=== mem_arbiter ===
Fig. 1: mem_arbiter, clock nets
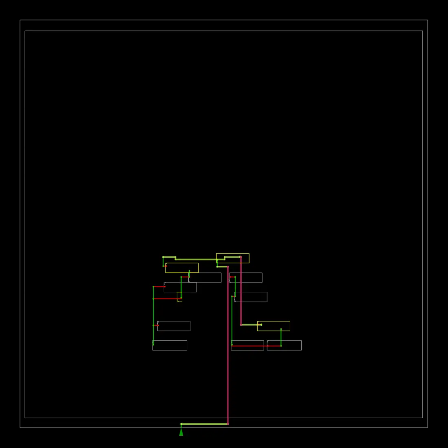

$ cat config.mk
export PLATFORM = sky130hd
export DESIGN_NAME = mem_arbiter
export DESIGN_NICKNAME = d
export VERILOG_FILES = /design/src/rtl/mem_arbiter.sv
export SDC_FILE = /design/constraint.sdc
export NUM_CORES = 1
export LEC_CHECK = 0
export CELL_PAD_IN_SITES_DETAIL_PLACEMENT = 1
export CELL_PAD_IN_SITES_GLOBAL_PLACEMENT = 1
export CORE_UTILIZATION = 15
export DETAILED_ROUTE_END_ITERATION = 6
export GPL_TIMING_DRIVEN = 0
export PLACE_DENSITY = 0.8
export SYNTH_ARGS = -nofsm -noshare
export SYNTH_HDL_FRONTEND = slang
export SYNTH_SLANG_ARGS = --single-unit
$ cat constraint.sdc
create_clock -name clk -period 2.3 [get_ports clk]
set_input_delay 0.69 -clock clk [delete_from_list [all_inputs] [get_ports clk]]
set_output_delay 0.69 -clock clk [all_outputs]
set_load 0.01 [all_outputs]
$ cat src/rtl/mem_arbiter.sv
// rtl/mem_arbiter.sv - two-port round-robin memory arbiter with port 1 locked bursts
module mem_arbiter #(
    parameter int AW       = 32,
    parameter int DW       = 32,
    parameter int MAXBURST = 4
) (
    input  logic          clk,
    input  logic          reset,
    input  logic          req0,
    input  logic          we0,
    input  logic [AW-1:0] addr0,
    input  logic [DW-1:0] wdata0,
    output logic          ack0,
    input  logic          req1,
    input  logic          we1,
    input  logic [AW-1:0] addr1,
    input  logic [DW-1:0] wdata1,
    output logic          ack1,
    input  logic          lock1,
    output logic [DW-1:0] rdata,
    output logic          mem_en,
    output logic          mem_we,
    output logic [AW-1:0] mem_addr,
    output logic [DW-1:0] mem_wdata,
    input  logic [DW-1:0] mem_rdata,
    output logic          owner,
    output logic          busy
);

    typedef enum logic [1:0] {
        IDLE = 2'd0,
        ACC  = 2'd1,
        RESP = 2'd2
    } state_t;

    localparam logic [3:0] MAXB = 4'(MAXBURST);

    state_t     state, state_nxt;
    logic       owner_q, owner_nxt;
    logic [3:0] burst_cnt, burst_nxt;
    // Owner resets to 1 so that round-robin hands the first tie to port 0;
    // granted_q keeps that fictitious ownership from starting a locked burst.
    logic       granted_q, granted_nxt;
    logic       gnt;

    logic          sel_we;
    logic [AW-1:0] sel_addr;
    logic [DW-1:0] sel_wdata;

    assign sel_we    = owner_q ? we1    : we0;
    assign sel_addr  = owner_q ? addr1  : addr0;
    assign sel_wdata = owner_q ? wdata1 : wdata0;
    assign owner     = owner_q;

    // State, owner and burst counter registers
    always_ff @(posedge clk or negedge reset) begin
        if (!reset) begin
            state     <= IDLE;
            owner_q   <= 1'b1;
            burst_cnt <= 4'd0;
            granted_q <= 1'b0;
        end else begin
            state     <= state_nxt;
            owner_q   <= owner_nxt;
            burst_cnt <= burst_nxt;
            granted_q <= granted_nxt;
        end
    end

    // Next state and arbitration decision at IDLE and RESP
    always_comb begin
        state_nxt   = IDLE;
        owner_nxt   = owner_q;
        burst_nxt   = burst_cnt;
        granted_nxt = granted_q;
        gnt         = owner_q;
        case (state)
            ACC: state_nxt = RESP;
            IDLE, RESP: begin
                if (!lock1) begin
                    burst_nxt = 4'd0;
                end
                if (req0 || req1) begin
                    state_nxt = ACC;
                    if (req0 && req1) begin
                        if (granted_q && owner_q && lock1 && (burst_cnt < MAXB)) begin
                            gnt = 1'b1;
                        end else begin
                            gnt = ~owner_q;
                        end
                    end else begin
                        gnt = req1;
                    end
                    owner_nxt   = gnt;
                    granted_nxt = 1'b1;
                    if (!gnt) begin
                        burst_nxt = 4'd0;
                    end else if (lock1 && (burst_cnt < MAXB)) begin
                        burst_nxt = burst_cnt + 4'd1;
                    end
                end
            end
            default: state_nxt = IDLE;
        endcase
    end

    // Memory strobe, acks and read data decoded from state and owner
    always_comb begin
        mem_en    = 1'b0;
        mem_we    = 1'b0;
        mem_addr  = '0;
        mem_wdata = '0;
        ack0      = 1'b0;
        ack1      = 1'b0;
        rdata     = '0;
        busy      = 1'b0;
        case (state)
            ACC: begin
                busy      = 1'b1;
                mem_en    = 1'b1;
                mem_we    = sel_we;
                mem_addr  = sel_addr;
                mem_wdata = sel_wdata;
            end
            RESP: begin
                busy = 1'b1;
                ack0 = ~owner_q;
                ack1 = owner_q;
                if (!sel_we) begin
                    rdata = mem_rdata;
                end
            end
            default: ;
        endcase
    end

endmodule

=== qspi_pad_ctrl ===
[config.mk]
export PLATFORM = sky130hd
export DESIGN_NAME = qspi_pad_ctrl
export DESIGN_NICKNAME = d
export VERILOG_FILES = /design/src/rtl/qspi_pad_ctrl.sv
export SDC_FILE = /design/constraint.sdc
export NUM_CORES = 1
export LEC_CHECK = 0
export ABC_AREA = 1
export CAP_MARGIN = 20
export CORE_MARGIN = 1
export CORE_UTILIZATION = 45
export DETAILED_ROUTE_END_ITERATION = 12
export MAX_ROUTING_LAYER = met4
export PLACE_DENSITY = 0.76
export SLEW_MARGIN = 20
export SYNTH_ARGS = -nofsm -noshare
export SYNTH_HDL_FRONTEND = slang
export SYNTH_SLANG_ARGS = --single-unit
[constraint.sdc]
create_clock -name i_clk -period 2.6 [get_ports i_clk]
set_clock_uncertainty 0.15 [all_clocks]
set_input_delay 0.52 -clock i_clk [delete_from_list [all_inputs] [get_ports i_clk]]
set_output_delay 0.52 -clock i_clk [all_outputs]
set_load 0.03 [all_outputs]
[src/rtl/qspi_pad_ctrl.sv]
// Pad-side adapter between the flash controller and the serial-flash pins:
// registers the pad outputs, inserts bus turnaround and captures delayed read data.
module qspi_pad_ctrl #(
    parameter int NLANES     = 4,
    parameter int RDDELAY    = 2,
    parameter int TURNAROUND = 1
) (
    input  logic              i_clk,
    input  logic              i_rst,
    input  logic              i_cs_n,
    input  logic [1:0]        i_sck,
    input  logic [1:0]        i_mod,
    input  logic [NLANES-1:0] i_dat,
    output logic              o_stall,
    output logic              o_rd_stb,
    output logic [NLANES-1:0] o_rd_dat,
    output logic              o_pad_cs_n,
    output logic [1:0]        o_pad_sck,
    output logic [NLANES-1:0] o_pad_dat,
    output logic [NLANES-1:0] o_pad_oe,
    input  logic [NLANES-1:0] i_pad_dat
);

    localparam int         RDW  = (RDDELAY > 0) ? RDDELAY : 1;
    localparam int         MISO = (NLANES > 1) ? 1 : 0;
    localparam logic [2:0] TA   = 3'(TURNAROUND);

    typedef enum logic {ST_DRIVE = 1'b0, ST_TURN = 1'b1} state_t;

    function automatic logic [NLANES-1:0] spi_mask_f();
        logic [NLANES-1:0] m;
        for (int l = 0; l < NLANES; l++) begin
            m[l] = (l == 0) || (l == 2) || (l == 3);
        end
        return m;
    endfunction

    localparam logic [NLANES-1:0] SPI_MASK = spi_mask_f();

    state_t            state_q;
    logic [2:0]        cnt_q;
    logic              cs_n_q;
    logic [1:0]        sck_q;
    logic              sck_prev0_q;
    logic [NLANES-1:0] dat_q;
    logic [NLANES-1:0] oe_q;
    logic              spi_q;
    logic              rx_q;
    logic              rd_stb_q;
    logic [NLANES-1:0] rd_dat_q;
    logic [NLANES-1:0] rd_dat_d;

    logic              eff_spi_s;
    logic              eff_rx_s;
    logic [NLANES-1:0] tgt_oe_s;
    logic [NLANES-1:0] tgt_dat_s;
    logic              adds_s;
    logic              sck_edge_s;
    logic              miso_rel_s;
    logic              rx_ok_s;
    logic              stb_s;
    logic              pipe_stb_s;
    logic              pipe_spi_s;

    // Effective mode and the lane pattern it asks for; cs_n high forces SPI.
    always_comb begin
        eff_spi_s = i_cs_n | ~i_mod[1];
        eff_rx_s  = ~eff_spi_s & i_mod[0];
        tgt_dat_s = '1;
        if (eff_spi_s) begin
            tgt_oe_s     = SPI_MASK;
            tgt_dat_s[0] = i_dat[0];
        end else if (eff_rx_s) begin
            tgt_oe_s = '0;
        end else begin
            tgt_oe_s  = '1;
            tgt_dat_s = i_dat;
        end
        adds_s = |(tgt_oe_s & ~oe_q);
    end

    // SCK rising edge seen on the registered clock pair, qualified by a released receive lane.
    always_comb begin
        sck_edge_s = (sck_q == 2'b01) | (~sck_prev0_q & sck_q[1]);
        miso_rel_s = (NLANES > 1) ? ~oe_q[MISO] : 1'b1;
        rx_ok_s    = spi_q ? miso_rel_s : (rx_q & ~(|oe_q));
        stb_s      = sck_edge_s & rx_ok_s & ~cs_n_q;
    end

    // Pad output registers and the drive/turnaround state machine.
    always_ff @(posedge i_clk) begin
        if (i_rst) begin
            state_q     <= ST_DRIVE;
            cnt_q       <= 3'd0;
            cs_n_q      <= 1'b1;
            sck_q       <= 2'b11;
            sck_prev0_q <= 1'b1;
            dat_q       <= '1;
            oe_q        <= SPI_MASK;
            spi_q       <= 1'b1;
            rx_q        <= 1'b0;
        end else begin
            cs_n_q      <= i_cs_n;
            dat_q       <= tgt_dat_s;
            sck_prev0_q <= sck_q[0];
            spi_q       <= eff_spi_s;
            rx_q        <= eff_rx_s;
            case (state_q)
                ST_DRIVE: begin
                    if (adds_s && (TA != 3'd0)) begin
                        state_q <= ST_TURN;
                        cnt_q   <= TA;
                        oe_q    <= oe_q & tgt_oe_s;
                        sck_q   <= 2'b11;
                    end else begin
                        oe_q  <= tgt_oe_s;
                        sck_q <= i_sck;
                    end
                end
                ST_TURN: begin
                    // A target that needs no new lanes ends the turnaround early.
                    if (!adds_s || (cnt_q == 3'd1)) begin
                        state_q <= ST_DRIVE;
                        cnt_q   <= 3'd0;
                        oe_q    <= tgt_oe_s;
                        sck_q   <= i_sck;
                    end else begin
                        cnt_q <= cnt_q - 3'd1;
                        oe_q  <= oe_q & tgt_oe_s;
                        sck_q <= 2'b11;
                    end
                end
                default: begin
                    state_q <= ST_DRIVE;
                    cnt_q   <= 3'd0;
                    oe_q    <= SPI_MASK;
                    sck_q   <= 2'b11;
                end
            endcase
        end
    end

    generate
        if (RDDELAY == 0) begin : g_nodly
            assign pipe_stb_s = stb_s;
            assign pipe_spi_s = spi_q;
        end else begin : g_dly
            logic [RDW-1:0] stb_sr_q;
            logic [RDW-1:0] spi_sr_q;
            // Round-trip delay line for the strobe and the mode it was taken in.
            always_ff @(posedge i_clk) begin
                if (i_rst) begin
                    stb_sr_q <= '0;
                    spi_sr_q <= '0;
                end else begin
                    stb_sr_q[0] <= stb_s;
                    spi_sr_q[0] <= spi_q;
                    for (int i = 1; i < RDW; i++) begin
                        stb_sr_q[i] <= stb_sr_q[i-1];
                        spi_sr_q[i] <= spi_sr_q[i-1];
                    end
                end
            end
            assign pipe_stb_s = stb_sr_q[RDW-1];
            assign pipe_spi_s = spi_sr_q[RDW-1];
        end
    endgenerate

    // Read data selection: single MISO bit in SPI, full lane word otherwise.
    always_comb begin
        rd_dat_d = rd_dat_q;
        if (pipe_stb_s) begin
            if (pipe_spi_s) begin
                rd_dat_d    = '0;
                rd_dat_d[0] = i_pad_dat[MISO];
            end else begin
                rd_dat_d = i_pad_dat;
            end
        end else begin
            rd_dat_d = rd_dat_q;
        end
    end

    // Read strobe and captured data registers.
    always_ff @(posedge i_clk) begin
        if (i_rst) begin
            rd_stb_q <= 1'b0;
            rd_dat_q <= '0;
        end else begin
            rd_stb_q <= pipe_stb_s;
            rd_dat_q <= rd_dat_d;
        end
    end

    assign o_stall    = (state_q == ST_TURN);
    assign o_rd_stb   = rd_stb_q;
    assign o_rd_dat   = rd_dat_q;
    assign o_pad_cs_n = cs_n_q;
    assign o_pad_sck  = sck_q;
    assign o_pad_dat  = dat_q;
    assign o_pad_oe   = oe_q;

endmodule

Fig. 2: qspi_pad_ctrl, cell density map
Scale: 6 px per micron. The die is cut into 10 by 10 equal tiles; dark purple is low, yellow is high, 0 to 100% covered.
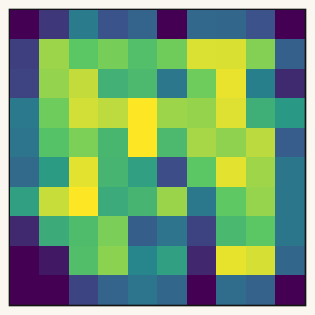
- fullest tile: 100%
- mean over tiles: 55%
- tiles over 75% full: 33%
- nearly empty tiles: 8.0%
- emptiest ninth of the die: lower left
core area: 0.00202 sq mm
Initial Utilization: 49.4%
final core utilization: 67.4%

==> run_results.csv, qspi_pad_ctrl <==
group,metric,value,unit
global_route,grt_pass1_wl,3230,microns
setup_path,crit_chain,"clkdlybuf4s50_1",
synth,top_area_cell,"dfxtp_1",
finish,drive_gt1_share,16.3,%
detailed_routing,vias_per_cell,4.83,
detailed_routing,drc_errors,0,
job,warnings,27,
final_timing,fmax,472,MHz
setup_path,cpMaxStageDelayCell,"clkdlybuf4s50_1",
clock_network,hold_buffers,0,
run_status,status,"completed",
detailed_routing,dr.pass1.iters,4,
finish,final_common_cell,"clkdlybuf4s50_1",
detailed_routing,routed_wl,1820,microns
global_route,grt_util_all_layers,18.4,%
setup_path,endpoint,"o_stall",
power,power_density,569,mW/mm^2
synth,top_cell,"dfxtp_1",
synth,synth_seq_share,54.1,%
placement,io_buffer_count,31,
## qspi_pad_ctrl: area by class of cell
cell class | count | area (sq um) | area share, %
clock buffer | 4 | 26.3 | 1.93
inverter | 14 | 53.8 | 3.95
multi-input combinational | 70 | 390 | 28.7
sequential | 27 | 541 | 39.7
tap | 27 | 33.8 | 2.48
timing repair buffer | 32 | 318 | 23.3
## qspi_pad_ctrl: report_power, final
group | switching (uW) | internal, uW | total, uW | leakage, uW
Clock | 118 | 60.2 | 178 | 0.0000150
Sequential | 12.3 | 434 | 446 | 0.000221
Combinational | 84.2 | 67.4 | 152 | 0.000315
Total | 214 | 561 | 776 | 0.000551
Fig. 3: mem_arbiter, gate families picked out
Scale: 4 px per micron.
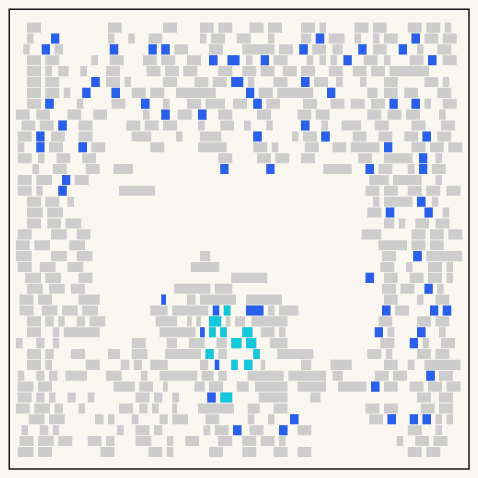
- NOR gates: blue (cells 71; where all over the die)
- inverting AOI/OAI gates: cyan (cells 12; where bottom center)
combinational fraction of the cell area: 31.9%
Top cell excl fill/tap: clkdlybuf4s50_1

Fig. 4: mem_arbiter, where the registers sit
Scale: 3 px per micron. Other sequential cells in the stronger gray, the rest of the logic in the fainter gray.
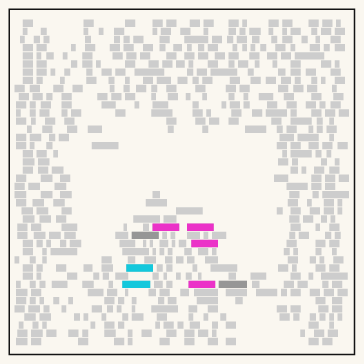
- state: cyan (placed flops 2)
- burst_cnt: magenta (placed flops 4)
- not colored: 2
Seq area share: 3.95%
Flop area: 203 sq um
final core utilization: 42.2%
Seq. pwr: 229 uW

Notes on Fig. 1 above:
Seq Cell Count: 8
clk latency late pin: 0.24 ns
Clock Skews: 0.00279 ns

==> run_results.csv, mem_arbiter <==
group,metric,value,unit
run_status,status,"finished, violations left",
run_status,violations,"setup timing",
synth,top_area_cell,"mux2i_1",
global_route,grt_pass1_wl,16000,microns
clock_network,path_clk_slew,0.04,ns
setup_path,critPathKind,"register to output pin",
hold_path,worstHoldStart,"granted_q$_DFFE_PN0P_",
final_timing,layout_setup_ws,-0.0840,ns
detailed_routing,antenna_left,0,
synth,synthDistinctLibCells,35,
detailed_routing,routed_wl,11400,microns
final_timing,fmax,419,MHz
final_timing,setup_viol,58,
synth,synthArstFlopShare,100,%
clock_network,cts_tree,"yes",
==> mem_arbiter: power breakdown <==
group / switching (uW) / internal (uW) / leakage [uW]
Sequential: 40.2 / 189 / 0.0000970
Clock: 72.4 / 231 / 0.0000382
Combinational: 1700 / 2390 / 0.00232
==> mem_arbiter: per-layer routing <==
metal / global-route usage, % / vias to the layer above
met5: 0 / -
met4: 2.86 / 0
met3: 4.87 / 8
met2: 30.6 / 172
met1: 16.1 / 1328
li1: - / 1396

=== sccb_config_seq ===
Fig. 5: sccb_config_seq, where the registers sit
Scale: 4 px per micron. Other sequential cells in the stronger gray, the rest of the logic in the fainter gray.
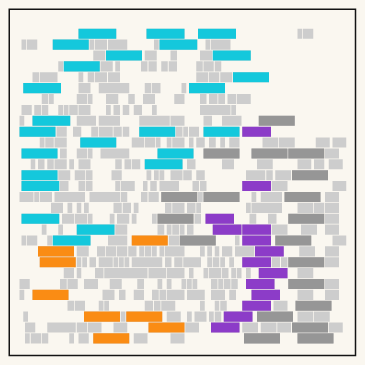

**src/rtl/ov7670_cfg_pkg.sv**
```systemverilog
// OV7670 configuration table, sequencer state encoding and table markers.
package ov7670_cfg_pkg;

  typedef enum logic [2:0] {PWRUP, FETCH, DECODE, SEND, DELAY, DONE} cfg_state_t;

  localparam int unsigned CNT_W     = 24;
  localparam logic [15:0] CFG_END   = 16'hFFFF;
  localparam logic [15:0] CFG_DELAY = 16'hFFF0;

  localparam int unsigned CFG_LEN   = 12;
  localparam int unsigned TAB_IDX_W = $clog2(CFG_LEN);

  // {reg, val} pairs; COM7 soft reset needs a settle interval before anything else.
  localparam logic [0:CFG_LEN-1][15:0] CFG_TABLE = {
    16'h1280,   // COM7: soft reset
    CFG_DELAY,
    16'h1204,   // COM7: RGB output
    16'h1180,   // CLKRC
    16'h0C00,   // COM3
    16'h3E00,   // COM14
    16'h8C00,   // RGB444 off
    16'h0400,   // COM1
    16'h40D0,   // COM15: RGB565, full range
    16'h3A04,   // TSLB
    16'h1438,   // COM9: AGC ceiling
    CFG_END
  };

endpackage

```
**src/rtl/ov7670_reg_rom.sv**
```systemverilog
// Registered-output lookup of the configuration table; out-of-range reads return the end marker.
module ov7670_reg_rom
  import ov7670_cfg_pkg::*;
#(
  parameter int unsigned ADDR_W = 8
) (
  input  logic              clk,
  input  logic [ADDR_W-1:0] addr,
  output logic [15:0]       data
);

  logic [15:0] r_data;

  always_ff @(posedge clk) begin
    if (32'(addr) < CFG_LEN) r_data <= CFG_TABLE[addr[TAB_IDX_W-1:0]];
    else                     r_data <= CFG_END;
  end

  assign data = r_data;

endmodule

```
**src/rtl/sccb_config_seq.sv**
```systemverilog
// Walks the OV7670 register table and hands one {reg, val} pair at a time to the SCCB sender.
module sccb_config_seq
  import ov7670_cfg_pkg::*;
#(
  parameter logic [7:0]       CAM_ID       = 8'h42,
  parameter int unsigned      ADDR_W       = 8,
  parameter logic [CNT_W-1:0] PWRUP_CYCLES = 24'd1_000_000,
  parameter logic [CNT_W-1:0] DELAY_CYCLES = 24'd1_000_000
) (
  input  logic              clk,
  input  logic              rst_n,
  input  logic              resend,
  input  logic              taken,
  output logic              send,
  output logic [7:0]        id,
  output logic [7:0]        regi,
  output logic [7:0]        value,
  output logic              config_done,
  output logic [ADDR_W-1:0] entry_idx
);

  localparam logic [ADDR_W-1:0] IDX_LAST = '1;

  cfg_state_t        r_state, w_state_nxt;
  logic [CNT_W-1:0]  r_cnt, w_cnt_nxt;
  logic [ADDR_W-1:0] r_entry_idx, w_entry_idx_nxt;
  logic [7:0]        r_regi, w_regi_nxt;
  logic [7:0]        r_value, w_value_nxt;
  logic              r_send, w_send_nxt;
  logic              r_done, w_done_nxt;
  logic [15:0]       w_rom_data;
  logic              w_restart;

  ov7670_reg_rom #(.ADDR_W(ADDR_W)) u_rom (
    .clk  (clk),
    .addr (r_entry_idx),
    .data (w_rom_data)
  );

  assign w_restart = resend && (r_state != PWRUP);

  always_ff @(posedge clk or negedge rst_n) begin
    if (!rst_n) r_state <= PWRUP;
    else        r_state <= w_state_nxt;
  end

  always_comb begin
    w_state_nxt = r_state;
    case (r_state)
      PWRUP:  if (r_cnt == '0) w_state_nxt = FETCH;
      FETCH:  w_state_nxt = DECODE;
      DECODE: begin
        if      (w_rom_data == CFG_END)   w_state_nxt = DONE;
        else if (w_rom_data == CFG_DELAY) w_state_nxt = DELAY;
        else                              w_state_nxt = SEND;
      end
      SEND:   if (taken) w_state_nxt = (r_entry_idx == IDX_LAST) ? DONE : FETCH;
      DELAY:  if (r_cnt == '0) w_state_nxt = (r_entry_idx == IDX_LAST) ? DONE : FETCH;
      DONE:   w_state_nxt = DONE;
      default: w_state_nxt = PWRUP;
    endcase
    // Replay overrides everything, including a taken in the same cycle.
    if (w_restart) w_state_nxt = FETCH;
  end

  always_comb begin
    w_cnt_nxt       = r_cnt;
    w_entry_idx_nxt = r_entry_idx;
    w_regi_nxt      = r_regi;
    w_value_nxt     = r_value;
    case (r_state)
      PWRUP:  if (r_cnt != '0) w_cnt_nxt = r_cnt - CNT_W'(1);
      DECODE: begin
        if (w_rom_data == CFG_DELAY) begin
          w_cnt_nxt = DELAY_CYCLES - CNT_W'(1);
        end else if (w_rom_data != CFG_END) begin
          w_regi_nxt  = w_rom_data[15:8];
          w_value_nxt = w_rom_data[7:0];
        end
      end
      SEND:   if (taken && (r_entry_idx != IDX_LAST)) w_entry_idx_nxt = r_entry_idx + ADDR_W'(1);
      DELAY: begin
        if (r_cnt != '0)                      w_cnt_nxt = r_cnt - CNT_W'(1);
        else if (r_entry_idx != IDX_LAST)     w_entry_idx_nxt = r_entry_idx + ADDR_W'(1);
      end
      default: ;
    endcase
    if (w_restart) w_entry_idx_nxt = '0;
    w_send_nxt = (w_state_nxt == SEND);
    w_done_nxt = (w_state_nxt == DONE);
  end

  always_ff @(posedge clk or negedge rst_n) begin
    if (!rst_n) begin
      r_cnt       <= PWRUP_CYCLES - CNT_W'(1);
      r_entry_idx <= '0;
      r_regi      <= '0;
      r_value     <= '0;
      r_send      <= 1'b0;
      r_done      <= 1'b0;
    end else begin
      r_cnt       <= w_cnt_nxt;
      r_entry_idx <= w_entry_idx_nxt;
      r_regi      <= w_regi_nxt;
      r_value     <= w_value_nxt;
      r_send      <= w_send_nxt;
      r_done      <= w_done_nxt;
    end
  end

  assign send        = r_send;
  assign id          = CAM_ID;
  assign regi        = r_regi;
  assign value       = r_value;
  assign config_done = r_done;
  assign entry_idx   = r_entry_idx;

endmodule

```
**config.mk**
```make
export PLATFORM = sky130hd
export DESIGN_NAME = sccb_config_seq
export DESIGN_NICKNAME = d
export VERILOG_FILES = /design/src/rtl/ov7670_cfg_pkg.sv /design/src/rtl/ov7670_reg_rom.sv /design/src/rtl/sccb_config_seq.sv
export SDC_FILE = /design/constraint.sdc
export NUM_CORES = 1
export LEC_CHECK = 0
export CAP_MARGIN = 20
export CELL_PAD_IN_SITES_DETAIL_PLACEMENT = 0
export CELL_PAD_IN_SITES_GLOBAL_PLACEMENT = 1
export CORE_MARGIN = 2
export CORE_UTILIZATION = 49
export CTS_BUF_LIST = sky130_fd_sc_hd__clkbuf_4 sky130_fd_sc_hd__clkbuf_8
export DETAILED_ROUTE_END_ITERATION = 6
export GPL_TIMING_DRIVEN = 0
export PLACE_DENSITY = 0.92
export SYNTH_ARGS = -nofsm -noshare
export SYNTH_HDL_FRONTEND = slang
export SYNTH_SLANG_ARGS = --single-unit
```
**constraint.sdc**
```tcl
create_clock -name clk -period 3.9 [get_ports clk]
set_clock_uncertainty 0.05 [all_clocks]
set_input_delay 1.17 -clock clk [delete_from_list [all_inputs] [get_ports clk]]
set_output_delay 1.17 -clock clk [all_outputs]
set_load 0.02 [all_outputs]
```
=== rst_seq_ctrl ===
<file path="src/rtl/rst_seq_ctrl.sv">
// Reset sequencer: synchronises an async active-low reset, holds every domain in reset for a
// programmable period, then releases NUM_RST domain resets one by one; a software request re-runs it.
module rst_seq_ctrl #(
    parameter int NUM_RST        = 4,
    parameter int SYNC_STAGES    = 2,
    parameter int HOLD_CYCLES    = 16,
    parameter int STAGGER_CYCLES = 4
) (
    input  logic               aclk_i,
    input  logic               areset_n_i,
    input  logic               sw_rst_req_i,
    output logic               aclk_o,
    output logic [NUM_RST-1:0] areset_n_o,
    output logic               rst_done_o,
    output logic [1:0]         rst_state_o
);

    localparam int CNT_MAX = (HOLD_CYCLES > STAGGER_CYCLES) ? HOLD_CYCLES : STAGGER_CYCLES;
    localparam int CNT_W   = $clog2(CNT_MAX + 1);
    localparam int IDX_W   = $clog2(NUM_RST + 1);
    localparam int SYNC_W  = SYNC_STAGES - 1;

    localparam logic [CNT_W-1:0] HOLD_LAST = CNT_W'(HOLD_CYCLES - 1);
    localparam logic [CNT_W-1:0] STAG_LAST = CNT_W'((STAGGER_CYCLES > 0) ? STAGGER_CYCLES - 1 : 0);
    localparam logic [IDX_W-1:0] IDX_LAST  = IDX_W'(NUM_RST - 1);
    localparam bit               ALL_AT_ONCE = (STAGGER_CYCLES == 0) || (NUM_RST == 1);

    typedef enum logic [1:0] {
        ST_SYNC    = 2'd0,
        ST_HOLD    = 2'd1,
        ST_RELEASE = 2'd2,
        ST_DONE    = 2'd3
    } state_t;

    // The state register doubles as the last synchroniser stage, so HOLD begins on the
    // same edge the synchronised reset would rise (edge SYNC_STAGES).
    logic [SYNC_W-1:0] sync;
    state_t            state, state_d;
    logic [CNT_W-1:0]  cnt, cnt_d;
    logic [IDX_W-1:0]  idx, idx_d;
    logic [NUM_RST-1:0] rel, rel_d;
    logic              done, done_d;

    always_ff @(posedge aclk_i or negedge areset_n_i) begin
        if (!areset_n_i) begin
            sync  <= '0;
            state <= ST_SYNC;
            cnt   <= '0;
            idx   <= '0;
            rel   <= '0;
            done  <= 1'b0;
        end else begin
            sync  <= (sync << 1) | SYNC_W'(1);
            state <= state_d;
            cnt   <= cnt_d;
            idx   <= idx_d;
            rel   <= rel_d;
            done  <= done_d;
        end
    end

    always_comb begin
        state_d = state;
        cnt_d   = cnt;
        idx_d   = idx;
        rel_d   = rel;
        done_d  = done;
        case (state)
            ST_SYNC: begin
                if (sync[SYNC_W-1]) begin
                    state_d = ST_HOLD;
                    cnt_d   = '0;
                end
            end
            ST_HOLD: begin
                if (sw_rst_req_i) begin
                    cnt_d = '0;
                    idx_d = '0;
                end else if (cnt == HOLD_LAST) begin
                    cnt_d = '0;
                    if (ALL_AT_ONCE) begin
                        rel_d   = '1;
                        done_d  = 1'b1;
                        idx_d   = IDX_W'(NUM_RST);
                        state_d = ST_DONE;
                    end else begin
                        rel_d   = NUM_RST'(1);
                        idx_d   = IDX_W'(1);
                        state_d = ST_RELEASE;
                    end
                end else begin
                    cnt_d = cnt + 1'b1;
                end
            end
            ST_RELEASE: begin
                if (sw_rst_req_i) begin
                    state_d = ST_HOLD;
                    cnt_d   = '0;
                    idx_d   = '0;
                    rel_d   = '0;
                    done_d  = 1'b0;
                end else if (cnt == STAG_LAST) begin
                    // idx is the next channel to release; shifting keeps release thermometer-coded
                    cnt_d = '0;
                    rel_d = (rel << 1) | NUM_RST'(1);
                    idx_d = idx + 1'b1;
                    if (idx == IDX_LAST) begin
                        done_d  = 1'b1;
                        state_d = ST_DONE;
                    end
                end else begin
                    cnt_d = cnt + 1'b1;
                end
            end
            ST_DONE: begin
                if (sw_rst_req_i) begin
                    state_d = ST_HOLD;
                    cnt_d   = '0;
                    idx_d   = '0;
                    rel_d   = '0;
                    done_d  = 1'b0;
                end
            end
        endcase
    end

    assign aclk_o      = aclk_i;
    assign areset_n_o  = rel;
    assign rst_done_o  = done;
    assign rst_state_o = state;

endmodule
</file>
<file path="config.mk">
export PLATFORM = sky130hd
export DESIGN_NAME = rst_seq_ctrl
export DESIGN_NICKNAME = d
export VERILOG_FILES = /design/src/rtl/rst_seq_ctrl.sv
export SDC_FILE = /design/constraint.sdc
export NUM_CORES = 1
export LEC_CHECK = 0
export CAP_MARGIN = 20
export CORE_UTILIZATION = 45
export DETAILED_ROUTE_END_ITERATION = 8
export PLACE_DENSITY_LB_ADDON = 0.25
export SLEW_MARGIN = 10
export SYNTH_ARGS = -nofsm -noshare
export SYNTH_HDL_FRONTEND = slang
export SYNTH_SLANG_ARGS = --single-unit
</file>
<file path="constraint.sdc">
create_clock -name aclk_i -period 2.17 [get_ports aclk_i]
set_input_delay 0.651 -clock aclk_i [delete_from_list [all_inputs] [get_ports aclk_i]]
set_output_delay 0.651 -clock aclk_i [all_outputs]
set_load 0.02 [all_outputs]
</file>
=== acq_sequencer ===
$ cat src/rtl/acq_sequencer.sv
// acq_sequencer: capture sequencer (IDLE -> PRE -> ARMED -> POST -> DONE) over a circular sample RAM; AUTO_TRIG_TIMEOUT_EN adds the auto-trigger timeout.
// Latency: all outputs registered except Wr_En (combinational); trigger in ARMED reaches POST in one edge.
// Backpressure: none; CLK_EN paces every write and Stop aborts to IDLE from any state.
module acq_sequencer #(
    parameter int ADDR_W = 12,
    parameter int TMO_W  = 24
) (
    input  logic              CLK,
    input  logic              nRST,
    input  logic              CLK_EN,
    input  logic              Start,
    input  logic              Stop,
    input  logic [ADDR_W-1:0] Pre_Depth,
    input  logic [ADDR_W-1:0] Post_Depth,
    input  logic              Trig_In,
    input  logic              Force_Trig,
    input  logic              Auto_Mode,
    input  logic [TMO_W-1:0]  Timeout,
    output logic              Start_Write,
    output logic              Enable_Trig,
    output logic              Wr_En,
    output logic [ADDR_W-1:0] Wr_Addr,
    output logic [ADDR_W-1:0] Trig_Addr,
    output logic              Busy,
    output logic              Done,
    output logic              Auto_Fired
);

    typedef enum logic [2:0] {S_IDLE, S_PRE, S_ARMED, S_POST, S_DONE} state_t;

    localparam logic [ADDR_W-1:0] ONE_A = 1;

    state_t            state, state_nxt;
    logic [ADDR_W-1:0] pre_cnt, post_cnt;
    logic              pre_last, post_last, tmo_fire, trig_any;

    assign Wr_En     = CLK_EN && (state == S_PRE || state == S_ARMED || state == S_POST);
    // Depth 0 exits on the first cycle regardless of CLK_EN.
    assign pre_last  = (Pre_Depth == '0)  || (Wr_En && (pre_cnt + ONE_A == Pre_Depth));
    assign post_last = (Post_Depth == '0) || (Wr_En && (post_cnt + ONE_A == Post_Depth));
    assign trig_any  = Trig_In || Force_Trig || tmo_fire;

`ifdef AUTO_TRIG_TIMEOUT_EN
    localparam logic [TMO_W-1:0] ONE_T = 1;
    logic [TMO_W-1:0] tmo_cnt;

    assign tmo_fire = (state == S_ARMED) && Auto_Mode &&
                      ((Timeout == '0) || (CLK_EN && (tmo_cnt + ONE_T == Timeout)));

    always_ff @(posedge CLK) begin
        if (!nRST)
            tmo_cnt <= '0;
        else if (state != S_ARMED)
            tmo_cnt <= '0;
        else if (Auto_Mode && CLK_EN)
            tmo_cnt <= tmo_cnt + ONE_T;
    end
`else
    logic unused_cfg;
    assign unused_cfg = ^{Auto_Mode, Timeout};
    assign tmo_fire   = 1'b0;
`endif

    always_comb begin
        state_nxt = state;
        if (Stop) begin
            state_nxt = S_IDLE;
        end else begin
            case (state)
                S_IDLE, S_DONE: if (Start)     state_nxt = S_PRE;
                S_PRE:          if (pre_last)  state_nxt = S_ARMED;
                S_ARMED:        if (trig_any)  state_nxt = S_POST;
                S_POST:         if (post_last) state_nxt = S_DONE;
                default:                       state_nxt = S_IDLE;
            endcase
        end
    end

    always_ff @(posedge CLK) begin
        if (!nRST) begin
            state       <= S_IDLE;
            pre_cnt     <= '0;
            post_cnt    <= '0;
            Wr_Addr     <= '0;
            Trig_Addr   <= '0;
            Start_Write <= 1'b0;
            Enable_Trig <= 1'b0;
            Busy        <= 1'b0;
            Done        <= 1'b0;
            Auto_Fired  <= 1'b0;
        end else begin
            state       <= state_nxt;
            Start_Write <= state_nxt inside {S_PRE, S_ARMED, S_POST};
            Busy        <= state_nxt inside {S_PRE, S_ARMED, S_POST};
            Enable_Trig <= state_nxt inside {S_ARMED, S_POST};
            Done        <= (state_nxt == S_DONE);

            if (Wr_En)
                Wr_Addr <= Wr_Addr + ONE_A;
            if (state == S_PRE && Wr_En)
                pre_cnt <= pre_cnt + ONE_A;
            if (state == S_POST && Wr_En)
                post_cnt <= post_cnt + ONE_A;

            if (!Stop) begin
                if ((state == S_IDLE || state == S_DONE) && Start) begin
                    Wr_Addr    <= '0;
                    pre_cnt    <= '0;
                    post_cnt   <= '0;
                    Auto_Fired <= 1'b0;
                end
                // Trigger position is the address being written in the trigger cycle.
                if (state == S_ARMED && trig_any) begin
                    Trig_Addr <= Wr_Addr;
                    if (!Trig_In && !Force_Trig)
                        Auto_Fired <= 1'b1;
                end
            end
        end
    end

endmodule

$ cat config.mk
export PLATFORM = sky130hd
export DESIGN_NAME = acq_sequencer
export DESIGN_NICKNAME = d
export VERILOG_FILES = /design/src/rtl/acq_sequencer.sv
export SDC_FILE = /design/constraint.sdc
export NUM_CORES = 1
export LEC_CHECK = 0
export ABC_AREA = 1
export CAP_MARGIN = 40
export CORE_ASPECT_RATIO = 1.4
export CORE_MARGIN = 3
export CORE_UTILIZATION = 25
export DETAILED_ROUTE_END_ITERATION = 10
export SYNTH_ARGS = -nofsm -noshare
export SYNTH_HDL_FRONTEND = slang
export SYNTH_SLANG_ARGS = --single-unit
$ cat constraint.sdc
create_clock -name CLK -period 3.8 [get_ports CLK]
set_clock_uncertainty 0.1 [all_clocks]
set_input_delay 0.95 -clock CLK [delete_from_list [all_inputs] [get_ports CLK]]
set_output_delay 0.95 -clock CLK [all_outputs]
set_load 0.05 [all_outputs]
=== alu_operand_sequencer ===
[config.mk]
export PLATFORM = sky130hd
export DESIGN_NAME = alu_operand_sequencer
export DESIGN_NICKNAME = d
export VERILOG_FILES = /design/src/rtl/alu_operand_sequencer_pkg.sv /design/src/rtl/alu_operand_sequencer_alu_op_decoder.sv /design/src/rtl/alu_operand_sequencer.sv
export SDC_FILE = /design/constraint.sdc
export NUM_CORES = 1
export LEC_CHECK = 0
export CORE_ASPECT_RATIO = 0.7
export CORE_UTILIZATION = 35
export CTS_BUF_LIST = sky130_fd_sc_hd__clkbuf_2
export CTS_CLUSTER_DIAMETER = 150
export CTS_CLUSTER_SIZE = 14
export DETAILED_ROUTE_END_ITERATION = 6
export GPL_TIMING_DRIVEN = 0
export RECOVER_POWER = 25
export SLEW_MARGIN = 20
export SYNTH_ARGS = -nofsm -noshare
export SYNTH_HDL_FRONTEND = slang
export SYNTH_SLANG_ARGS = --single-unit
[constraint.sdc]
create_clock -name clk_i -period 2.4 [get_ports clk_i]
set_input_delay 0.48 -clock clk_i [delete_from_list [all_inputs] [get_ports clk_i]]
set_output_delay 0.48 -clock clk_i [all_outputs]
set_load 0.02 [all_outputs]
[src/rtl/alu_operand_sequencer_pkg.sv]
// Shared control encodings for the multicycle CPU: FSM states, ALU ops, datapath mux selects
// and instruction field constants. The ALU-B select encoding here is the one the datapath uses.
package alu_operand_sequencer_pkg;

    typedef enum logic [4:0] {
        StFetch     = 5'd0,
        StFetchWait = 5'd1,
        StIrLoad    = 5'd2,
        StDecode    = 5'd3,
        StRExec     = 5'd4,
        StRWb       = 5'd5,
        StAddiExec  = 5'd6,
        StOriExec   = 5'd7,
        StImmWb     = 5'd8,
        StMemAddr   = 5'd9,
        StLwRead    = 5'd10,
        StLwMdr     = 5'd11,
        StLwWb      = 5'd12,
        StSwWrite   = 5'd13,
        StBeq       = 5'd14,
        StJump      = 5'd15,
        StExc       = 5'd16
    } state_e;

    typedef enum logic [2:0] {
        AluAdd = 3'd0,
        AluSub = 3'd1,
        AluAnd = 3'd2,
        AluOr  = 3'd3,
        AluSlt = 3'd4,
        AluSll = 3'd5
    } alu_op_e;

    typedef enum logic [1:0] {
        SrcAPc    = 2'd0,
        SrcARegA  = 2'd1,
        SrcAShamt = 2'd2
    } src_a_e;

    typedef enum logic [2:0] {
        SrcBRegB   = 3'd0,
        SrcBFour   = 3'd1,
        SrcBImm    = 3'd2,
        SrcBImmSh2 = 3'd3,
        SrcBZimm   = 3'd4
    } src_b_e;

    typedef enum logic [1:0] {
        PcAlu    = 2'd0,
        PcAluOut = 2'd1,
        PcJump   = 2'd2,
        PcExc    = 2'd3
    } pc_src_e;

    localparam logic [5:0] OpRType = 6'h00;
    localparam logic [5:0] OpJ     = 6'h02;
    localparam logic [5:0] OpBeq   = 6'h04;
    localparam logic [5:0] OpAddi  = 6'h08;
    localparam logic [5:0] OpOri   = 6'h0D;
    localparam logic [5:0] OpLw    = 6'h23;
    localparam logic [5:0] OpSw    = 6'h2B;

    localparam logic [5:0] FnSll = 6'h00;
    localparam logic [5:0] FnAdd = 6'h20;
    localparam logic [5:0] FnSub = 6'h22;
    localparam logic [5:0] FnAnd = 6'h24;
    localparam logic [5:0] FnOr  = 6'h25;
    localparam logic [5:0] FnSlt = 6'h2A;

    typedef struct packed {
        src_a_e  alu_src_a;
        src_b_e  alu_src_b;
        alu_op_e alu_op;
        pc_src_e pc_source;
        logic    pc_write;
        logic    pc_write_cond;
        logic    ir_write;
        logic    mem_write;
        logic    a_b_write;
        logic    alu_out_write;
        logic    reg_write;
        logic    reg_dst;
        logic    mem_to_reg;
        logic    mdr_write;
        logic    epc_write;
    } ctrl_t;

    localparam ctrl_t CtrlIdle = '{
        alu_src_a: SrcAPc, alu_src_b: SrcBRegB, alu_op: AluAdd, pc_source: PcAlu,
        pc_write: 1'b0, pc_write_cond: 1'b0, ir_write: 1'b0, mem_write: 1'b0,
        a_b_write: 1'b0, alu_out_write: 1'b0, reg_write: 1'b0, reg_dst: 1'b0,
        mem_to_reg: 1'b0, mdr_write: 1'b0, epc_write: 1'b0
    };

    // Reset keeps the FETCH mux selects but no enables.
    localparam ctrl_t CtrlReset = '{
        alu_src_a: SrcAPc, alu_src_b: SrcBFour, alu_op: AluAdd, pc_source: PcAlu,
        pc_write: 1'b0, pc_write_cond: 1'b0, ir_write: 1'b0, mem_write: 1'b0,
        a_b_write: 1'b0, alu_out_write: 1'b0, reg_write: 1'b0, reg_dst: 1'b0,
        mem_to_reg: 1'b0, mdr_write: 1'b0, epc_write: 1'b0
    };

    function automatic logic funct_known(input logic [5:0] funct);
        return funct inside {FnSll, FnAdd, FnSub, FnAnd, FnOr, FnSlt};
    endfunction

    function automatic logic funct_traps_ovf(input logic [5:0] funct);
        return funct inside {FnAdd, FnSub};
    endfunction

endpackage

[src/rtl/alu_operand_sequencer_alu_op_decoder.sv]
// Maps (state, funct) to the ALU operation and the ALU source-A select.
module alu_operand_sequencer_alu_op_decoder
    import alu_operand_sequencer_pkg::*;
(
    input  logic [4:0] state_i,
    input  logic [5:0] funct_i,
    output logic [2:0] alu_op_o,
    output logic [1:0] alu_src_a_o
);

    state_e st;
    assign st = state_e'(state_i);

    always_comb begin
        alu_op_o    = AluAdd;
        alu_src_a_o = SrcAPc;
        case (st)
            StRExec: begin
                alu_src_a_o = SrcARegA;
                case (funct_i)
                    FnSub:   alu_op_o = AluSub;
                    FnAnd:   alu_op_o = AluAnd;
                    FnOr:    alu_op_o = AluOr;
                    FnSlt:   alu_op_o = AluSlt;
                    FnSll: begin
                        alu_op_o    = AluSll;
                        alu_src_a_o = SrcAShamt;
                    end
                    default: alu_op_o = AluAdd;
                endcase
            end
            StAddiExec, StMemAddr: alu_src_a_o = SrcARegA;
            StOriExec: begin
                alu_src_a_o = SrcARegA;
                alu_op_o    = AluOr;
            end
            StBeq: begin
                alu_src_a_o = SrcARegA;
                alu_op_o    = AluSub;
            end
            default: ;
        endcase
    end

endmodule

[src/rtl/alu_operand_sequencer.sv]
// Multicycle CPU control FSM: sequences instruction phases and drives registered datapath
// selects, register write enables, memory strobes and PC control.
module alu_operand_sequencer
    import alu_operand_sequencer_pkg::*;
#(
    parameter int unsigned MemWait = 1
) (
    input  logic       clk_i,
    input  logic       rst_ni,
    input  logic [5:0] opcode_i,
    input  logic [5:0] funct_i,
    input  logic       alu_zero_i,
    input  logic       overflow_i,
    output logic [1:0] alu_src_a_o,
    output logic [2:0] alu_src_b_o,
    output logic [2:0] alu_op_o,
    output logic [1:0] pc_source_o,
    output logic       pc_write_o,
    output logic       pc_write_cond_o,
    output logic       ir_write_o,
    output logic       mem_write_o,
    output logic       a_b_write_o,
    output logic       alu_out_write_o,
    output logic       reg_write_o,
    output logic       reg_dst_o,
    output logic       mem_to_reg_o,
    output logic       mdr_write_o,
    output logic       epc_write_o,
    output logic [4:0] state_dbg_o
);

    localparam logic [1:0] WaitInit = 2'(MemWait);

    state_e     state_q, state_d;
    logic [1:0] cnt_q, cnt_d;
    logic       ovf_q, ovf_d;
    logic       run_q;
    ctrl_t      ctrl_q, ctrl_d;
    logic [2:0] dec_alu_op;
    logic [1:0] dec_src_a;

    // The branch decision is taken in the datapath through pc_write_cond.
    logic unused_alu_zero;
    assign unused_alu_zero = alu_zero_i;

    alu_operand_sequencer_alu_op_decoder u_alu_op_decoder (
        .state_i     (state_d),
        .funct_i     (funct_i),
        .alu_op_o    (dec_alu_op),
        .alu_src_a_o (dec_src_a)
    );

    always_comb begin
        state_d = state_q;
        cnt_d   = cnt_q;
        ovf_d   = ovf_q;
        // First edge after reset re-enters FETCH so its PC write is actually issued.
        if (!run_q) begin
            state_d = StFetch;
        end else begin
            case (state_q)
                StFetch: begin
                    cnt_d   = WaitInit;
                    state_d = (MemWait == 0) ? StIrLoad : StFetchWait;
                end
                StFetchWait: begin
                    cnt_d = cnt_q - 2'd1;
                    if (cnt_q <= 2'd1) state_d = StIrLoad;
                end
                StIrLoad: state_d = StDecode;
                StDecode: begin
                    case (opcode_i)
                        OpRType:    state_d = StRExec;
                        OpAddi:     state_d = StAddiExec;
                        OpOri:      state_d = StOriExec;
                        OpLw, OpSw: state_d = StMemAddr;
                        OpBeq:      state_d = StBeq;
                        OpJ:        state_d = StJump;
                        default:    state_d = StExc;
                    endcase
                end
                StRExec: begin
                    ovf_d   = overflow_i && funct_traps_ovf(funct_i);
                    state_d = funct_known(funct_i) ? StRWb : StExc;
                end
                StAddiExec: begin
                    ovf_d   = overflow_i;
                    state_d = StImmWb;
                end
                StOriExec: begin
                    ovf_d   = 1'b0;
                    state_d = StImmWb;
                end
                StRWb, StImmWb: state_d = ovf_q ? StExc : StFetch;
                StMemAddr: begin
                    if (opcode_i == OpLw) begin
                        cnt_d   = WaitInit;
                        state_d = StLwRead;
                    end else begin
                        state_d = StSwWrite;
                    end
                end
                StLwRead: begin
                    cnt_d = cnt_q - 2'd1;
                    if (cnt_q <= 2'd1) state_d = StLwMdr;
                end
                StLwMdr: state_d = StLwWb;
                default: state_d = StFetch;
            endcase
        end
    end

    // Outputs are decoded from the next state so they register in step with it.
    always_comb begin
        ctrl_d           = CtrlIdle;
        ctrl_d.alu_op    = alu_op_e'(dec_alu_op);
        ctrl_d.alu_src_a = src_a_e'(dec_src_a);
        case (state_d)
            StFetch: begin
                ctrl_d.alu_src_b = SrcBFour;
                ctrl_d.pc_source = PcAlu;
                ctrl_d.pc_write  = 1'b1;
            end
            StIrLoad: ctrl_d.ir_write = 1'b1;
            StDecode: begin
                ctrl_d.a_b_write     = 1'b1;
                ctrl_d.alu_src_b     = SrcBImmSh2;
                ctrl_d.alu_out_write = 1'b1;
            end
            StRExec: begin
                ctrl_d.alu_src_b     = SrcBRegB;
                ctrl_d.alu_out_write = 1'b1;
            end
            StRWb: begin
                ctrl_d.reg_write = !ovf_d;
                ctrl_d.reg_dst   = 1'b1;
            end
            StAddiExec, StMemAddr: begin
                ctrl_d.alu_src_b     = SrcBImm;
                ctrl_d.alu_out_write = 1'b1;
            end
            StOriExec: begin
                ctrl_d.alu_src_b     = SrcBZimm;
                ctrl_d.alu_out_write = 1'b1;
            end
            StImmWb: ctrl_d.reg_write = !ovf_d;
            StLwMdr: ctrl_d.mdr_write = 1'b1;
            StLwWb: begin
                ctrl_d.reg_write  = 1'b1;
                ctrl_d.mem_to_reg = 1'b1;
            end
            StSwWrite: ctrl_d.mem_write = 1'b1;
            StBeq: begin
                ctrl_d.alu_src_b     = SrcBRegB;
                ctrl_d.pc_source     = PcAluOut;
                ctrl_d.pc_write_cond = 1'b1;
            end
            StJump: begin
                ctrl_d.pc_source = PcJump;
                ctrl_d.pc_write  = 1'b1;
            end
            StExc: begin
                ctrl_d.epc_write = 1'b1;
                ctrl_d.pc_source = PcExc;
                ctrl_d.pc_write  = 1'b1;
            end
            default: ;
        endcase
    end

    always_ff @(posedge clk_i or negedge rst_ni) begin
        if (!rst_ni) begin
            state_q <= StFetch;
            cnt_q   <= 2'd0;
            ovf_q   <= 1'b0;
            run_q   <= 1'b0;
            ctrl_q  <= CtrlReset;
        end else begin
            state_q <= state_d;
            cnt_q   <= cnt_d;
            ovf_q   <= ovf_d;
            run_q   <= 1'b1;
            ctrl_q  <= ctrl_d;
        end
    end

    assign alu_src_a_o     = ctrl_q.alu_src_a;
    assign alu_src_b_o     = ctrl_q.alu_src_b;
    assign alu_op_o        = ctrl_q.alu_op;
    assign pc_source_o     = ctrl_q.pc_source;
    assign pc_write_o      = ctrl_q.pc_write;
    assign pc_write_cond_o = ctrl_q.pc_write_cond;
    assign ir_write_o      = ctrl_q.ir_write;
    assign mem_write_o     = ctrl_q.mem_write;
    assign a_b_write_o     = ctrl_q.a_b_write;
    assign alu_out_write_o = ctrl_q.alu_out_write;
    assign reg_write_o     = ctrl_q.reg_write;
    assign reg_dst_o       = ctrl_q.reg_dst;
    assign mem_to_reg_o    = ctrl_q.mem_to_reg;
    assign mdr_write_o     = ctrl_q.mdr_write;
    assign epc_write_o     = ctrl_q.epc_write;
    assign state_dbg_o     = state_q;

endmodule

Fig. 6: acq_sequencer, I/O nets highlighted
Scale: 3 px per micron.
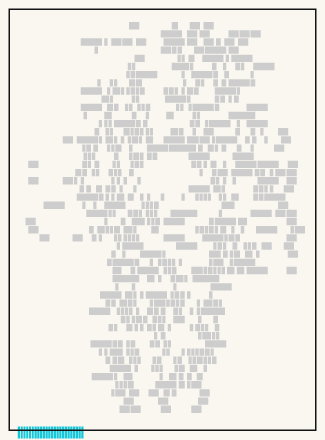
- Timeout: cyan (direction input; edge bottom; end cells 0)
I/O pin count: 86
PortBufs: 60

==> run_results.csv, acq_sequencer <==
group,metric,value,unit
run_status,status,"completed",
power,power_switching,300,uW
finish,inv_count,66,
power,internal_power,888,uW
global_route,grt_pass1_wl,14600,microns
synth,ff_type,"dfxtp_1",
synth,synth_chip_area,0.00320,sq mm
placement,routabilityCongestion,0.839,
clock_network,postCtsResizedCells,0,
synth,synthArstFlopShare,0,%
detailed_routing,routed_wl,8470,microns
setup_path,worstPathMaxFanout,5,
setup_path,cp_num_buf_inv,2,
synth,synth_flops,55,
setup_path,cp_data_required_time,2.75,ns
global_route,grt_antenna_before_repair,0,
job,cap_violations,0,
clock_network,hold_buffers,0,
synth,top_area_share,34.4,%
finish,n_all_buffers,62,
final_timing,worst_pin_slew,0.758,ns
finish,insertedDiodeCount,0,
synth,fp_nets,555,
hold_path,whs_endpoint,"Auto_Fired$_SDFFE_PN0N_",
floorplan,taps,150,
## acq_sequencer: layer usage
metal  vias up  GRT usage, %  part of all wire [%]
li1       1738             -                     -
met1      1470          14.7                    43
met2        53          22.4                    52
met3        14          2.11                   3.7
met4         0          4.76                   2.2
met5         -             0                     0
## acq_sequencer: power groups by stage
| stage | Clock [uW] | Sequential, uW | Combinational, uW |
|---|---|---|---|
| detailed placement | 0 | 601 | 119 |
| CTS | 501 | 587 | 119 |
| global placement | 0 | 601 | 117 |
| floorplan | 0 | 604 | 57.2 |
| global route | 522 | 588 | 132 |
| finish | 482 | 587 | 119 |
Fig. 7: alu_operand_sequencer, clock nets
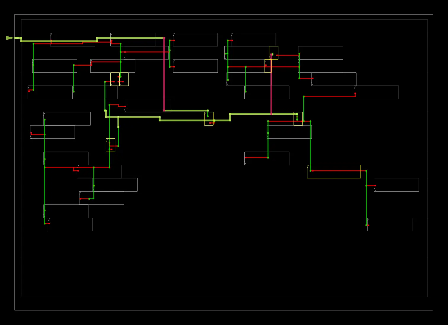
Seq Cell Count: 30
Clock Skews: 0.0197 ns

==> run_results.csv, alu_operand_sequencer <==
group,metric,value,unit
synth,top_area_cell,"dfrtp_1",
synth,top_area_share,41.8,%
synth,synthesis.instances,197,
clock_network,clock_path_buffers,2,
synth,ys_sh_simple,29.0,%
finish,n_all_buffers,56,
run_status,status,"finished, violations left",
final_timing,setup_viol,2,
finish,comb-cell-share,40.8,%
clock_network,postCtsResizedCells,4,
final_timing,finalMaxSlewViolations,31,
final_timing,fmax,415,MHz
job,cap_violations,1,
run_status,violations,"capacitance limit, slew limit, setup timing",
clock_network,cts_root_buf,"clkbuf_2",
finish,final-clk-cell-share,2.64,%
floorplan,initial_core_util,36.3,%
final_timing,layout_setup_ws,-0.00970,ns
detailed_routing,vias_per_cell,5.30,
finish,utilization,50.6,%
setup_path,critPathKind,"register to register",
## alu_operand_sequencer: cells in the mapped netlist, types with 2 or more instances
cell	number
nand2_1	16
a32oi_1	2
nor2_1	22
a31oi_1	4
a41oi_1	2
a21oi_1	7
a21o_1	4
nor3b_1	2
nand4_1	3
o32a_1	2
nor2b_1	5
inv_1	9
o221ai_1	2
nand2b_1	6
clkbuf_1	6
dfrtp_1	29
nor3_1	14
a211oi_1	2
a21oi_2	2
o21ai_0	9
nand3_1	8
or3_1	3
and3_1	3
o32ai_1	2
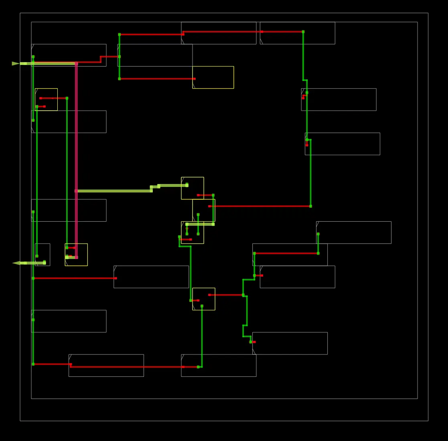
Fig. 8. Clock nets (rst_seq_ctrl).
Clock Skews: 0.00539 ns
Clk power: 322 uW
clk latency late pin: 0.39 ns
Seq Cell Count: 16
# clk buffers: 8

==> run_results.csv, rst_seq_ctrl <==
group,metric,value,unit
finish,seq_share,31.1,%
floorplan,core_area,0.00219,sq mm
finish,largest_reg_flops,5,
synth,ys_warn_count,0,
detailed_routing,drc_errors,0,
final_timing,rsz0062_at_grt,"no",
hold_path,min_path_cells,1,
job,cap_violations,0,
detailed_routing,routed_wl,2100,microns
synth,synth_flops,16,
final_timing,setup_tns,0,ns
hold_path,worstHoldStart,"cnt[0]$_DFFE_PN0P_",
run_status,status,"completed",
floorplan,ios,11,
synth,ys_sh_aoi,18.3,%
detailed_routing,antenna_left,0,
floorplan,initial_core_util,47.5,%
setup_path,crit_start,"aclk_i",
setup_path,r2r-start,"cnt[0]$_DFFE_PN0P_",
synth,synthXorXnorAreaFrac,0,%
synth,syn_area,0.00104,sq mm
finish,insertedDiodeCount,0,
==> rst_seq_ctrl: power breakdown <==
group	total (uW)	internal (uW)	switching, uW
sequential	436	372	64.0
clock	322	176	146
combinational	785	367	418
==> rst_seq_ctrl: cell families (layout without fill, tap and decap cells) <==
group | Yosys count | count (layout)
and+or+nand+nor | 28 | 28
AOI/OAI and AO/OA | 24 | 24
DFF | 16 | 16
buffers and inverters | 16 | 40
adders and majority gates | 10 | 10
muxes | 8 | 8
other | 1 | 1
==> rst_seq_ctrl: worst max-delay path, cell delays in order <==
cell      delay (ns)
clkbuf_4        0.11
clkbuf_4        0.12
buf_2           0.15
Fig. 9: sccb_config_seq, gate families picked out
Scale: 6 px per micron.
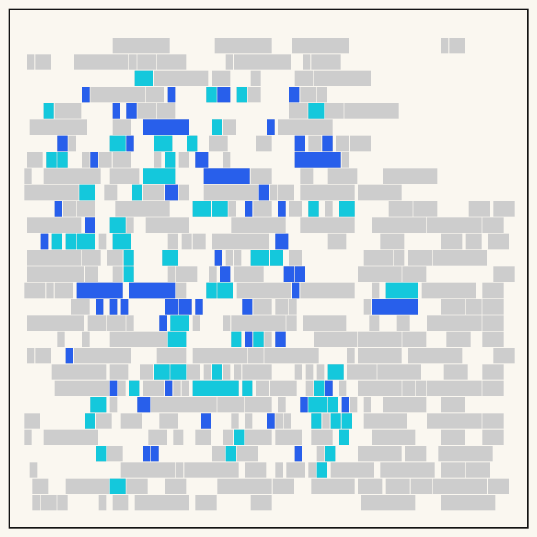
- NOR gates: blue (cells 54)
- inverting AOI/OAI gates: cyan (cells 58)
Top cell excl fill/tap: dfrtp_1
Post-Layout Cell Count: 456
combinational fraction of the cell area: 40.7%

Fig. 10: sccb_config_seq, clock nets
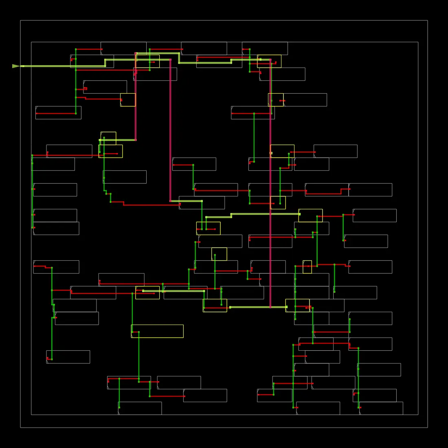
Clk power: 584 uW
total clock buffers created by CTS: 9
clk sinks: 65
clk latency late pin: 0.35 ns

## Picture notes: Fig. 5
- entry_idx: orange (placed flops 8)
- r_cnt: cyan (placed flops 24)
- u_rom.data: purple (placed flops 14)
- not colored: 19
final core utilization: 60.9%
Seq area share: 39.9%
Flop area: 0.00157 sq mm

==> run_results.csv, sccb_config_seq <==
group,metric,value,unit
floorplan,die_w,86.2,microns
finish,syn_to_final_growth,18.9,%
setup_path,crit_arrival,1.48,ns
finish,numSequentialCells,65,
synth,synthArstFlopShare,78.5,%
setup_path,worstPathMaxFanout,8,
final_timing,relSlewSlack,52.5,%
setup_path,critPathKind,"register to output pin",
run_status,status,"completed",
placement,dpl_worst_slack,0.950,ns
finish,drive_gt1_share,19.8,%
power,power_frac_comb,37.9,%
hold_path,min_path_cells,1,
synth,synth_flops,65,
finish,final-clk-cell-share,5.15,%
setup_path,worstReg2RegEnd,"r_cnt[19]$_DFFE_PN1P_",
final_timing,setup_tns,0,ns
finish,clockBufferCount,9,
finish,inv_count,10,
sccb_config_seq: sequential cells by signal (all words and copies together), names as in the netlist:
| name | count |
|---|---|
| u_rom.data | 14 |
| value | 6 |
| config_done | 1 |
| r_state | 3 |
| entry_idx | 8 |
| r_cnt | 24 |
| send | 1 |
| regi | 8 |
sccb_config_seq: layer usage:
layer | up-vias | global-route usage (%) | wire (microns)
met2 | 51 | 30.3 | 3130
met3 | 10 | 5.24 | 238
met4 | 0 | 7.24 | 114
met1 | 1207 | 27.4 | 3230
met5 | - | 0 | 0
li1 | 1239 | - | -

=== multi_chan_join_fifo ===
==> src/rtl/multi_chan_join_fifo.sv <==
// rtl/multi_chan_join_fifo.sv - NUM_CH per-channel sync FIFOs joined into one output beat (optional output stage: MCJF_OUT_REG_EN)
module multi_chan_join_fifo #(
  parameter int NUM_CH   = 2,
  parameter int CH_WIDTH = 32,
  parameter int DEPTH    = 16,
  localparam int CNT_W   = $clog2(DEPTH + 1)
) (
  input  logic                       clk,
  input  logic                       rst_n,
  input  logic [NUM_CH*CH_WIDTH-1:0] s_data,
  input  logic [NUM_CH-1:0]          s_valid,
  output logic [NUM_CH-1:0]          s_ready,
  output logic [NUM_CH*CH_WIDTH-1:0] m_data,
  output logic                       m_valid,
  input  logic                       m_ready,
  input  logic                       flush,
  input  logic                       clr_err,
  output logic [NUM_CH*CNT_W-1:0]    ch_level,
  output logic [NUM_CH-1:0]          ch_empty,
  output logic                       all_empty,
  output logic [NUM_CH-1:0]          drop
);

  localparam int PTR_W = $clog2(DEPTH);

  logic [CH_WIDTH-1:0]        mem    [NUM_CH][DEPTH];
  logic [PTR_W-1:0]           wr_ptr [NUM_CH];
  logic [PTR_W-1:0]           rd_ptr [NUM_CH];
  logic [CNT_W-1:0]           level  [NUM_CH];
  logic [NUM_CH-1:0]          push;
  logic [NUM_CH-1:0]          not_empty;
  logic [NUM_CH*CH_WIDTH-1:0] heads;
  logic                       all_ne;
  logic                       pop;

  // Per-channel status and head-entry read; s_ready depends only on registered levels
  always_comb begin
    s_ready   = '0;
    not_empty = '0;
    push      = '0;
    heads     = '0;
    ch_level  = '0;
    for (int i = 0; i < NUM_CH; i++) begin
      s_ready[i]                       = (level[i] != CNT_W'(DEPTH));
      not_empty[i]                     = (level[i] != '0);
      push[i]                          = s_valid[i] && s_ready[i];
      heads[i*CH_WIDTH +: CH_WIDTH]    = mem[i][rd_ptr[i]];
      ch_level[i*CNT_W +: CNT_W]       = level[i];
    end
    ch_empty = ~not_empty;
    all_ne   = &not_empty;
  end

`ifdef MCJF_OUT_REG_EN
  logic                       out_valid;
  logic [NUM_CH*CH_WIDTH-1:0] out_data;

  // Output stage refills whenever it is empty or its beat is being taken
  always_comb begin
    pop       = all_ne && (!out_valid || m_ready);
    m_valid   = out_valid;
    m_data    = out_data;
    all_empty = ~|not_empty && !out_valid;
  end

  // One-entry output register after the join
  always_ff @(posedge clk or negedge rst_n) begin
    if (!rst_n) begin
      out_valid <= 1'b0;
      out_data  <= '0;
    end else if (flush) begin
      out_valid <= 1'b0;
    end else if (pop) begin
      out_valid <= 1'b1;
      out_data  <= heads;
    end else if (m_ready) begin
      out_valid <= 1'b0;
    end
  end
`else
  // Combinational first-word fall-through join
  always_comb begin
    pop       = all_ne && m_ready;
    m_valid   = all_ne;
    m_data    = heads;
    all_empty = ~|not_empty;
  end
`endif

  // Channel storage, pointers and levels; flush discards the cycle's pushes and pop
  always_ff @(posedge clk or negedge rst_n) begin
    if (!rst_n) begin
      for (int i = 0; i < NUM_CH; i++) begin
        wr_ptr[i] <= '0;
        rd_ptr[i] <= '0;
        level[i]  <= '0;
        for (int j = 0; j < DEPTH; j++) begin
          mem[i][j] <= '0;
        end
      end
    end else if (flush) begin
      for (int i = 0; i < NUM_CH; i++) begin
        wr_ptr[i] <= '0;
        rd_ptr[i] <= '0;
        level[i]  <= '0;
      end
    end else begin
      for (int i = 0; i < NUM_CH; i++) begin
        if (push[i]) begin
          mem[i][wr_ptr[i]] <= s_data[i*CH_WIDTH +: CH_WIDTH];
          wr_ptr[i]         <= wr_ptr[i] + 1'b1;
        end
        if (pop) begin
          rd_ptr[i] <= rd_ptr[i] + 1'b1;
        end
        case ({push[i], pop})
          2'b10:   level[i] <= level[i] + 1'b1;
          2'b01:   level[i] <= level[i] - 1'b1;
          default: level[i] <= level[i];
        endcase
      end
    end
  end

  // Sticky drop flags; a new refused push outranks clr_err
  always_ff @(posedge clk or negedge rst_n) begin
    if (!rst_n) begin
      drop <= '0;
    end else begin
      drop <= (drop & ~{NUM_CH{clr_err}}) | (s_valid & ~s_ready);
    end
  end

endmodule

==> config.mk <==
export PLATFORM = sky130hd
export DESIGN_NAME = multi_chan_join_fifo
export DESIGN_NICKNAME = d
export VERILOG_FILES = /design/src/rtl/multi_chan_join_fifo.sv
export SDC_FILE = /design/constraint.sdc
export NUM_CORES = 1
export LEC_CHECK = 0
export CORE_MARGIN = 2
export CORE_UTILIZATION = 42
export CTS_CLUSTER_SIZE = 16
export DETAILED_ROUTE_END_ITERATION = 6
export GPL_ROUTABILITY_DRIVEN = 0
export HOLD_SLACK_MARGIN = 0.1
export SYNTH_ARGS = -nofsm -noshare
export SYNTH_HDL_FRONTEND = slang
export SYNTH_SLANG_ARGS = --single-unit
==> constraint.sdc <==
create_clock -name clk -period 4.95 [get_ports clk]
set_input_delay 1.2375 -clock clk [delete_from_list [all_inputs] [get_ports clk]]
set_output_delay 1.2375 -clock clk [all_outputs]
set_load 0.01 [all_outputs]
=== serial_loader ===
--- src/rtl/serial_loader.sv ---
// serial_loader: parallel-to-serial front end for a small shift register.
// A word accepted on the valid/ready handshake is sent out one bit per strobe.
// GAP idle cycles can be inserted between bits. The last bit carries a
// frame_done pulse. Outputs depend only on registered state. The one exception
// is load_ready, which is also held low while reset is asserted.
module serial_loader #(
  parameter int WIDTH     = 4,
  parameter bit MSB_FIRST = 1'b1,
  parameter int GAP       = 0
) (
  input  logic             clock,
  input  logic             reset,
  input  logic             load_valid,
  input  logic [WIDTH-1:0] load_data,
  output logic             load_ready,
  output logic             shift_enable,
  output logic             shift_data,
  output logic             frame_done
);

  localparam int CW = $clog2(WIDTH);
  localparam logic [CW-1:0] LAST_BIT = CW'(WIDTH - 1);
  // GAP-1 is only loaded when GAP is nonzero; guard the subtraction anyway.
  localparam logic [3:0] GAP_RELOAD = (GAP > 0) ? 4'(GAP - 1) : 4'd0;

  typedef enum logic [1:0] {
    IDLE  = 2'd0,
    SHIFT = 2'd1,
    WAIT  = 2'd2
  } state_t;

  state_t          state;
  state_t          next_state;
  logic [WIDTH-1:0] hold;
  logic [CW-1:0]    bit_cnt;
  logic [3:0]       gap_cnt;
  logic             last_bit;

  assign last_bit = (bit_cnt == LAST_BIT);

  // State register; reset always returns to IDLE.
  always_ff @(posedge clock) begin
    if (reset) begin
      state <= IDLE;
    end else begin
      state <= next_state;
    end
  end

  // Next-state and Moore output decode.
  always_comb begin
    next_state   = state;
    load_ready   = 1'b0;
    shift_enable = 1'b0;
    shift_data   = 1'b0;
    frame_done   = 1'b0;
    case (state)
      IDLE: begin
        // Gating with reset means a word offered during reset is never taken.
        load_ready = !reset;
        if (load_valid && !reset) begin
          next_state = SHIFT;
        end
      end
      SHIFT: begin
        shift_enable = 1'b1;
        shift_data   = MSB_FIRST ? hold[WIDTH-1] : hold[0];
        frame_done   = last_bit;
        if (last_bit) begin
          next_state = IDLE;
        end else if (GAP != 0) begin
          next_state = WAIT;
        end
      end
      WAIT: begin
        if (gap_cnt == 4'd0) begin
          next_state = SHIFT;
        end
      end
      default: begin
        next_state = IDLE;
      end
    endcase
  end

  // Word holding register, bit counter and gap counter.
  always_ff @(posedge clock) begin
    if (reset) begin
      hold    <= '0;
      bit_cnt <= '0;
      gap_cnt <= 4'd0;
    end else begin
      case (state)
        IDLE: begin
          if (load_valid) begin
            hold    <= load_data;
            bit_cnt <= '0;
          end
        end
        SHIFT: begin
          // Move the next bit toward the output end, zero-filling behind it.
          hold    <= MSB_FIRST ? (hold << 1) : (hold >> 1);
          bit_cnt <= bit_cnt + 1'b1;
          if (!last_bit && (GAP != 0)) begin
            gap_cnt <= GAP_RELOAD;
          end
        end
        WAIT: begin
          gap_cnt <= gap_cnt - 4'd1;
        end
        default: begin
          hold <= hold;
        end
      endcase
    end
  end

endmodule
--- config.mk ---
export PLATFORM = sky130hd
export DESIGN_NAME = serial_loader
export DESIGN_NICKNAME = d
export VERILOG_FILES = /design/src/rtl/serial_loader.sv
export SDC_FILE = /design/constraint.sdc
export NUM_CORES = 1
export LEC_CHECK = 0
export CELL_PAD_IN_SITES_DETAIL_PLACEMENT = 0
export CELL_PAD_IN_SITES_GLOBAL_PLACEMENT = 1
export CORE_AREA = 2 2 39 41
export DETAILED_ROUTE_END_ITERATION = 10
export DIE_AREA = 0 0 41 43
export PLACE_DENSITY = 0.64
export SLEW_MARGIN = 5
export SYNTH_ARGS = -nofsm -noshare
export SYNTH_HDL_FRONTEND = slang
export SYNTH_SLANG_ARGS = --single-unit
--- constraint.sdc ---
create_clock -name clock -period 0.9 [get_ports clock]
set_input_delay 0.135 -clock clock [delete_from_list [all_inputs] [get_ports clock]]
set_output_delay 0.135 -clock clock [all_outputs]
set_load 0.01 [all_outputs]
Fig. 11: multi_chan_join_fifo, I/O nets highlighted
Scale: 1 px per micron.
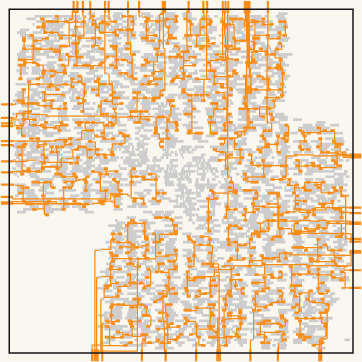
- s_data: orange (direction input; edge 23 top, 16 bottom, 13 right, 12 left; end cells 1024; wire 11400 microns)
I/O pin count: 153
PortBufs: 152

==> run_results.csv, multi_chan_join_fifo <==
group,metric,value,unit
clock_network,postCtsResizedCells,0,
finish,final_common_cell,"dfrtp_1",
setup_path,crit_start,"rd_ptr[4]$_DFFE_PN0P_",
clock_network,path_clk_slew,0.06,ns
finish,final-clk-cell-share,7.22,%
synth,logic_family,"multiplexers",
detailed_routing,routed_wl,120000,microns
final_timing,finalMaxSlewViolations,0,
floorplan,num_rows,124,
global_route,gr-total-overflow,0,
global_route,grt_pass1_wl,184000,microns
global_route,grt_util_all_layers,20.9,%
job,warnings,41,
finish,inv_count,11,
synth,synth-adder-area-share,0.365,%
finish,num-multi-input-gates,1526,
hold_path,whs_endpoint,"mem[248]$_DFFE_PN0P_",
power,vdd_drop_max,0.362,mV
synth,synth_seq_share,54.8,%
synth,top_area_cell,"dfrtp_1",
run_status,status,"completed",
synth,synthArstFlopShare,100,%
clock_network,cts_made_buffers,114,
final_timing,final-hold-violation-count,0,
detailed_routing,drtIter0Drc,1452,
setup_path,crit_arrival,3.49,ns
clock_network,cts_sinks,1052,
final_timing,worst_pin_slew,1.02,ns
synth,ys_cells,2835,
## multi_chan_join_fifo: routing by layer
layer / vias to the layer above / wire, microns
li1: 10903 / -
met2: 489 / 59300
met1: 14165 / 51800
met4: 12 / 2860
met3: 185 / 5950
met5: - / 75
## multi_chan_join_fifo: registers in the layout, indices dropped and copies added, names as in the netlist
signal	cells
ch_level	10
wr_ptr	8
mem	1024
drop	2
rd_ptr	8
## multi_chan_join_fifo: critical path, cell delays in order (launching register included)
cell             delay, ns
dfrtp_4               0.87
buf_4                 0.38
mux4_2                0.53
mux4_2                0.51
clkdlybuf4s50_1       0.50
Fig. 12: serial_loader, where the registers sit
Scale: 8 px per micron. Other sequential cells in the stronger gray, the rest of the logic in the fainter gray.
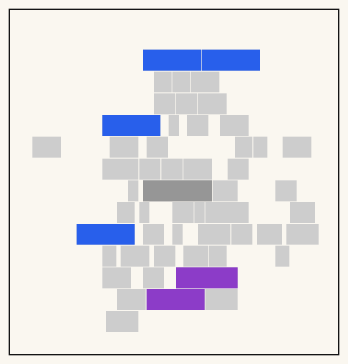
- bit_cnt: purple (placed flops 2)
- hold: blue (placed flops 4)
- not colored: 1
Seq. pwr: 346 uW
final core utilization: 38.7%
Seq area share: 27.1%
Flop area: 145 sq um

==> run_results.csv, serial_loader <==
group,metric,value,unit
run_status,status,"finished, violations left",
run_status,violations,"setup timing",
final_timing,hold_ws,0.441,ns
synth,logic_family,"simple AND/OR/NAND/NOR gates",
final_timing,worst_pin_slew,0.160,ns
synth,top_area_cell,"dfxtp_1",
synth,synthesis.instances,34,
hold_path,hold_class,"input pin to register",
synth,mux_share,12.3,%
final_timing,layout_setup_ws,-0.203,ns
final_timing,setup_viol,6,
synth,synth_seq_share,43.1,%
floorplan,die_w,41,microns
global_route,grt_busiest_layer,"met2",
detailed_routing,vias,313,
setup_path,critical-path-max-stage-delay,0.32,ns
clock_network,hold_buffers,0,
detailed_routing,top_layer,"met4",
finish,final_common_cell,"buf_4",
detailed_routing,dr_wl_met3,36,microns
global_route,grt_max_degree,8,
final_timing,rsz0062_at_grt,"yes",
detailed_routing,vias_per_cell,4.54,
power,power,772,uW
placement,dp_cells,64,
-- serial_loader: cell type report --
| class | instances | share of cell area (%) |
|---|---|---|
| Clock buffer | 4 | 4.91 |
| Tap cell | 16 | 3.74 |
| Inverter | 1 | 0.701 |
| Sequential cell | 7 | 27.1 |
| Multi-Input combinational cell | 23 | 35.3 |
| Timing Repair Buffer | 18 | 28.3 |
-- serial_loader: registers in the layout, indices dropped and copies added (netlist names) --
name     flops
bit_cnt      2
hold         4
state        1
-- serial_loader: where the power goes --
group	switching, uW	internal [uW]
sequential	13.7	332
clock	114	169
combinational	56.6	86.4
total	184	588

=== stepper_pulse_gen ===
--- config.mk ---
export PLATFORM = sky130hd
export DESIGN_NAME = stepper_pulse_gen
export DESIGN_NICKNAME = d
export VERILOG_FILES = /design/src/rtl/scara_stepper_pkg.sv /design/src/rtl/stepper_axis.sv /design/src/rtl/stepper_pulse_gen.sv
export SDC_FILE = /design/constraint.sdc
export NUM_CORES = 1
export LEC_CHECK = 0
export ABC_AREA = 1
export CELL_PAD_IN_SITES_DETAIL_PLACEMENT = 1
export CELL_PAD_IN_SITES_GLOBAL_PLACEMENT = 1
export CORE_UTILIZATION = 41
export CTS_CLUSTER_DIAMETER = 30
export DETAILED_ROUTE_END_ITERATION = 8
export PLACE_DENSITY_LB_ADDON = 0.1
export SLEW_MARGIN = 20
export SYNTH_ARGS = -nofsm -noshare
export SYNTH_HDL_FRONTEND = slang
export SYNTH_SLANG_ARGS = --single-unit
export TNS_END_PERCENT = 20
--- constraint.sdc ---
create_clock -name clk -period 2.2 [get_ports clk]
set_input_delay 0.33 -clock clk [delete_from_list [all_inputs] [get_ports clk]]
set_output_delay 0.33 -clock clk [all_outputs]
set_load 0.05 [all_outputs]
--- src/rtl/scara_stepper_pkg.sv ---
// Shared types and widths for the SCARA two-joint STEP/DIR pulse generator.
package scara_stepper_pkg;

  localparam int STEP_CNT_W = 8;

  typedef enum logic [1:0] {
    IDLE,
    SETUP,
    RUN
  } stepper_state_t;

  function automatic logic [STEP_CNT_W-1:0] max_cnt(input logic [STEP_CNT_W-1:0] a,
                                                    input logic [STEP_CNT_W-1:0] b);
    return (a >= b) ? a : b;
  endfunction

endpackage

--- src/rtl/stepper_axis.sv ---
// One joint's STEP generator: latched count, remaining-step counter and per-slot pulse decision.
// SCARA_STEP_SYNC_AXES_EN selects Bresenham spacing against the major-axis count instead of front-loading.
module stepper_axis
  import scara_stepper_pkg::*;
(
  input  logic                  clk,
  input  logic                  reset,
  input  logic                  load,
  input  logic [STEP_CNT_W-1:0] steps,
`ifdef SCARA_STEP_SYNC_AXES_EN
  input  logic [STEP_CNT_W-1:0] major,
`endif
  input  logic                  run,
  input  logic                  slot_end,
  input  logic                  pulse_win,
  output logic                  step
);

  logic [STEP_CNT_W-1:0] rem_q, rem_d;
  logic                  fire;
`ifdef SCARA_STEP_SYNC_AXES_EN
  logic [STEP_CNT_W-1:0] cnt_q, cnt_d;
  logic [STEP_CNT_W:0]   acc_q, acc_d, acc_sum;
`endif

  // fire depends only on state that changes at slot boundaries, so it is stable for a whole slot
  always_comb begin
    rem_d = rem_q;
`ifdef SCARA_STEP_SYNC_AXES_EN
    cnt_d   = cnt_q;
    acc_d   = acc_q;
    acc_sum = acc_q + {1'b0, cnt_q};
    fire    = (rem_q != '0) && (acc_sum >= {1'b0, major});
`else
    fire    = (rem_q != '0);
`endif
    if (load) begin
      rem_d = steps;
`ifdef SCARA_STEP_SYNC_AXES_EN
      cnt_d = steps;
      acc_d = '0;
`endif
    end else if (run && slot_end) begin
      if (fire) rem_d = rem_q - STEP_CNT_W'(1);
`ifdef SCARA_STEP_SYNC_AXES_EN
      acc_d = fire ? (acc_sum - {1'b0, major}) : acc_sum;
`endif
    end
  end

  always_ff @(posedge clk) begin
    if (reset) begin
      rem_q <= '0;
`ifdef SCARA_STEP_SYNC_AXES_EN
      cnt_q <= '0;
      acc_q <= '0;
`endif
    end else begin
      rem_q <= rem_d;
`ifdef SCARA_STEP_SYNC_AXES_EN
      cnt_q <= cnt_d;
      acc_q <= acc_d;
`endif
    end
  end

  assign step = run && pulse_win && fire;

endmodule

--- src/rtl/stepper_pulse_gen.sv ---
// Converts one latched two-joint move command into STEP/DIR pulse trains; owns FSM, slot timing and DIR.
// Build option SCARA_STEP_SYNC_AXES_EN: Bresenham-coordinated axes (same slot count and latencies).
module stepper_pulse_gen
  import scara_stepper_pkg::*;
#(
  parameter int STEP_PERIOD = 10,
  parameter int PULSE_WIDTH = 3,
  parameter int DIR_SETUP   = 2
) (
  input  logic                  clk,
  input  logic                  reset,
  input  logic                  stepsValid,
  input  logic [STEP_CNT_W-1:0] steps1,
  input  logic [STEP_CNT_W-1:0] steps2,
  input  logic                  dir1,
  input  logic                  dir2,
  output logic                  step1,
  output logic                  step2,
  output logic                  dirOut1,
  output logic                  dirOut2,
  output logic                  stepperReady
);

  localparam int CLK_CNT_W   = $clog2(STEP_PERIOD);
  localparam int SETUP_CNT_W = (DIR_SETUP > 1) ? $clog2(DIR_SETUP) : 1;
  localparam logic [CLK_CNT_W-1:0]   SLOT_LAST  = CLK_CNT_W'(STEP_PERIOD - 1);
  localparam logic [CLK_CNT_W-1:0]   PW         = CLK_CNT_W'(PULSE_WIDTH);
  localparam logic [SETUP_CNT_W-1:0] SETUP_LAST = SETUP_CNT_W'(DIR_SETUP - 1);

  stepper_state_t          state_q, state_d;
  logic                    valid_q, valid_d;
  logic                    armed_q, armed_d;
  logic                    ready_q, ready_d;
  logic                    dir1_q, dir1_d, dir2_q, dir2_d;
  logic [SETUP_CNT_W-1:0]  setup_cnt_q, setup_cnt_d;
  logic [CLK_CNT_W-1:0]    clk_cnt_q, clk_cnt_d;
  logic [STEP_CNT_W-1:0]   slot_q, slot_d;
  logic [STEP_CNT_W-1:0]   n_q, n_d;
  logic [STEP_CNT_W-1:0]   n_in;
  logic                    accept, run, slot_end, pulse_win;

  always_comb begin
    n_in      = max_cnt(steps1, steps2);
    run       = (state_q == RUN);
    slot_end  = run && (clk_cnt_q == SLOT_LAST);
    pulse_win = (clk_cnt_q < PW);
    // armed_q blocks a level that was already high when reset released from counting as an edge
    accept    = (state_q == IDLE) && stepsValid && !valid_q && armed_q;

    state_d     = state_q;
    valid_d     = stepsValid;
    armed_d     = armed_q | ~stepsValid;
    ready_d     = (state_q == IDLE) && !accept;
    dir1_d      = dir1_q;
    dir2_d      = dir2_q;
    setup_cnt_d = setup_cnt_q;
    clk_cnt_d   = clk_cnt_q;
    slot_d      = slot_q;
    n_d         = n_q;

    case (state_q)
      IDLE: begin
        if (accept) begin
          n_d = n_in;
          if (n_in != '0) begin
            state_d     = SETUP;
            dir1_d      = dir1;
            dir2_d      = dir2;
            setup_cnt_d = '0;
          end
        end
      end
      SETUP: begin
        if (setup_cnt_q == SETUP_LAST) begin
          state_d   = RUN;
          clk_cnt_d = '0;
          slot_d    = '0;
        end else begin
          setup_cnt_d = setup_cnt_q + SETUP_CNT_W'(1);
        end
      end
      RUN: begin
        if (slot_end) begin
          clk_cnt_d = '0;
          slot_d    = slot_q + STEP_CNT_W'(1);
          if (slot_q == n_q - STEP_CNT_W'(1)) state_d = IDLE;
        end else begin
          clk_cnt_d = clk_cnt_q + CLK_CNT_W'(1);
        end
      end
      default: state_d = IDLE;
    endcase
  end

  always_ff @(posedge clk) begin
    if (reset) begin
      state_q     <= IDLE;
      valid_q     <= 1'b0;
      armed_q     <= 1'b0;
      ready_q     <= 1'b1;
      dir1_q      <= 1'b0;
      dir2_q      <= 1'b0;
      setup_cnt_q <= '0;
      clk_cnt_q   <= '0;
      slot_q      <= '0;
      n_q         <= '0;
    end else begin
      state_q     <= state_d;
      valid_q     <= valid_d;
      armed_q     <= armed_d;
      ready_q     <= ready_d;
      dir1_q      <= dir1_d;
      dir2_q      <= dir2_d;
      setup_cnt_q <= setup_cnt_d;
      clk_cnt_q   <= clk_cnt_d;
      slot_q      <= slot_d;
      n_q         <= n_d;
    end
  end

  stepper_axis u_axis1 (
    .clk       (clk),
    .reset     (reset),
    .load      (accept),
    .steps     (steps1),
`ifdef SCARA_STEP_SYNC_AXES_EN
    .major     (n_q),
`endif
    .run       (run),
    .slot_end  (slot_end),
    .pulse_win (pulse_win),
    .step      (step1)
  );

  stepper_axis u_axis2 (
    .clk       (clk),
    .reset     (reset),
    .load      (accept),
    .steps     (steps2),
`ifdef SCARA_STEP_SYNC_AXES_EN
    .major     (n_q),
`endif
    .run       (run),
    .slot_end  (slot_end),
    .pulse_win (pulse_win),
    .step      (step2)
  );

  assign dirOut1      = dir1_q;
  assign dirOut2      = dir2_q;
  assign stepperReady = ready_q;

endmodule
=== conv_seq_ctrl ===
## config.mk

```make
export PLATFORM = sky130hd
export DESIGN_NAME = conv_seq_ctrl
export DESIGN_NICKNAME = d
export VERILOG_FILES = /design/src/rtl/conv_seq_ctrl.sv
export SDC_FILE = /design/constraint.sdc
export NUM_CORES = 1
export LEC_CHECK = 0
export CORE_MARGIN = 10
export CORE_UTILIZATION = 55
export CTS_CLUSTER_DIAMETER = 40
export DETAILED_ROUTE_END_ITERATION = 10
export PLACE_DENSITY = 0.8
export REMOVE_ABC_BUFFERS = 1
export SLEW_MARGIN = 10
export SYNTH_ARGS = -nofsm -noshare
export SYNTH_HDL_FRONTEND = slang
export SYNTH_SLANG_ARGS = --single-unit
```

## constraint.sdc

```tcl
create_clock -name clk -period 4.7 [get_ports clk]
set_input_delay 1.175 -clock clk [delete_from_list [all_inputs] [get_ports clk]]
set_output_delay 1.175 -clock clk [all_outputs]
set_load 0.05 [all_outputs]
```

## src/rtl/conv_seq_ctrl.sv

```systemverilog
// Frame sequencer and double-buffered coefficient manager for the 3x3 RGB conv datapath.
// Gates one IMG_W x IMG_H frame into conv and counts its output beats for completion/timeout.
module conv_seq_ctrl #(
  parameter int IMG_W     = 480,
  parameter int IMG_H     = 272,
  parameter int EXP_OUT   = IMG_W * (IMG_H - 2),
  parameter int DRAIN_TMO = 1024,
  localparam int XW = $clog2(IMG_W),
  localparam int YW = $clog2(IMG_H),
  localparam int OW = $clog2(EXP_OUT + 1),
  localparam int TW = $clog2(DRAIN_TMO + 1)
) (
  input  logic          clk,
  input  logic          rst_n,
  input  logic          start,
  input  logic          abort,
  input  logic          cfg_we,
  input  logic [4:0]    cfg_addr,
  input  logic [3:0]    cfg_wdata,
  input  logic          cfg_commit,
  input  logic          src_valid,
  output logic          src_ready,
  output logic          conv_data_in_en,
  input  logic          conv_data_out_en,
  output logic [35:0]   coe_r,
  output logic [35:0]   coe_g,
  output logic [35:0]   coe_b,
  output logic [XW-1:0] pix_x,
  output logic [YW-1:0] pix_y,
  output logic          busy,
  output logic          cfg_pending,
  output logic          frame_done,
  output logic          timeout_err
);

  typedef enum logic [2:0] {S_IDLE, S_LOAD, S_RUN, S_DRAIN, S_DONE} state_e;

  localparam logic [35:0] IDENT = 36'h000010000;

  state_e          state_q;
  logic [26:0][3:0] shadow_q;
  logic [26:0][3:0] active_q;
  logic            cfg_pending_q;
  logic            src_ready_q;
  logic            busy_q;
  logic            frame_done_q;
  logic            timeout_err_q;
  logic [XW-1:0]   pix_x_q;
  logic [YW-1:0]   pix_y_q;
  logic [OW-1:0]   out_cnt_q;
  logic [TW-1:0]   tmo_cnt_q;

  logic beat;
  logic out_beat;
  logic last_x;
  logic last_y;
  logic out_full;

  assign beat     = src_valid & src_ready_q;
  assign out_beat = conv_data_out_en & ((state_q == S_RUN) | (state_q == S_DRAIN));
  assign last_x   = (pix_x_q == XW'(IMG_W - 1));
  assign last_y   = (pix_y_q == YW'(IMG_H - 1));
  assign out_full = (out_cnt_q == OW'(EXP_OUT));

  // Shadow bank takes host writes in any state; LOAD copies the pre-write contents.
  always_ff @(posedge clk or negedge rst_n) begin
    if (!rst_n) begin
      shadow_q <= {3{IDENT}};
    end else if (cfg_we && (cfg_addr < 5'd27)) begin
      shadow_q[cfg_addr] <= cfg_wdata;
    end
  end

  always_ff @(posedge clk or negedge rst_n) begin
    if (!rst_n) begin
      state_q       <= S_IDLE;
      active_q      <= {3{IDENT}};
      cfg_pending_q <= 1'b0;
      src_ready_q   <= 1'b0;
      busy_q        <= 1'b0;
      frame_done_q  <= 1'b0;
      timeout_err_q <= 1'b0;
      pix_x_q       <= '0;
      pix_y_q       <= '0;
      out_cnt_q     <= '0;
      tmo_cnt_q     <= '0;
    end else begin
      if (cfg_commit) cfg_pending_q <= 1'b1;
      if (abort && (state_q != S_IDLE)) begin
        // Abort keeps both banks and any pending commit untouched.
        state_q      <= S_IDLE;
        src_ready_q  <= 1'b0;
        busy_q       <= 1'b0;
        frame_done_q <= 1'b0;
        pix_x_q      <= '0;
        pix_y_q      <= '0;
        out_cnt_q    <= '0;
        tmo_cnt_q    <= '0;
      end else begin
        case (state_q)
          S_IDLE: begin
            if (start) begin
              state_q <= S_LOAD;
              busy_q  <= 1'b1;
            end
          end
          S_LOAD: begin
            if (cfg_pending_q || cfg_commit) begin
              active_q      <= shadow_q;
              cfg_pending_q <= 1'b0;
            end
            pix_x_q       <= '0;
            pix_y_q       <= '0;
            out_cnt_q     <= '0;
            tmo_cnt_q     <= '0;
            timeout_err_q <= 1'b0;
            src_ready_q   <= 1'b1;
            state_q       <= S_RUN;
          end
          S_RUN: begin
            if (out_beat && !out_full) out_cnt_q <= out_cnt_q + 1'b1;
            if (beat) begin
              if (last_x) begin
                pix_x_q <= '0;
                if (last_y) begin
                  state_q     <= S_DRAIN;
                  src_ready_q <= 1'b0;
                end else begin
                  pix_y_q <= pix_y_q + 1'b1;
                end
              end else begin
                pix_x_q <= pix_x_q + 1'b1;
              end
            end
          end
          S_DRAIN: begin
            if (out_beat && !out_full) out_cnt_q <= out_cnt_q + 1'b1;
            tmo_cnt_q <= tmo_cnt_q + 1'b1;
            // Completion wins over a timeout landing in the same cycle.
            if (out_full) begin
              state_q      <= S_DONE;
              frame_done_q <= 1'b1;
            end else if (tmo_cnt_q == TW'(DRAIN_TMO - 1)) begin
              state_q       <= S_DONE;
              frame_done_q  <= 1'b1;
              timeout_err_q <= 1'b1;
            end
          end
          S_DONE: begin
            state_q      <= S_IDLE;
            busy_q       <= 1'b0;
            frame_done_q <= 1'b0;
          end
          default: begin
            state_q      <= S_IDLE;
            src_ready_q  <= 1'b0;
            busy_q       <= 1'b0;
            frame_done_q <= 1'b0;
          end
        endcase
      end
    end
  end

  assign src_ready       = src_ready_q;
  assign conv_data_in_en = beat;
  assign coe_r           = active_q[8:0];
  assign coe_g           = active_q[17:9];
  assign coe_b           = active_q[26:18];
  assign pix_x           = pix_x_q;
  assign pix_y           = pix_y_q;
  assign busy            = busy_q;
  assign cfg_pending     = cfg_pending_q;
  assign frame_done      = frame_done_q;
  assign timeout_err     = timeout_err_q;

endmodule
```

=== mips_multicycle_ctrl_flat ===
`config.mk`:
```
export PLATFORM = sky130hd
export DESIGN_NAME = mips_multicycle_ctrl_flat
export DESIGN_NICKNAME = d
export VERILOG_FILES = /design/src/rtl/mips_pkg.sv /design/src/rtl/mips_multicycle_ctrl_if.sv /design/src/rtl/mips_ctrl_decode.sv /design/src/rtl/mips_multicycle_ctrl.sv /design/src/flat_wrapper.sv
export SDC_FILE = /design/constraint.sdc
export NUM_CORES = 1
export LEC_CHECK = 0
export ABC_CLOCK_PERIOD_IN_PS = 2400
export CAP_MARGIN = 20
export CORE_MARGIN = 2
export CORE_UTILIZATION = 40
export DETAILED_ROUTE_END_ITERATION = 7
export PLACE_DENSITY = 0.84
export SYNTH_ARGS = -nofsm -noshare
export SYNTH_HDL_FRONTEND = slang
export SYNTH_HIERARCHICAL = 1
export SYNTH_SLANG_ARGS = --single-unit
```
`constraint.sdc`:
```
create_clock -name clk -period 2.4 [get_ports clk]
set_input_delay 0.48 -clock clk [delete_from_list [all_inputs] [get_ports clk]]
set_output_delay 0.48 -clock clk [all_outputs]
set_load 0.02 [all_outputs]
```
`src/rtl/mips_pkg.sv`:
```
// Shared types and encodings for the multicycle MIPS controller.
package mips_pkg;

   localparam int unsigned OP_W    = 6;
   localparam int unsigned STATE_W = 4;

   localparam logic [OP_W-1:0] OP_R    = 6'b000000;
   localparam logic [OP_W-1:0] OP_LW   = 6'b100011;
   localparam logic [OP_W-1:0] OP_SW   = 6'b101011;
   localparam logic [OP_W-1:0] OP_BEQ  = 6'b000100;
   localparam logic [OP_W-1:0] OP_J    = 6'b000010;
   localparam logic [OP_W-1:0] OP_ADDI = 6'b001000;

   typedef enum logic [STATE_W-1:0] {
      S_FETCH  = 4'd0,
      S_DECODE = 4'd1,
      S_MEMADR = 4'd2,
      S_MEMRD  = 4'd3,
      S_MEMWB  = 4'd4,
      S_MEMWR  = 4'd5,
      S_EXEC   = 4'd6,
      S_RWB    = 4'd7,
      S_BRANCH = 4'd8,
      S_JUMP   = 4'd9,
      S_ADDIEX = 4'd10,
      S_ADDIWB = 4'd11
   } state_t;

   localparam logic [1:0] ALU_ADD   = 2'd0;
   localparam logic [1:0] ALU_SUB   = 2'd1;
   localparam logic [1:0] ALU_FUNCT = 2'd2;

   localparam logic [1:0] SRCB_B      = 2'd0;
   localparam logic [1:0] SRCB_FOUR   = 2'd1;
   localparam logic [1:0] SRCB_IMM    = 2'd2;
   localparam logic [1:0] SRCB_IMM_SH = 2'd3;

   localparam logic [1:0] PCSRC_ALU    = 2'd0;
   localparam logic [1:0] PCSRC_ALUOUT = 2'd1;
   localparam logic [1:0] PCSRC_JUMP   = 2'd2;

   // Datapath control word produced for every state
   typedef struct packed {
      logic       pc_write;
      logic       pc_write_cond;
      logic       i_or_d;
      logic       mem_read;
      logic       mem_write;
      logic       ir_write;
      logic       mem_to_reg;
      logic [1:0] pc_source;
      logic [1:0] alu_op;
      logic       alu_src_a;
      logic [1:0] alu_src_b;
      logic       reg_write;
      logic       reg_dst;
      logic       illegal_op;
   } ctrl_word_t;

   // True for the opcodes this controller knows how to sequence
   function automatic logic is_legal_op(input logic [OP_W-1:0] op);
      return (op == OP_R) || (op == OP_LW) || (op == OP_SW) ||
             (op == OP_BEQ) || (op == OP_J) || (op == OP_ADDI);
   endfunction

endpackage

```
`src/rtl/mips_multicycle_ctrl_if.sv`:
```
// Controller <-> datapath signal bundle.
interface mips_multicycle_ctrl_if;
   import mips_pkg::*;

   logic [OP_W-1:0]    opcode;
   logic               zero;
   logic               mem_ready;
   logic               pc_write;
   logic               pc_write_cond;
   logic               pc_en;
   logic               i_or_d;
   logic               mem_read;
   logic               mem_write;
   logic               ir_write;
   logic               mem_to_reg;
   logic [1:0]         pc_source;
   logic [1:0]         alu_op;
   logic               alu_src_a;
   logic [1:0]         alu_src_b;
   logic               reg_write;
   logic               reg_dst;
   logic               illegal_op;
   logic [STATE_W-1:0] state;

   modport master (
      input  opcode, zero, mem_ready,
      output pc_write, pc_write_cond, pc_en, i_or_d, mem_read, mem_write,
             ir_write, mem_to_reg, pc_source, alu_op, alu_src_a, alu_src_b,
             reg_write, reg_dst, illegal_op, state
   );

   modport slave (
      output opcode, zero, mem_ready,
      input  pc_write, pc_write_cond, pc_en, i_or_d, mem_read, mem_write,
             ir_write, mem_to_reg, pc_source, alu_op, alu_src_a, alu_src_b,
             reg_write, reg_dst, illegal_op, state
   );

endinterface

```
`src/rtl/mips_ctrl_decode.sv`:
```
// Combinational state -> control-word decode (Moore outputs plus pc_en).
module mips_ctrl_decode
   import mips_pkg::*;
(
   input  state_t          i_state,
   input  logic            i_rst,
   input  logic            i_zero,
   input  logic            i_mem_ready,
   input  logic [OP_W-1:0] i_opcode,
   output ctrl_word_t      o_ctrl,
   output logic            o_pc_en
);

   ctrl_word_t w_word;

   // Per-state control word; strobes are squashed while in reset
   always_comb begin
      w_word = '0;
      case (i_state)
         S_FETCH: begin
            w_word.mem_read  = 1'b1;
            w_word.alu_src_b = SRCB_FOUR;
            w_word.ir_write  = i_mem_ready;
            w_word.pc_write  = i_mem_ready;
         end
         S_DECODE: begin
            w_word.alu_src_b  = SRCB_IMM_SH;
            w_word.illegal_op = ~is_legal_op(i_opcode);
         end
         S_MEMADR, S_ADDIEX: begin
            w_word.alu_src_a = 1'b1;
            w_word.alu_src_b = SRCB_IMM;
         end
         S_MEMRD: begin
            w_word.mem_read = 1'b1;
            w_word.i_or_d   = 1'b1;
         end
         S_MEMWB: begin
            w_word.reg_write  = 1'b1;
            w_word.mem_to_reg = 1'b1;
         end
         S_MEMWR: begin
            w_word.mem_write = 1'b1;
            w_word.i_or_d    = 1'b1;
         end
         S_EXEC: begin
            w_word.alu_src_a = 1'b1;
            w_word.alu_src_b = SRCB_B;
            w_word.alu_op    = ALU_FUNCT;
         end
         S_RWB: begin
            w_word.reg_write = 1'b1;
            w_word.reg_dst   = 1'b1;
         end
         S_BRANCH: begin
            w_word.alu_src_a     = 1'b1;
            w_word.alu_op        = ALU_SUB;
            w_word.pc_write_cond = 1'b1;
            w_word.pc_source     = PCSRC_ALUOUT;
         end
         S_JUMP: begin
            w_word.pc_write  = 1'b1;
            w_word.pc_source = PCSRC_JUMP;
         end
         S_ADDIWB: begin
            w_word.reg_write = 1'b1;
         end
         default: ;
      endcase
      if (i_rst) begin
         w_word.pc_write      = 1'b0;
         w_word.pc_write_cond = 1'b0;
         w_word.ir_write      = 1'b0;
         w_word.mem_read      = 1'b0;
         w_word.mem_write     = 1'b0;
         w_word.reg_write     = 1'b0;
         w_word.illegal_op    = 1'b0;
      end
   end

   assign o_ctrl  = w_word;
   assign o_pc_en = w_word.pc_write | (w_word.pc_write_cond & i_zero);

endmodule

```
`src/rtl/mips_multicycle_ctrl.sv`:
```
// Multicycle MIPS main controller: state register, sequencing and output fan-out.
module mips_multicycle_ctrl
   import mips_pkg::*;
(
   input  logic                  clk,
   input  logic                  rst,
   mips_multicycle_ctrl_if.master bus
);

   state_t     r_state;
   ctrl_word_t w_ctrl;
   logic       w_pc_en;

   // State sequencing; memory states hold until mem_ready
   always_ff @(posedge clk) begin
      if (rst) begin
         r_state <= S_FETCH;
      end else begin
         case (r_state)
            S_FETCH:  r_state <= bus.mem_ready ? S_DECODE : S_FETCH;
            S_DECODE: begin
               case (bus.opcode)
                  OP_LW, OP_SW: r_state <= S_MEMADR;
                  OP_R:         r_state <= S_EXEC;
                  OP_BEQ:       r_state <= S_BRANCH;
                  OP_J:         r_state <= S_JUMP;
                  OP_ADDI:      r_state <= S_ADDIEX;
                  default:      r_state <= S_FETCH;
               endcase
            end
            S_MEMADR: begin
               if (bus.opcode == OP_LW)      r_state <= S_MEMRD;
               else if (bus.opcode == OP_SW) r_state <= S_MEMWR;
               else                          r_state <= S_FETCH;
            end
            S_MEMRD:  r_state <= bus.mem_ready ? S_MEMWB : S_MEMRD;
            S_MEMWB:  r_state <= S_FETCH;
            S_MEMWR:  r_state <= bus.mem_ready ? S_FETCH : S_MEMWR;
            S_EXEC:   r_state <= S_RWB;
            S_RWB:    r_state <= S_FETCH;
            S_BRANCH: r_state <= S_FETCH;
            S_JUMP:   r_state <= S_FETCH;
            S_ADDIEX: r_state <= S_ADDIWB;
            S_ADDIWB: r_state <= S_FETCH;
            default:  r_state <= S_FETCH;
         endcase
      end
   end

   mips_ctrl_decode u_decode (
      .i_state     (r_state),
      .i_rst       (rst),
      .i_zero      (bus.zero),
      .i_mem_ready (bus.mem_ready),
      .i_opcode    (bus.opcode),
      .o_ctrl      (w_ctrl),
      .o_pc_en     (w_pc_en)
   );

   assign bus.pc_write      = w_ctrl.pc_write;
   assign bus.pc_write_cond = w_ctrl.pc_write_cond;
   assign bus.pc_en         = w_pc_en;
   assign bus.i_or_d        = w_ctrl.i_or_d;
   assign bus.mem_read      = w_ctrl.mem_read;
   assign bus.mem_write     = w_ctrl.mem_write;
   assign bus.ir_write      = w_ctrl.ir_write;
   assign bus.mem_to_reg    = w_ctrl.mem_to_reg;
   assign bus.pc_source     = w_ctrl.pc_source;
   assign bus.alu_op        = w_ctrl.alu_op;
   assign bus.alu_src_a     = w_ctrl.alu_src_a;
   assign bus.alu_src_b     = w_ctrl.alu_src_b;
   assign bus.reg_write     = w_ctrl.reg_write;
   assign bus.reg_dst       = w_ctrl.reg_dst;
   assign bus.illegal_op    = w_ctrl.illegal_op;
   assign bus.state         = STATE_W'(r_state);

endmodule

```
`src/flat_wrapper.sv`:
```
// flat-port wrapper written by rule: the top's interface ports become plain ports
module mips_multicycle_ctrl_flat import mips_pkg::*;
  (clk, rst, bus_opcode, bus_zero, bus_mem_ready, bus_pc_write, bus_pc_write_cond, bus_pc_en, bus_i_or_d, bus_mem_read, bus_mem_write, bus_ir_write, bus_mem_to_reg, bus_pc_source, bus_alu_op, bus_alu_src_a, bus_alu_src_b, bus_reg_write, bus_reg_dst, bus_illegal_op, bus_state);
  mips_multicycle_ctrl_if bus_i ();
  input  logic clk;
  input  logic rst;
  input wire logic [$bits(bus_i.opcode)-1:0] bus_opcode;
  input wire logic [$bits(bus_i.zero)-1:0] bus_zero;
  input wire logic [$bits(bus_i.mem_ready)-1:0] bus_mem_ready;
  output wire logic [$bits(bus_i.pc_write)-1:0] bus_pc_write;
  output wire logic [$bits(bus_i.pc_write_cond)-1:0] bus_pc_write_cond;
  output wire logic [$bits(bus_i.pc_en)-1:0] bus_pc_en;
  output wire logic [$bits(bus_i.i_or_d)-1:0] bus_i_or_d;
  output wire logic [$bits(bus_i.mem_read)-1:0] bus_mem_read;
  output wire logic [$bits(bus_i.mem_write)-1:0] bus_mem_write;
  output wire logic [$bits(bus_i.ir_write)-1:0] bus_ir_write;
  output wire logic [$bits(bus_i.mem_to_reg)-1:0] bus_mem_to_reg;
  output wire logic [$bits(bus_i.pc_source)-1:0] bus_pc_source;
  output wire logic [$bits(bus_i.alu_op)-1:0] bus_alu_op;
  output wire logic [$bits(bus_i.alu_src_a)-1:0] bus_alu_src_a;
  output wire logic [$bits(bus_i.alu_src_b)-1:0] bus_alu_src_b;
  output wire logic [$bits(bus_i.reg_write)-1:0] bus_reg_write;
  output wire logic [$bits(bus_i.reg_dst)-1:0] bus_reg_dst;
  output wire logic [$bits(bus_i.illegal_op)-1:0] bus_illegal_op;
  output wire logic [$bits(bus_i.state)-1:0] bus_state;
  assign bus_i.opcode = bus_opcode;
  assign bus_i.zero = bus_zero;
  assign bus_i.mem_ready = bus_mem_ready;
  assign bus_pc_write = bus_i.pc_write;
  assign bus_pc_write_cond = bus_i.pc_write_cond;
  assign bus_pc_en = bus_i.pc_en;
  assign bus_i_or_d = bus_i.i_or_d;
  assign bus_mem_read = bus_i.mem_read;
  assign bus_mem_write = bus_i.mem_write;
  assign bus_ir_write = bus_i.ir_write;
  assign bus_mem_to_reg = bus_i.mem_to_reg;
  assign bus_pc_source = bus_i.pc_source;
  assign bus_alu_op = bus_i.alu_op;
  assign bus_alu_src_a = bus_i.alu_src_a;
  assign bus_alu_src_b = bus_i.alu_src_b;
  assign bus_reg_write = bus_i.reg_write;
  assign bus_reg_dst = bus_i.reg_dst;
  assign bus_illegal_op = bus_i.illegal_op;
  assign bus_state = bus_i.state;
  mips_multicycle_ctrl u_core (.clk(clk), .rst(rst), .bus(bus_i));
endmodule
```
=== mod_add_pipe ===
### src/rtl/mod_add_pipe_pkg.sv
// Shared types and defaults for the pipelined modular adder.
package mod_add_pipe_pkg;

    localparam int unsigned DATA_W = 64;

    typedef struct packed {
        logic [DATA_W-1:0] a;
        logic [DATA_W-1:0] b;
        logic [DATA_W-1:0] q;
    } beat_t;

    typedef struct packed {
        logic [DATA_W-1:0] sum;
        logic              err;
    } result_t;

endpackage

### src/rtl/mod_add_pipe_mod_add.sv
// Combinational reduce step: folds a W+1 bit sum back into [0, q) with one conditional subtract.
module mod_add
    import mod_add_pipe_pkg::*;
#(
    parameter int unsigned W = DATA_W
) (
    input  logic [W:0]   sum,
    input  logic [W:0]   q,
    output logic [W-1:0] red
);

    logic [W-1:0] diff;

    // Only the low W bits of the difference are ever kept, so subtract at W bits.
    assign diff = sum[W-1:0] - q[W-1:0];
    assign red  = (sum >= q) ? diff : sum[W-1:0];

endmodule

### src/rtl/mod_add_pipe.sv
// Two-stage streaming (a + b) mod q with valid/ready on both sides and a per-beat range flag.
module mod_add_pipe
    import mod_add_pipe_pkg::*;
#(
    parameter int unsigned W = DATA_W
) (
    input  logic         clk,
    input  logic         rst,
    input  logic         in_valid,
    output logic         in_ready,
    input  logic [W-1:0] in_a,
    input  logic [W-1:0] in_b,
    input  logic [W-1:0] in_q,
    output logic         out_valid,
    input  logic         out_ready,
    output logic [W-1:0] out_sum,
    output logic         out_err
);

    // A beat moves when valid && ready; ready never depends on valid, only on downstream state.
    logic         adv1;
    logic         adv2;
    logic         in_fire;

    logic         s1_valid_q, s1_valid_d;
    logic [W:0]   sum1_q, sum1_d;
    logic [W:0]   q1_q, q1_d;
    logic         err1_q, err1_d;

    logic         out_valid_q, out_valid_d;
    logic [W-1:0] out_sum_q, out_sum_d;
    logic         out_err_q, out_err_d;

    logic [W-1:0] reduced;

    assign adv2    = !out_valid_q || out_ready;
    assign adv1    = !s1_valid_q || adv2;
    assign in_fire = in_valid && adv1;

    mod_add #(.W(W)) u_reduce (
        .sum (sum1_q),
        .q   (q1_q),
        .red (reduced)
    );

    always_comb begin
        s1_valid_d  = s1_valid_q;
        sum1_d      = sum1_q;
        q1_d        = q1_q;
        err1_d      = err1_q;
        out_valid_d = out_valid_q;
        out_sum_d   = out_sum_q;
        out_err_d   = out_err_q;

        if (adv1) begin
            s1_valid_d = in_fire;
            if (in_fire) begin
                // Keep the carry into bit W so the compare in stage 2 sees the true sum.
                sum1_d = {1'b0, in_a} + {1'b0, in_b};
                q1_d   = {1'b0, in_q};
                err1_d = (in_a >= in_q) || (in_b >= in_q) || (in_q == '0);
            end
        end

        if (adv2) begin
            out_valid_d = s1_valid_q;
            out_sum_d   = reduced;
            out_err_d   = err1_q;
        end
    end

    always_ff @(posedge clk) begin
        if (rst) begin
            s1_valid_q  <= 1'b0;
            sum1_q      <= '0;
            q1_q        <= '0;
            err1_q      <= 1'b0;
            out_valid_q <= 1'b0;
            out_sum_q   <= '0;
            out_err_q   <= 1'b0;
        end else begin
            s1_valid_q  <= s1_valid_d;
            sum1_q      <= sum1_d;
            q1_q        <= q1_d;
            err1_q      <= err1_d;
            out_valid_q <= out_valid_d;
            out_sum_q   <= out_sum_d;
            out_err_q   <= out_err_d;
        end
    end

    assign in_ready  = adv1;
    assign out_valid = out_valid_q;
    assign out_sum   = out_sum_q;
    assign out_err   = out_err_q;

endmodule

### config.mk
export PLATFORM = sky130hd
export DESIGN_NAME = mod_add_pipe
export DESIGN_NICKNAME = d
export VERILOG_FILES = /design/src/rtl/mod_add_pipe_pkg.sv /design/src/rtl/mod_add_pipe_mod_add.sv /design/src/rtl/mod_add_pipe.sv
export SDC_FILE = /design/constraint.sdc
export NUM_CORES = 1
export LEC_CHECK = 0
export CAP_MARGIN = 5
export CELL_PAD_IN_SITES_DETAIL_PLACEMENT = 0
export CELL_PAD_IN_SITES_GLOBAL_PLACEMENT = 1
export CORE_MARGIN = 3
export CORE_UTILIZATION = 37
export CTS_BUF_LIST = sky130_fd_sc_hd__clkbuf_16
export CTS_CLUSTER_SIZE = 24
export DETAILED_ROUTE_END_ITERATION = 6
export GPL_TIMING_DRIVEN = 1
export PLACE_DENSITY_LB_ADDON = 0.15
export SYNTH_ARGS = -nofsm -noshare
export SYNTH_HDL_FRONTEND = slang
export SYNTH_SLANG_ARGS = --single-unit
### constraint.sdc
create_clock -name clk -period 3.17 [get_ports clk]
set_input_delay 0.634 -clock clk [delete_from_list [all_inputs] [get_ports clk]]
set_output_delay 0.634 -clock clk [all_outputs]
set_load 0.05 [all_outputs]
Fig. 13: mips_multicycle_ctrl_flat, I/O nets highlighted
Scale: 8 px per micron.
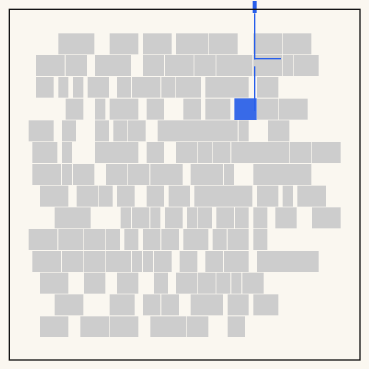
- bus_alu_src_a: blue (direction output; edge top; end cells 1; wire 14.3 microns)
PortBufs: 31
I/O pin count: 32

Fig. 14: mips_multicycle_ctrl_flat, cells by drive strength
Scale: 12 px per micron.
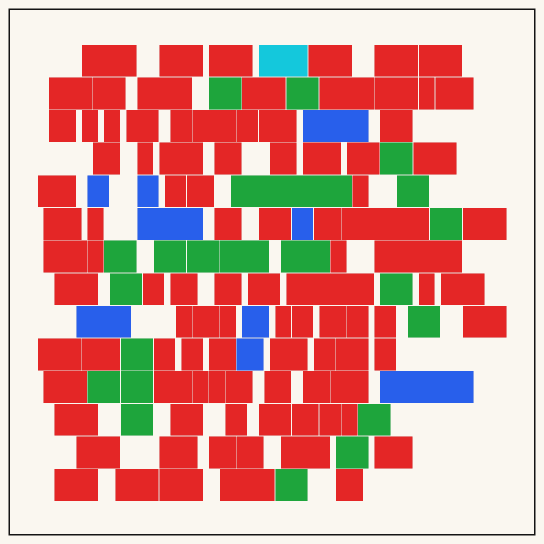
- drive 1 or less: red (cells 98; share 76%; most used clkdlybuf4s50_1)
- drive 2: blue (cells 9; share 7.0%)
- drive 3 to 4: green (cells 21; share 16%; most used buf_4)
- drive 6 and up: cyan (cells 1; share 0.78%; most used buf_6)
P&R area growth vs syn: 69.0%
Plain + repair buffers: 46
setup slack after layout: 0.109 ns
design area: 0.00106 sq mm

==> run_results.csv, mips_multicycle_ctrl_flat <==
group,metric,value,unit
synth,fp_nets,96,
global_route,grt_antenna_before_repair,0,
power,p_clk_share,33.0,%
finish,inv_count,1,
power,power_frac_comb,40.4,%
synth,synth_area_per_cell,7.32,sq um
synth,ff_type,"dfxtp_1",
finish,seq_share,7.65,%
run_status,status,"completed",
setup_path,crit_arrival,1.81,ns
clock_network,cts_made_buffers,3,
detailed_routing,vias,819,
clock_network,cts_tree,"yes",
setup_path,crit_start,"u_core/bus.state[2]$_SDFF_PP0_",
synth,synth_flops,4,
finish,comb-cell-share,48.8,%
floorplan,num_rows,14,
clock_network,path_clk_slew,0.04,ns
[mips_multicycle_ctrl_flat: path summary, 6_finish.rpt]
kind	cells after the start	slack [ns]	endpoint
worst max-delay path	4	0.11	bus_reg_dst
worst min-delay path	2	0.75	u_core/bus.state[3]$_SDFF_PP0_
worst max register to register	5	0.70	u_core/bus.state[0]$_SDFF_PP0_
worst min register to register	2	0.75	u_core/bus.state[3]$_SDFF_PP0_
Fig. 15: mod_add_pipe, I/O nets highlighted
Scale: 1.5 px per micron.
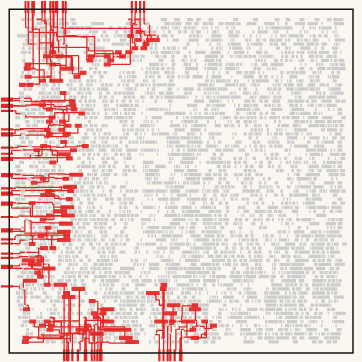
- in_a: red (direction input; edge 29 left, 19 bottom, 16 top; end cells 129; wire 3410 microns)
PortBufs: 262
I/O pin count: 263

==> run_results.csv, mod_add_pipe <==
group,metric,value,unit
final_timing,fmax,305,MHz
setup_path,critical-path-max-stage-delay,0.48,ns
power,cellLeakagePower,0.0136,uW
finish,nets,3797,
setup_path,worstPathMaxFanout,2,
finish,register_area,0.00397,sq mm
detailed_routing,vias_per_cell,5.33,
global_route,grt_util_met2,42.2,%
setup_path,worstSetupEndpointType,"register",
detailed_routing,drtIter0Drc,1620,
clock_network,cts_tree,"yes",
synth,fp_nets,2956,
finish,instances_no_fill,4013,
final_timing,layout_setup_ws,-0.108,ns
detailed_routing,drc_errors,0,
hold_path,worstHoldStart,"rst",
finish,utilization,60.0,%
final_timing,setup_viol,3,
final_timing,relSlewSlack,40.8,%
run_status,violations,"setup timing",
finish,buf_share,27.9,%
run_status,status,"finished, violations left",
setup_path,r2r_slack,-0.11,ns
finish,logic_area,0.0149,sq mm
==> mod_add_pipe: worst max-delay path: cells and delay by family, from the launching register on <==
kind | cells | cell delay [ns]
adder cells (fa/ha/maj) | 2 | 0.39
buffers and inverters | 3 | 0.23
AND-OR/OR-AND | 8 | 1.79
flip-flops | 1 | 0.34
AND/OR/NAND/NOR | 3 | 0.46
==> mod_add_pipe: routing by layer <==
layer	routed length [microns]	up-vias
met5	0	-
met4	1300	0
met3	4370	59
met2	32800	625
met1	41000	10094
li1	-	10628
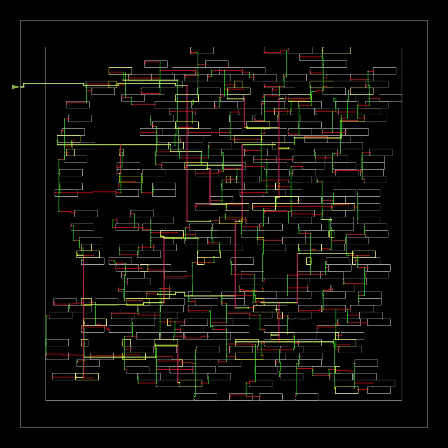
Fig. 16. Clock nets (conv_seq_ctrl).
Seq Cell Count: 270
clk latency late pin: 0.51 ns

Fig. 17: conv_seq_ctrl, gate families picked out
Scale: 3 px per micron.
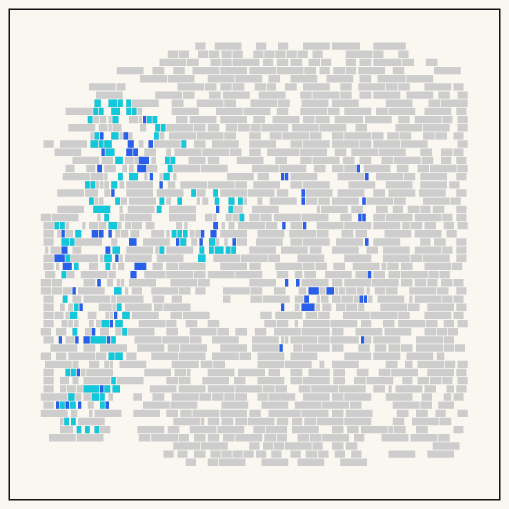
- NOR gates: blue (cells 73)
- inverting AOI/OAI gates: cyan (cells 102)
Post-Layout Cell Count: 1301
Top cell excl fill/tap: dfrtp_1
combinational fraction of the cell area: 30.0%

==> run_results.csv, conv_seq_ctrl <==
group,metric,value,unit
run_status,status,"completed",
power,top_power_group,"combinational logic",
setup_path,path_delay_family,"buffers and inverters",
finish,lay_top_cells,"dfrtp_1, mux2_2, clkdlybuf4s50_1",
global_route,grt_util_all_layers,18.8,%
final_timing,fmax,264,MHz
synth,ff_type,"dfrtp_1",
final_timing,finalMaxSlewViolations,0,
clock_network,clock_path_buffers,3,
setup_path,cpMostUsedCell,"clkdlybuf4s50_1",
detailed_routing,wire_per_inst,19.2,microns
synth,synthTopCellsByArea,"dfrtp_1, mux2_2, o21ai_0",
final_timing,finalClockPeriodUsage,80.5,%
clock_network,cts_sinks,270,
finish,insertedDiodeCount,0,
synth,top_area_share,58.7,%
synth,ys_sh_simple,8.97,%
detailed_routing,vias,7347,
power,power_frac_comb,39.4,%
global_route,grtUsageMet1,25.4,%
finish,fin_area,0.0142,sq mm
floorplan,die_w,163,microns
synth,synthDistinctLibCells,62,
## conv_seq_ctrl: through the flow
stage	hold WS [ns]	std cells	util, %	setup slack [ns]
floorplan	0.449	809	-	0.826
global placement	0.480	1238	64.5	0.927
detailed placement	0.486	1238	64.5	0.906
CTS	0.495	1301	70.3	0.905
global route	0.509	1301	70.3	0.856
finish	0.497	1301	70.3	0.915
## conv_seq_ctrl: cell type report
class | instances | area (sq um)
well taps | 270 | 338
flip-flops and latches | 270 | 6760
fillers | 1420 | 5990
repair buffers | 159 | 1610
inverters | 11 | 41.3
clock buffers | 42 | 933
clock inverters | 21 | 234
multi-input cells | 528 | 4260
Fig. 18: stepper_pulse_gen, cell density map
Scale: 3 px per micron. The die is cut into 8 by 8 equal tiles; dark purple is low, yellow is high, 0 to 100% covered.
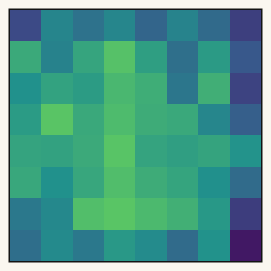
- mean over tiles: 50%
- fullest tile: 73%
Initial Utilization: 42.8%
final core utilization: 56.7%
core area: 0.00639 sq mm

==> run_results.csv, stepper_pulse_gen <==
group,metric,value,unit
hold_path,whs_endpoint,"u_axis2.rem_q[4]$_SDFFE_PP0P_",
final_timing,finalClockPeriodUsage,97.4,%
synth,top_area_share,32.2,%
final_timing,fmax,467,MHz
synth,logic_family,"simple AND/OR/NAND/NOR gates",
synth,synth_area_per_cell,6.79,sq um
finish,instances_no_fill,541,
job,warnings,27,
finish,insertedDiodeCount,0,
power,power_frac_seq,36.3,%
synth,ff_type,"dfxtp_1",
finish,comb-cell-share,46.7,%
finish,lay_top_cells,"nand2_1, inv_1, dfxtp_1",
synth,synth_flops,44,
final_timing,finalMaxSlewViolations,0,
synth,synthDistinctLibCells,36,
synth,ys_warn_count,0,
detailed_routing,drtIter0Drc,90,
finish,num-multi-input-gates,278,
detailed_routing,antenna_left,0,
finish,numSequentialCells,44,
setup_path,cp_data_required_time,1.87,ns
synth,ys_sh_aoi,12.4,%
synth,ys_cells,403,
finish,nets,498,
floorplan,num_rows,29,
run_status,status,"completed",
[stepper_pulse_gen: registers in the layout, summed over array words and instances, names as in the netlist]
name	count
n_q	8
slot_q	8
u_axis1.rem_q	8
u_axis2.rem_q	8
clk_cnt_q	4
state_q	2
armed_q	1
dirOut1	1
dirOut2	1
setup_cnt_q	1
stepperReady	1
valid_q	1
[stepper_pulse_gen: per-layer routing]
| metal | global-route usage, % | vias to the layer above |
|---|---|---|
| met2 | 41.8 | 39 |
| li1 | - | 1405 |
| met1 | 29.7 | 1353 |
| met3 | 3.36 | 18 |
| met5 | 0 | - |
| met4 | 6.63 | 0 |


==> layout pictures side by side <==
Clock nets.
shot_01.png
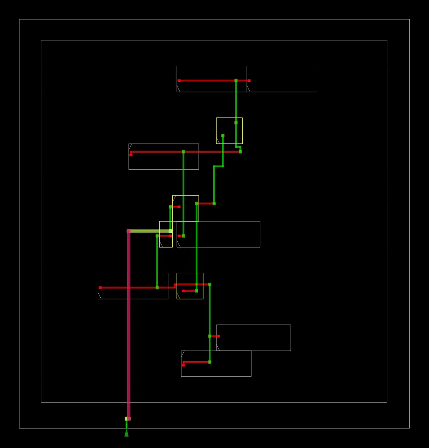
shot_02.png
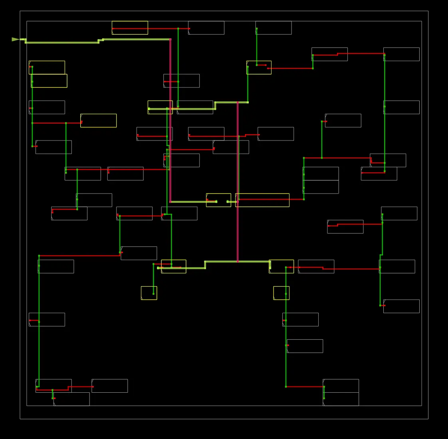
shot_03.png
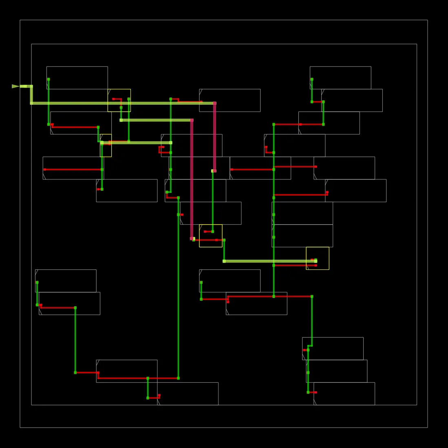
shot_04.png
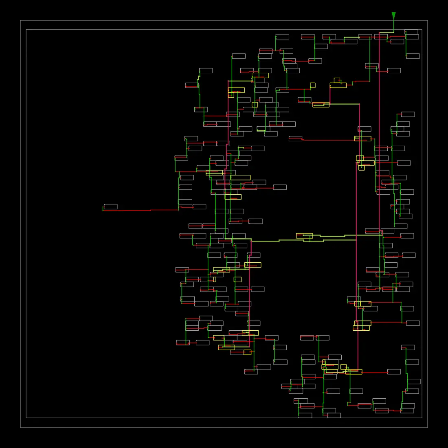
shot_05.png
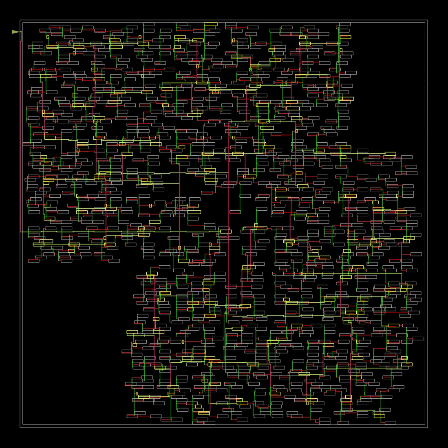
shot_06.png
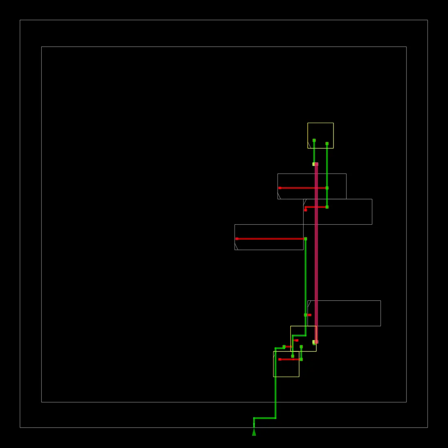
shot_03.png is qspi_pad_ctrl.
shot_01.png is serial_loader.
shot_02.png is stepper_pulse_gen.
shot_06.png is mips_multicycle_ctrl_flat.
shot_04.png is mod_add_pipe.
shot_05.png is multi_chan_join_fifo.
The one with the most sequential cells is shot_05.png.
The one with the most clock buffers is shot_05.png.


==> gallery <==
Cell density map.
(a)
The die is cut into 34 by 34 equal tiles; dark purple is low, yellow is high, 0 to 100% covered.
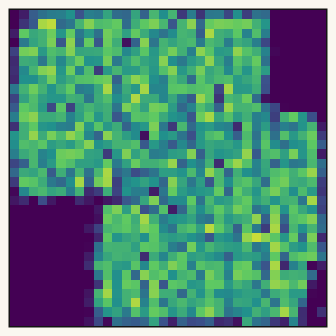
(b)
Scale: 1.5 px per micron. The die is cut into 16 by 16 equal tiles; dark purple is low, yellow is high, 0 to 100% covered.
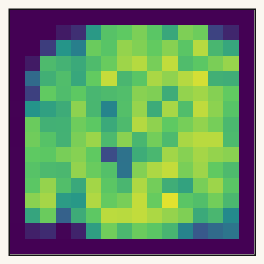
(c)
Scale: 6 px per micron. The die is cut into 8 by 9 equal tiles; dark purple is low, yellow is high, 0 to 100% covered.
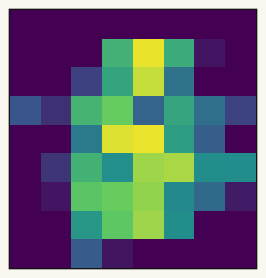
(d)
Scale: 6 px per micron. The die is cut into 9 by 9 equal tiles; dark purple is low, yellow is high, 0 to 100% covered.
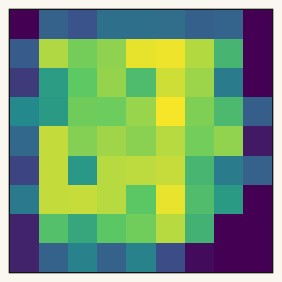
(e)
Scale: 3 px per micron. The die is cut into 9 by 6 equal tiles; dark purple is low, yellow is high, 0 to 100% covered.
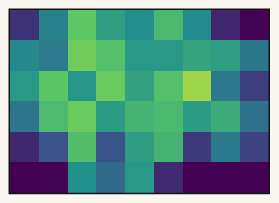
(f)
Scale: 2 px per micron. The die is cut into 11 by 11 equal tiles; dark purple is low, yellow is high, 0 to 100% covered.
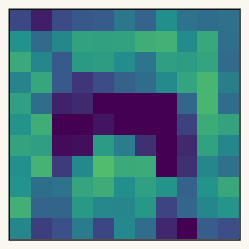
(b) is conv_seq_ctrl.
(a) is multi_chan_join_fifo.
(d) is mips_multicycle_ctrl_flat.
(c) is serial_loader.
(f) is mem_arbiter.
(e) is alu_operand_sequencer.

No activity file was given, so power comes from the tool's default toggle rates.
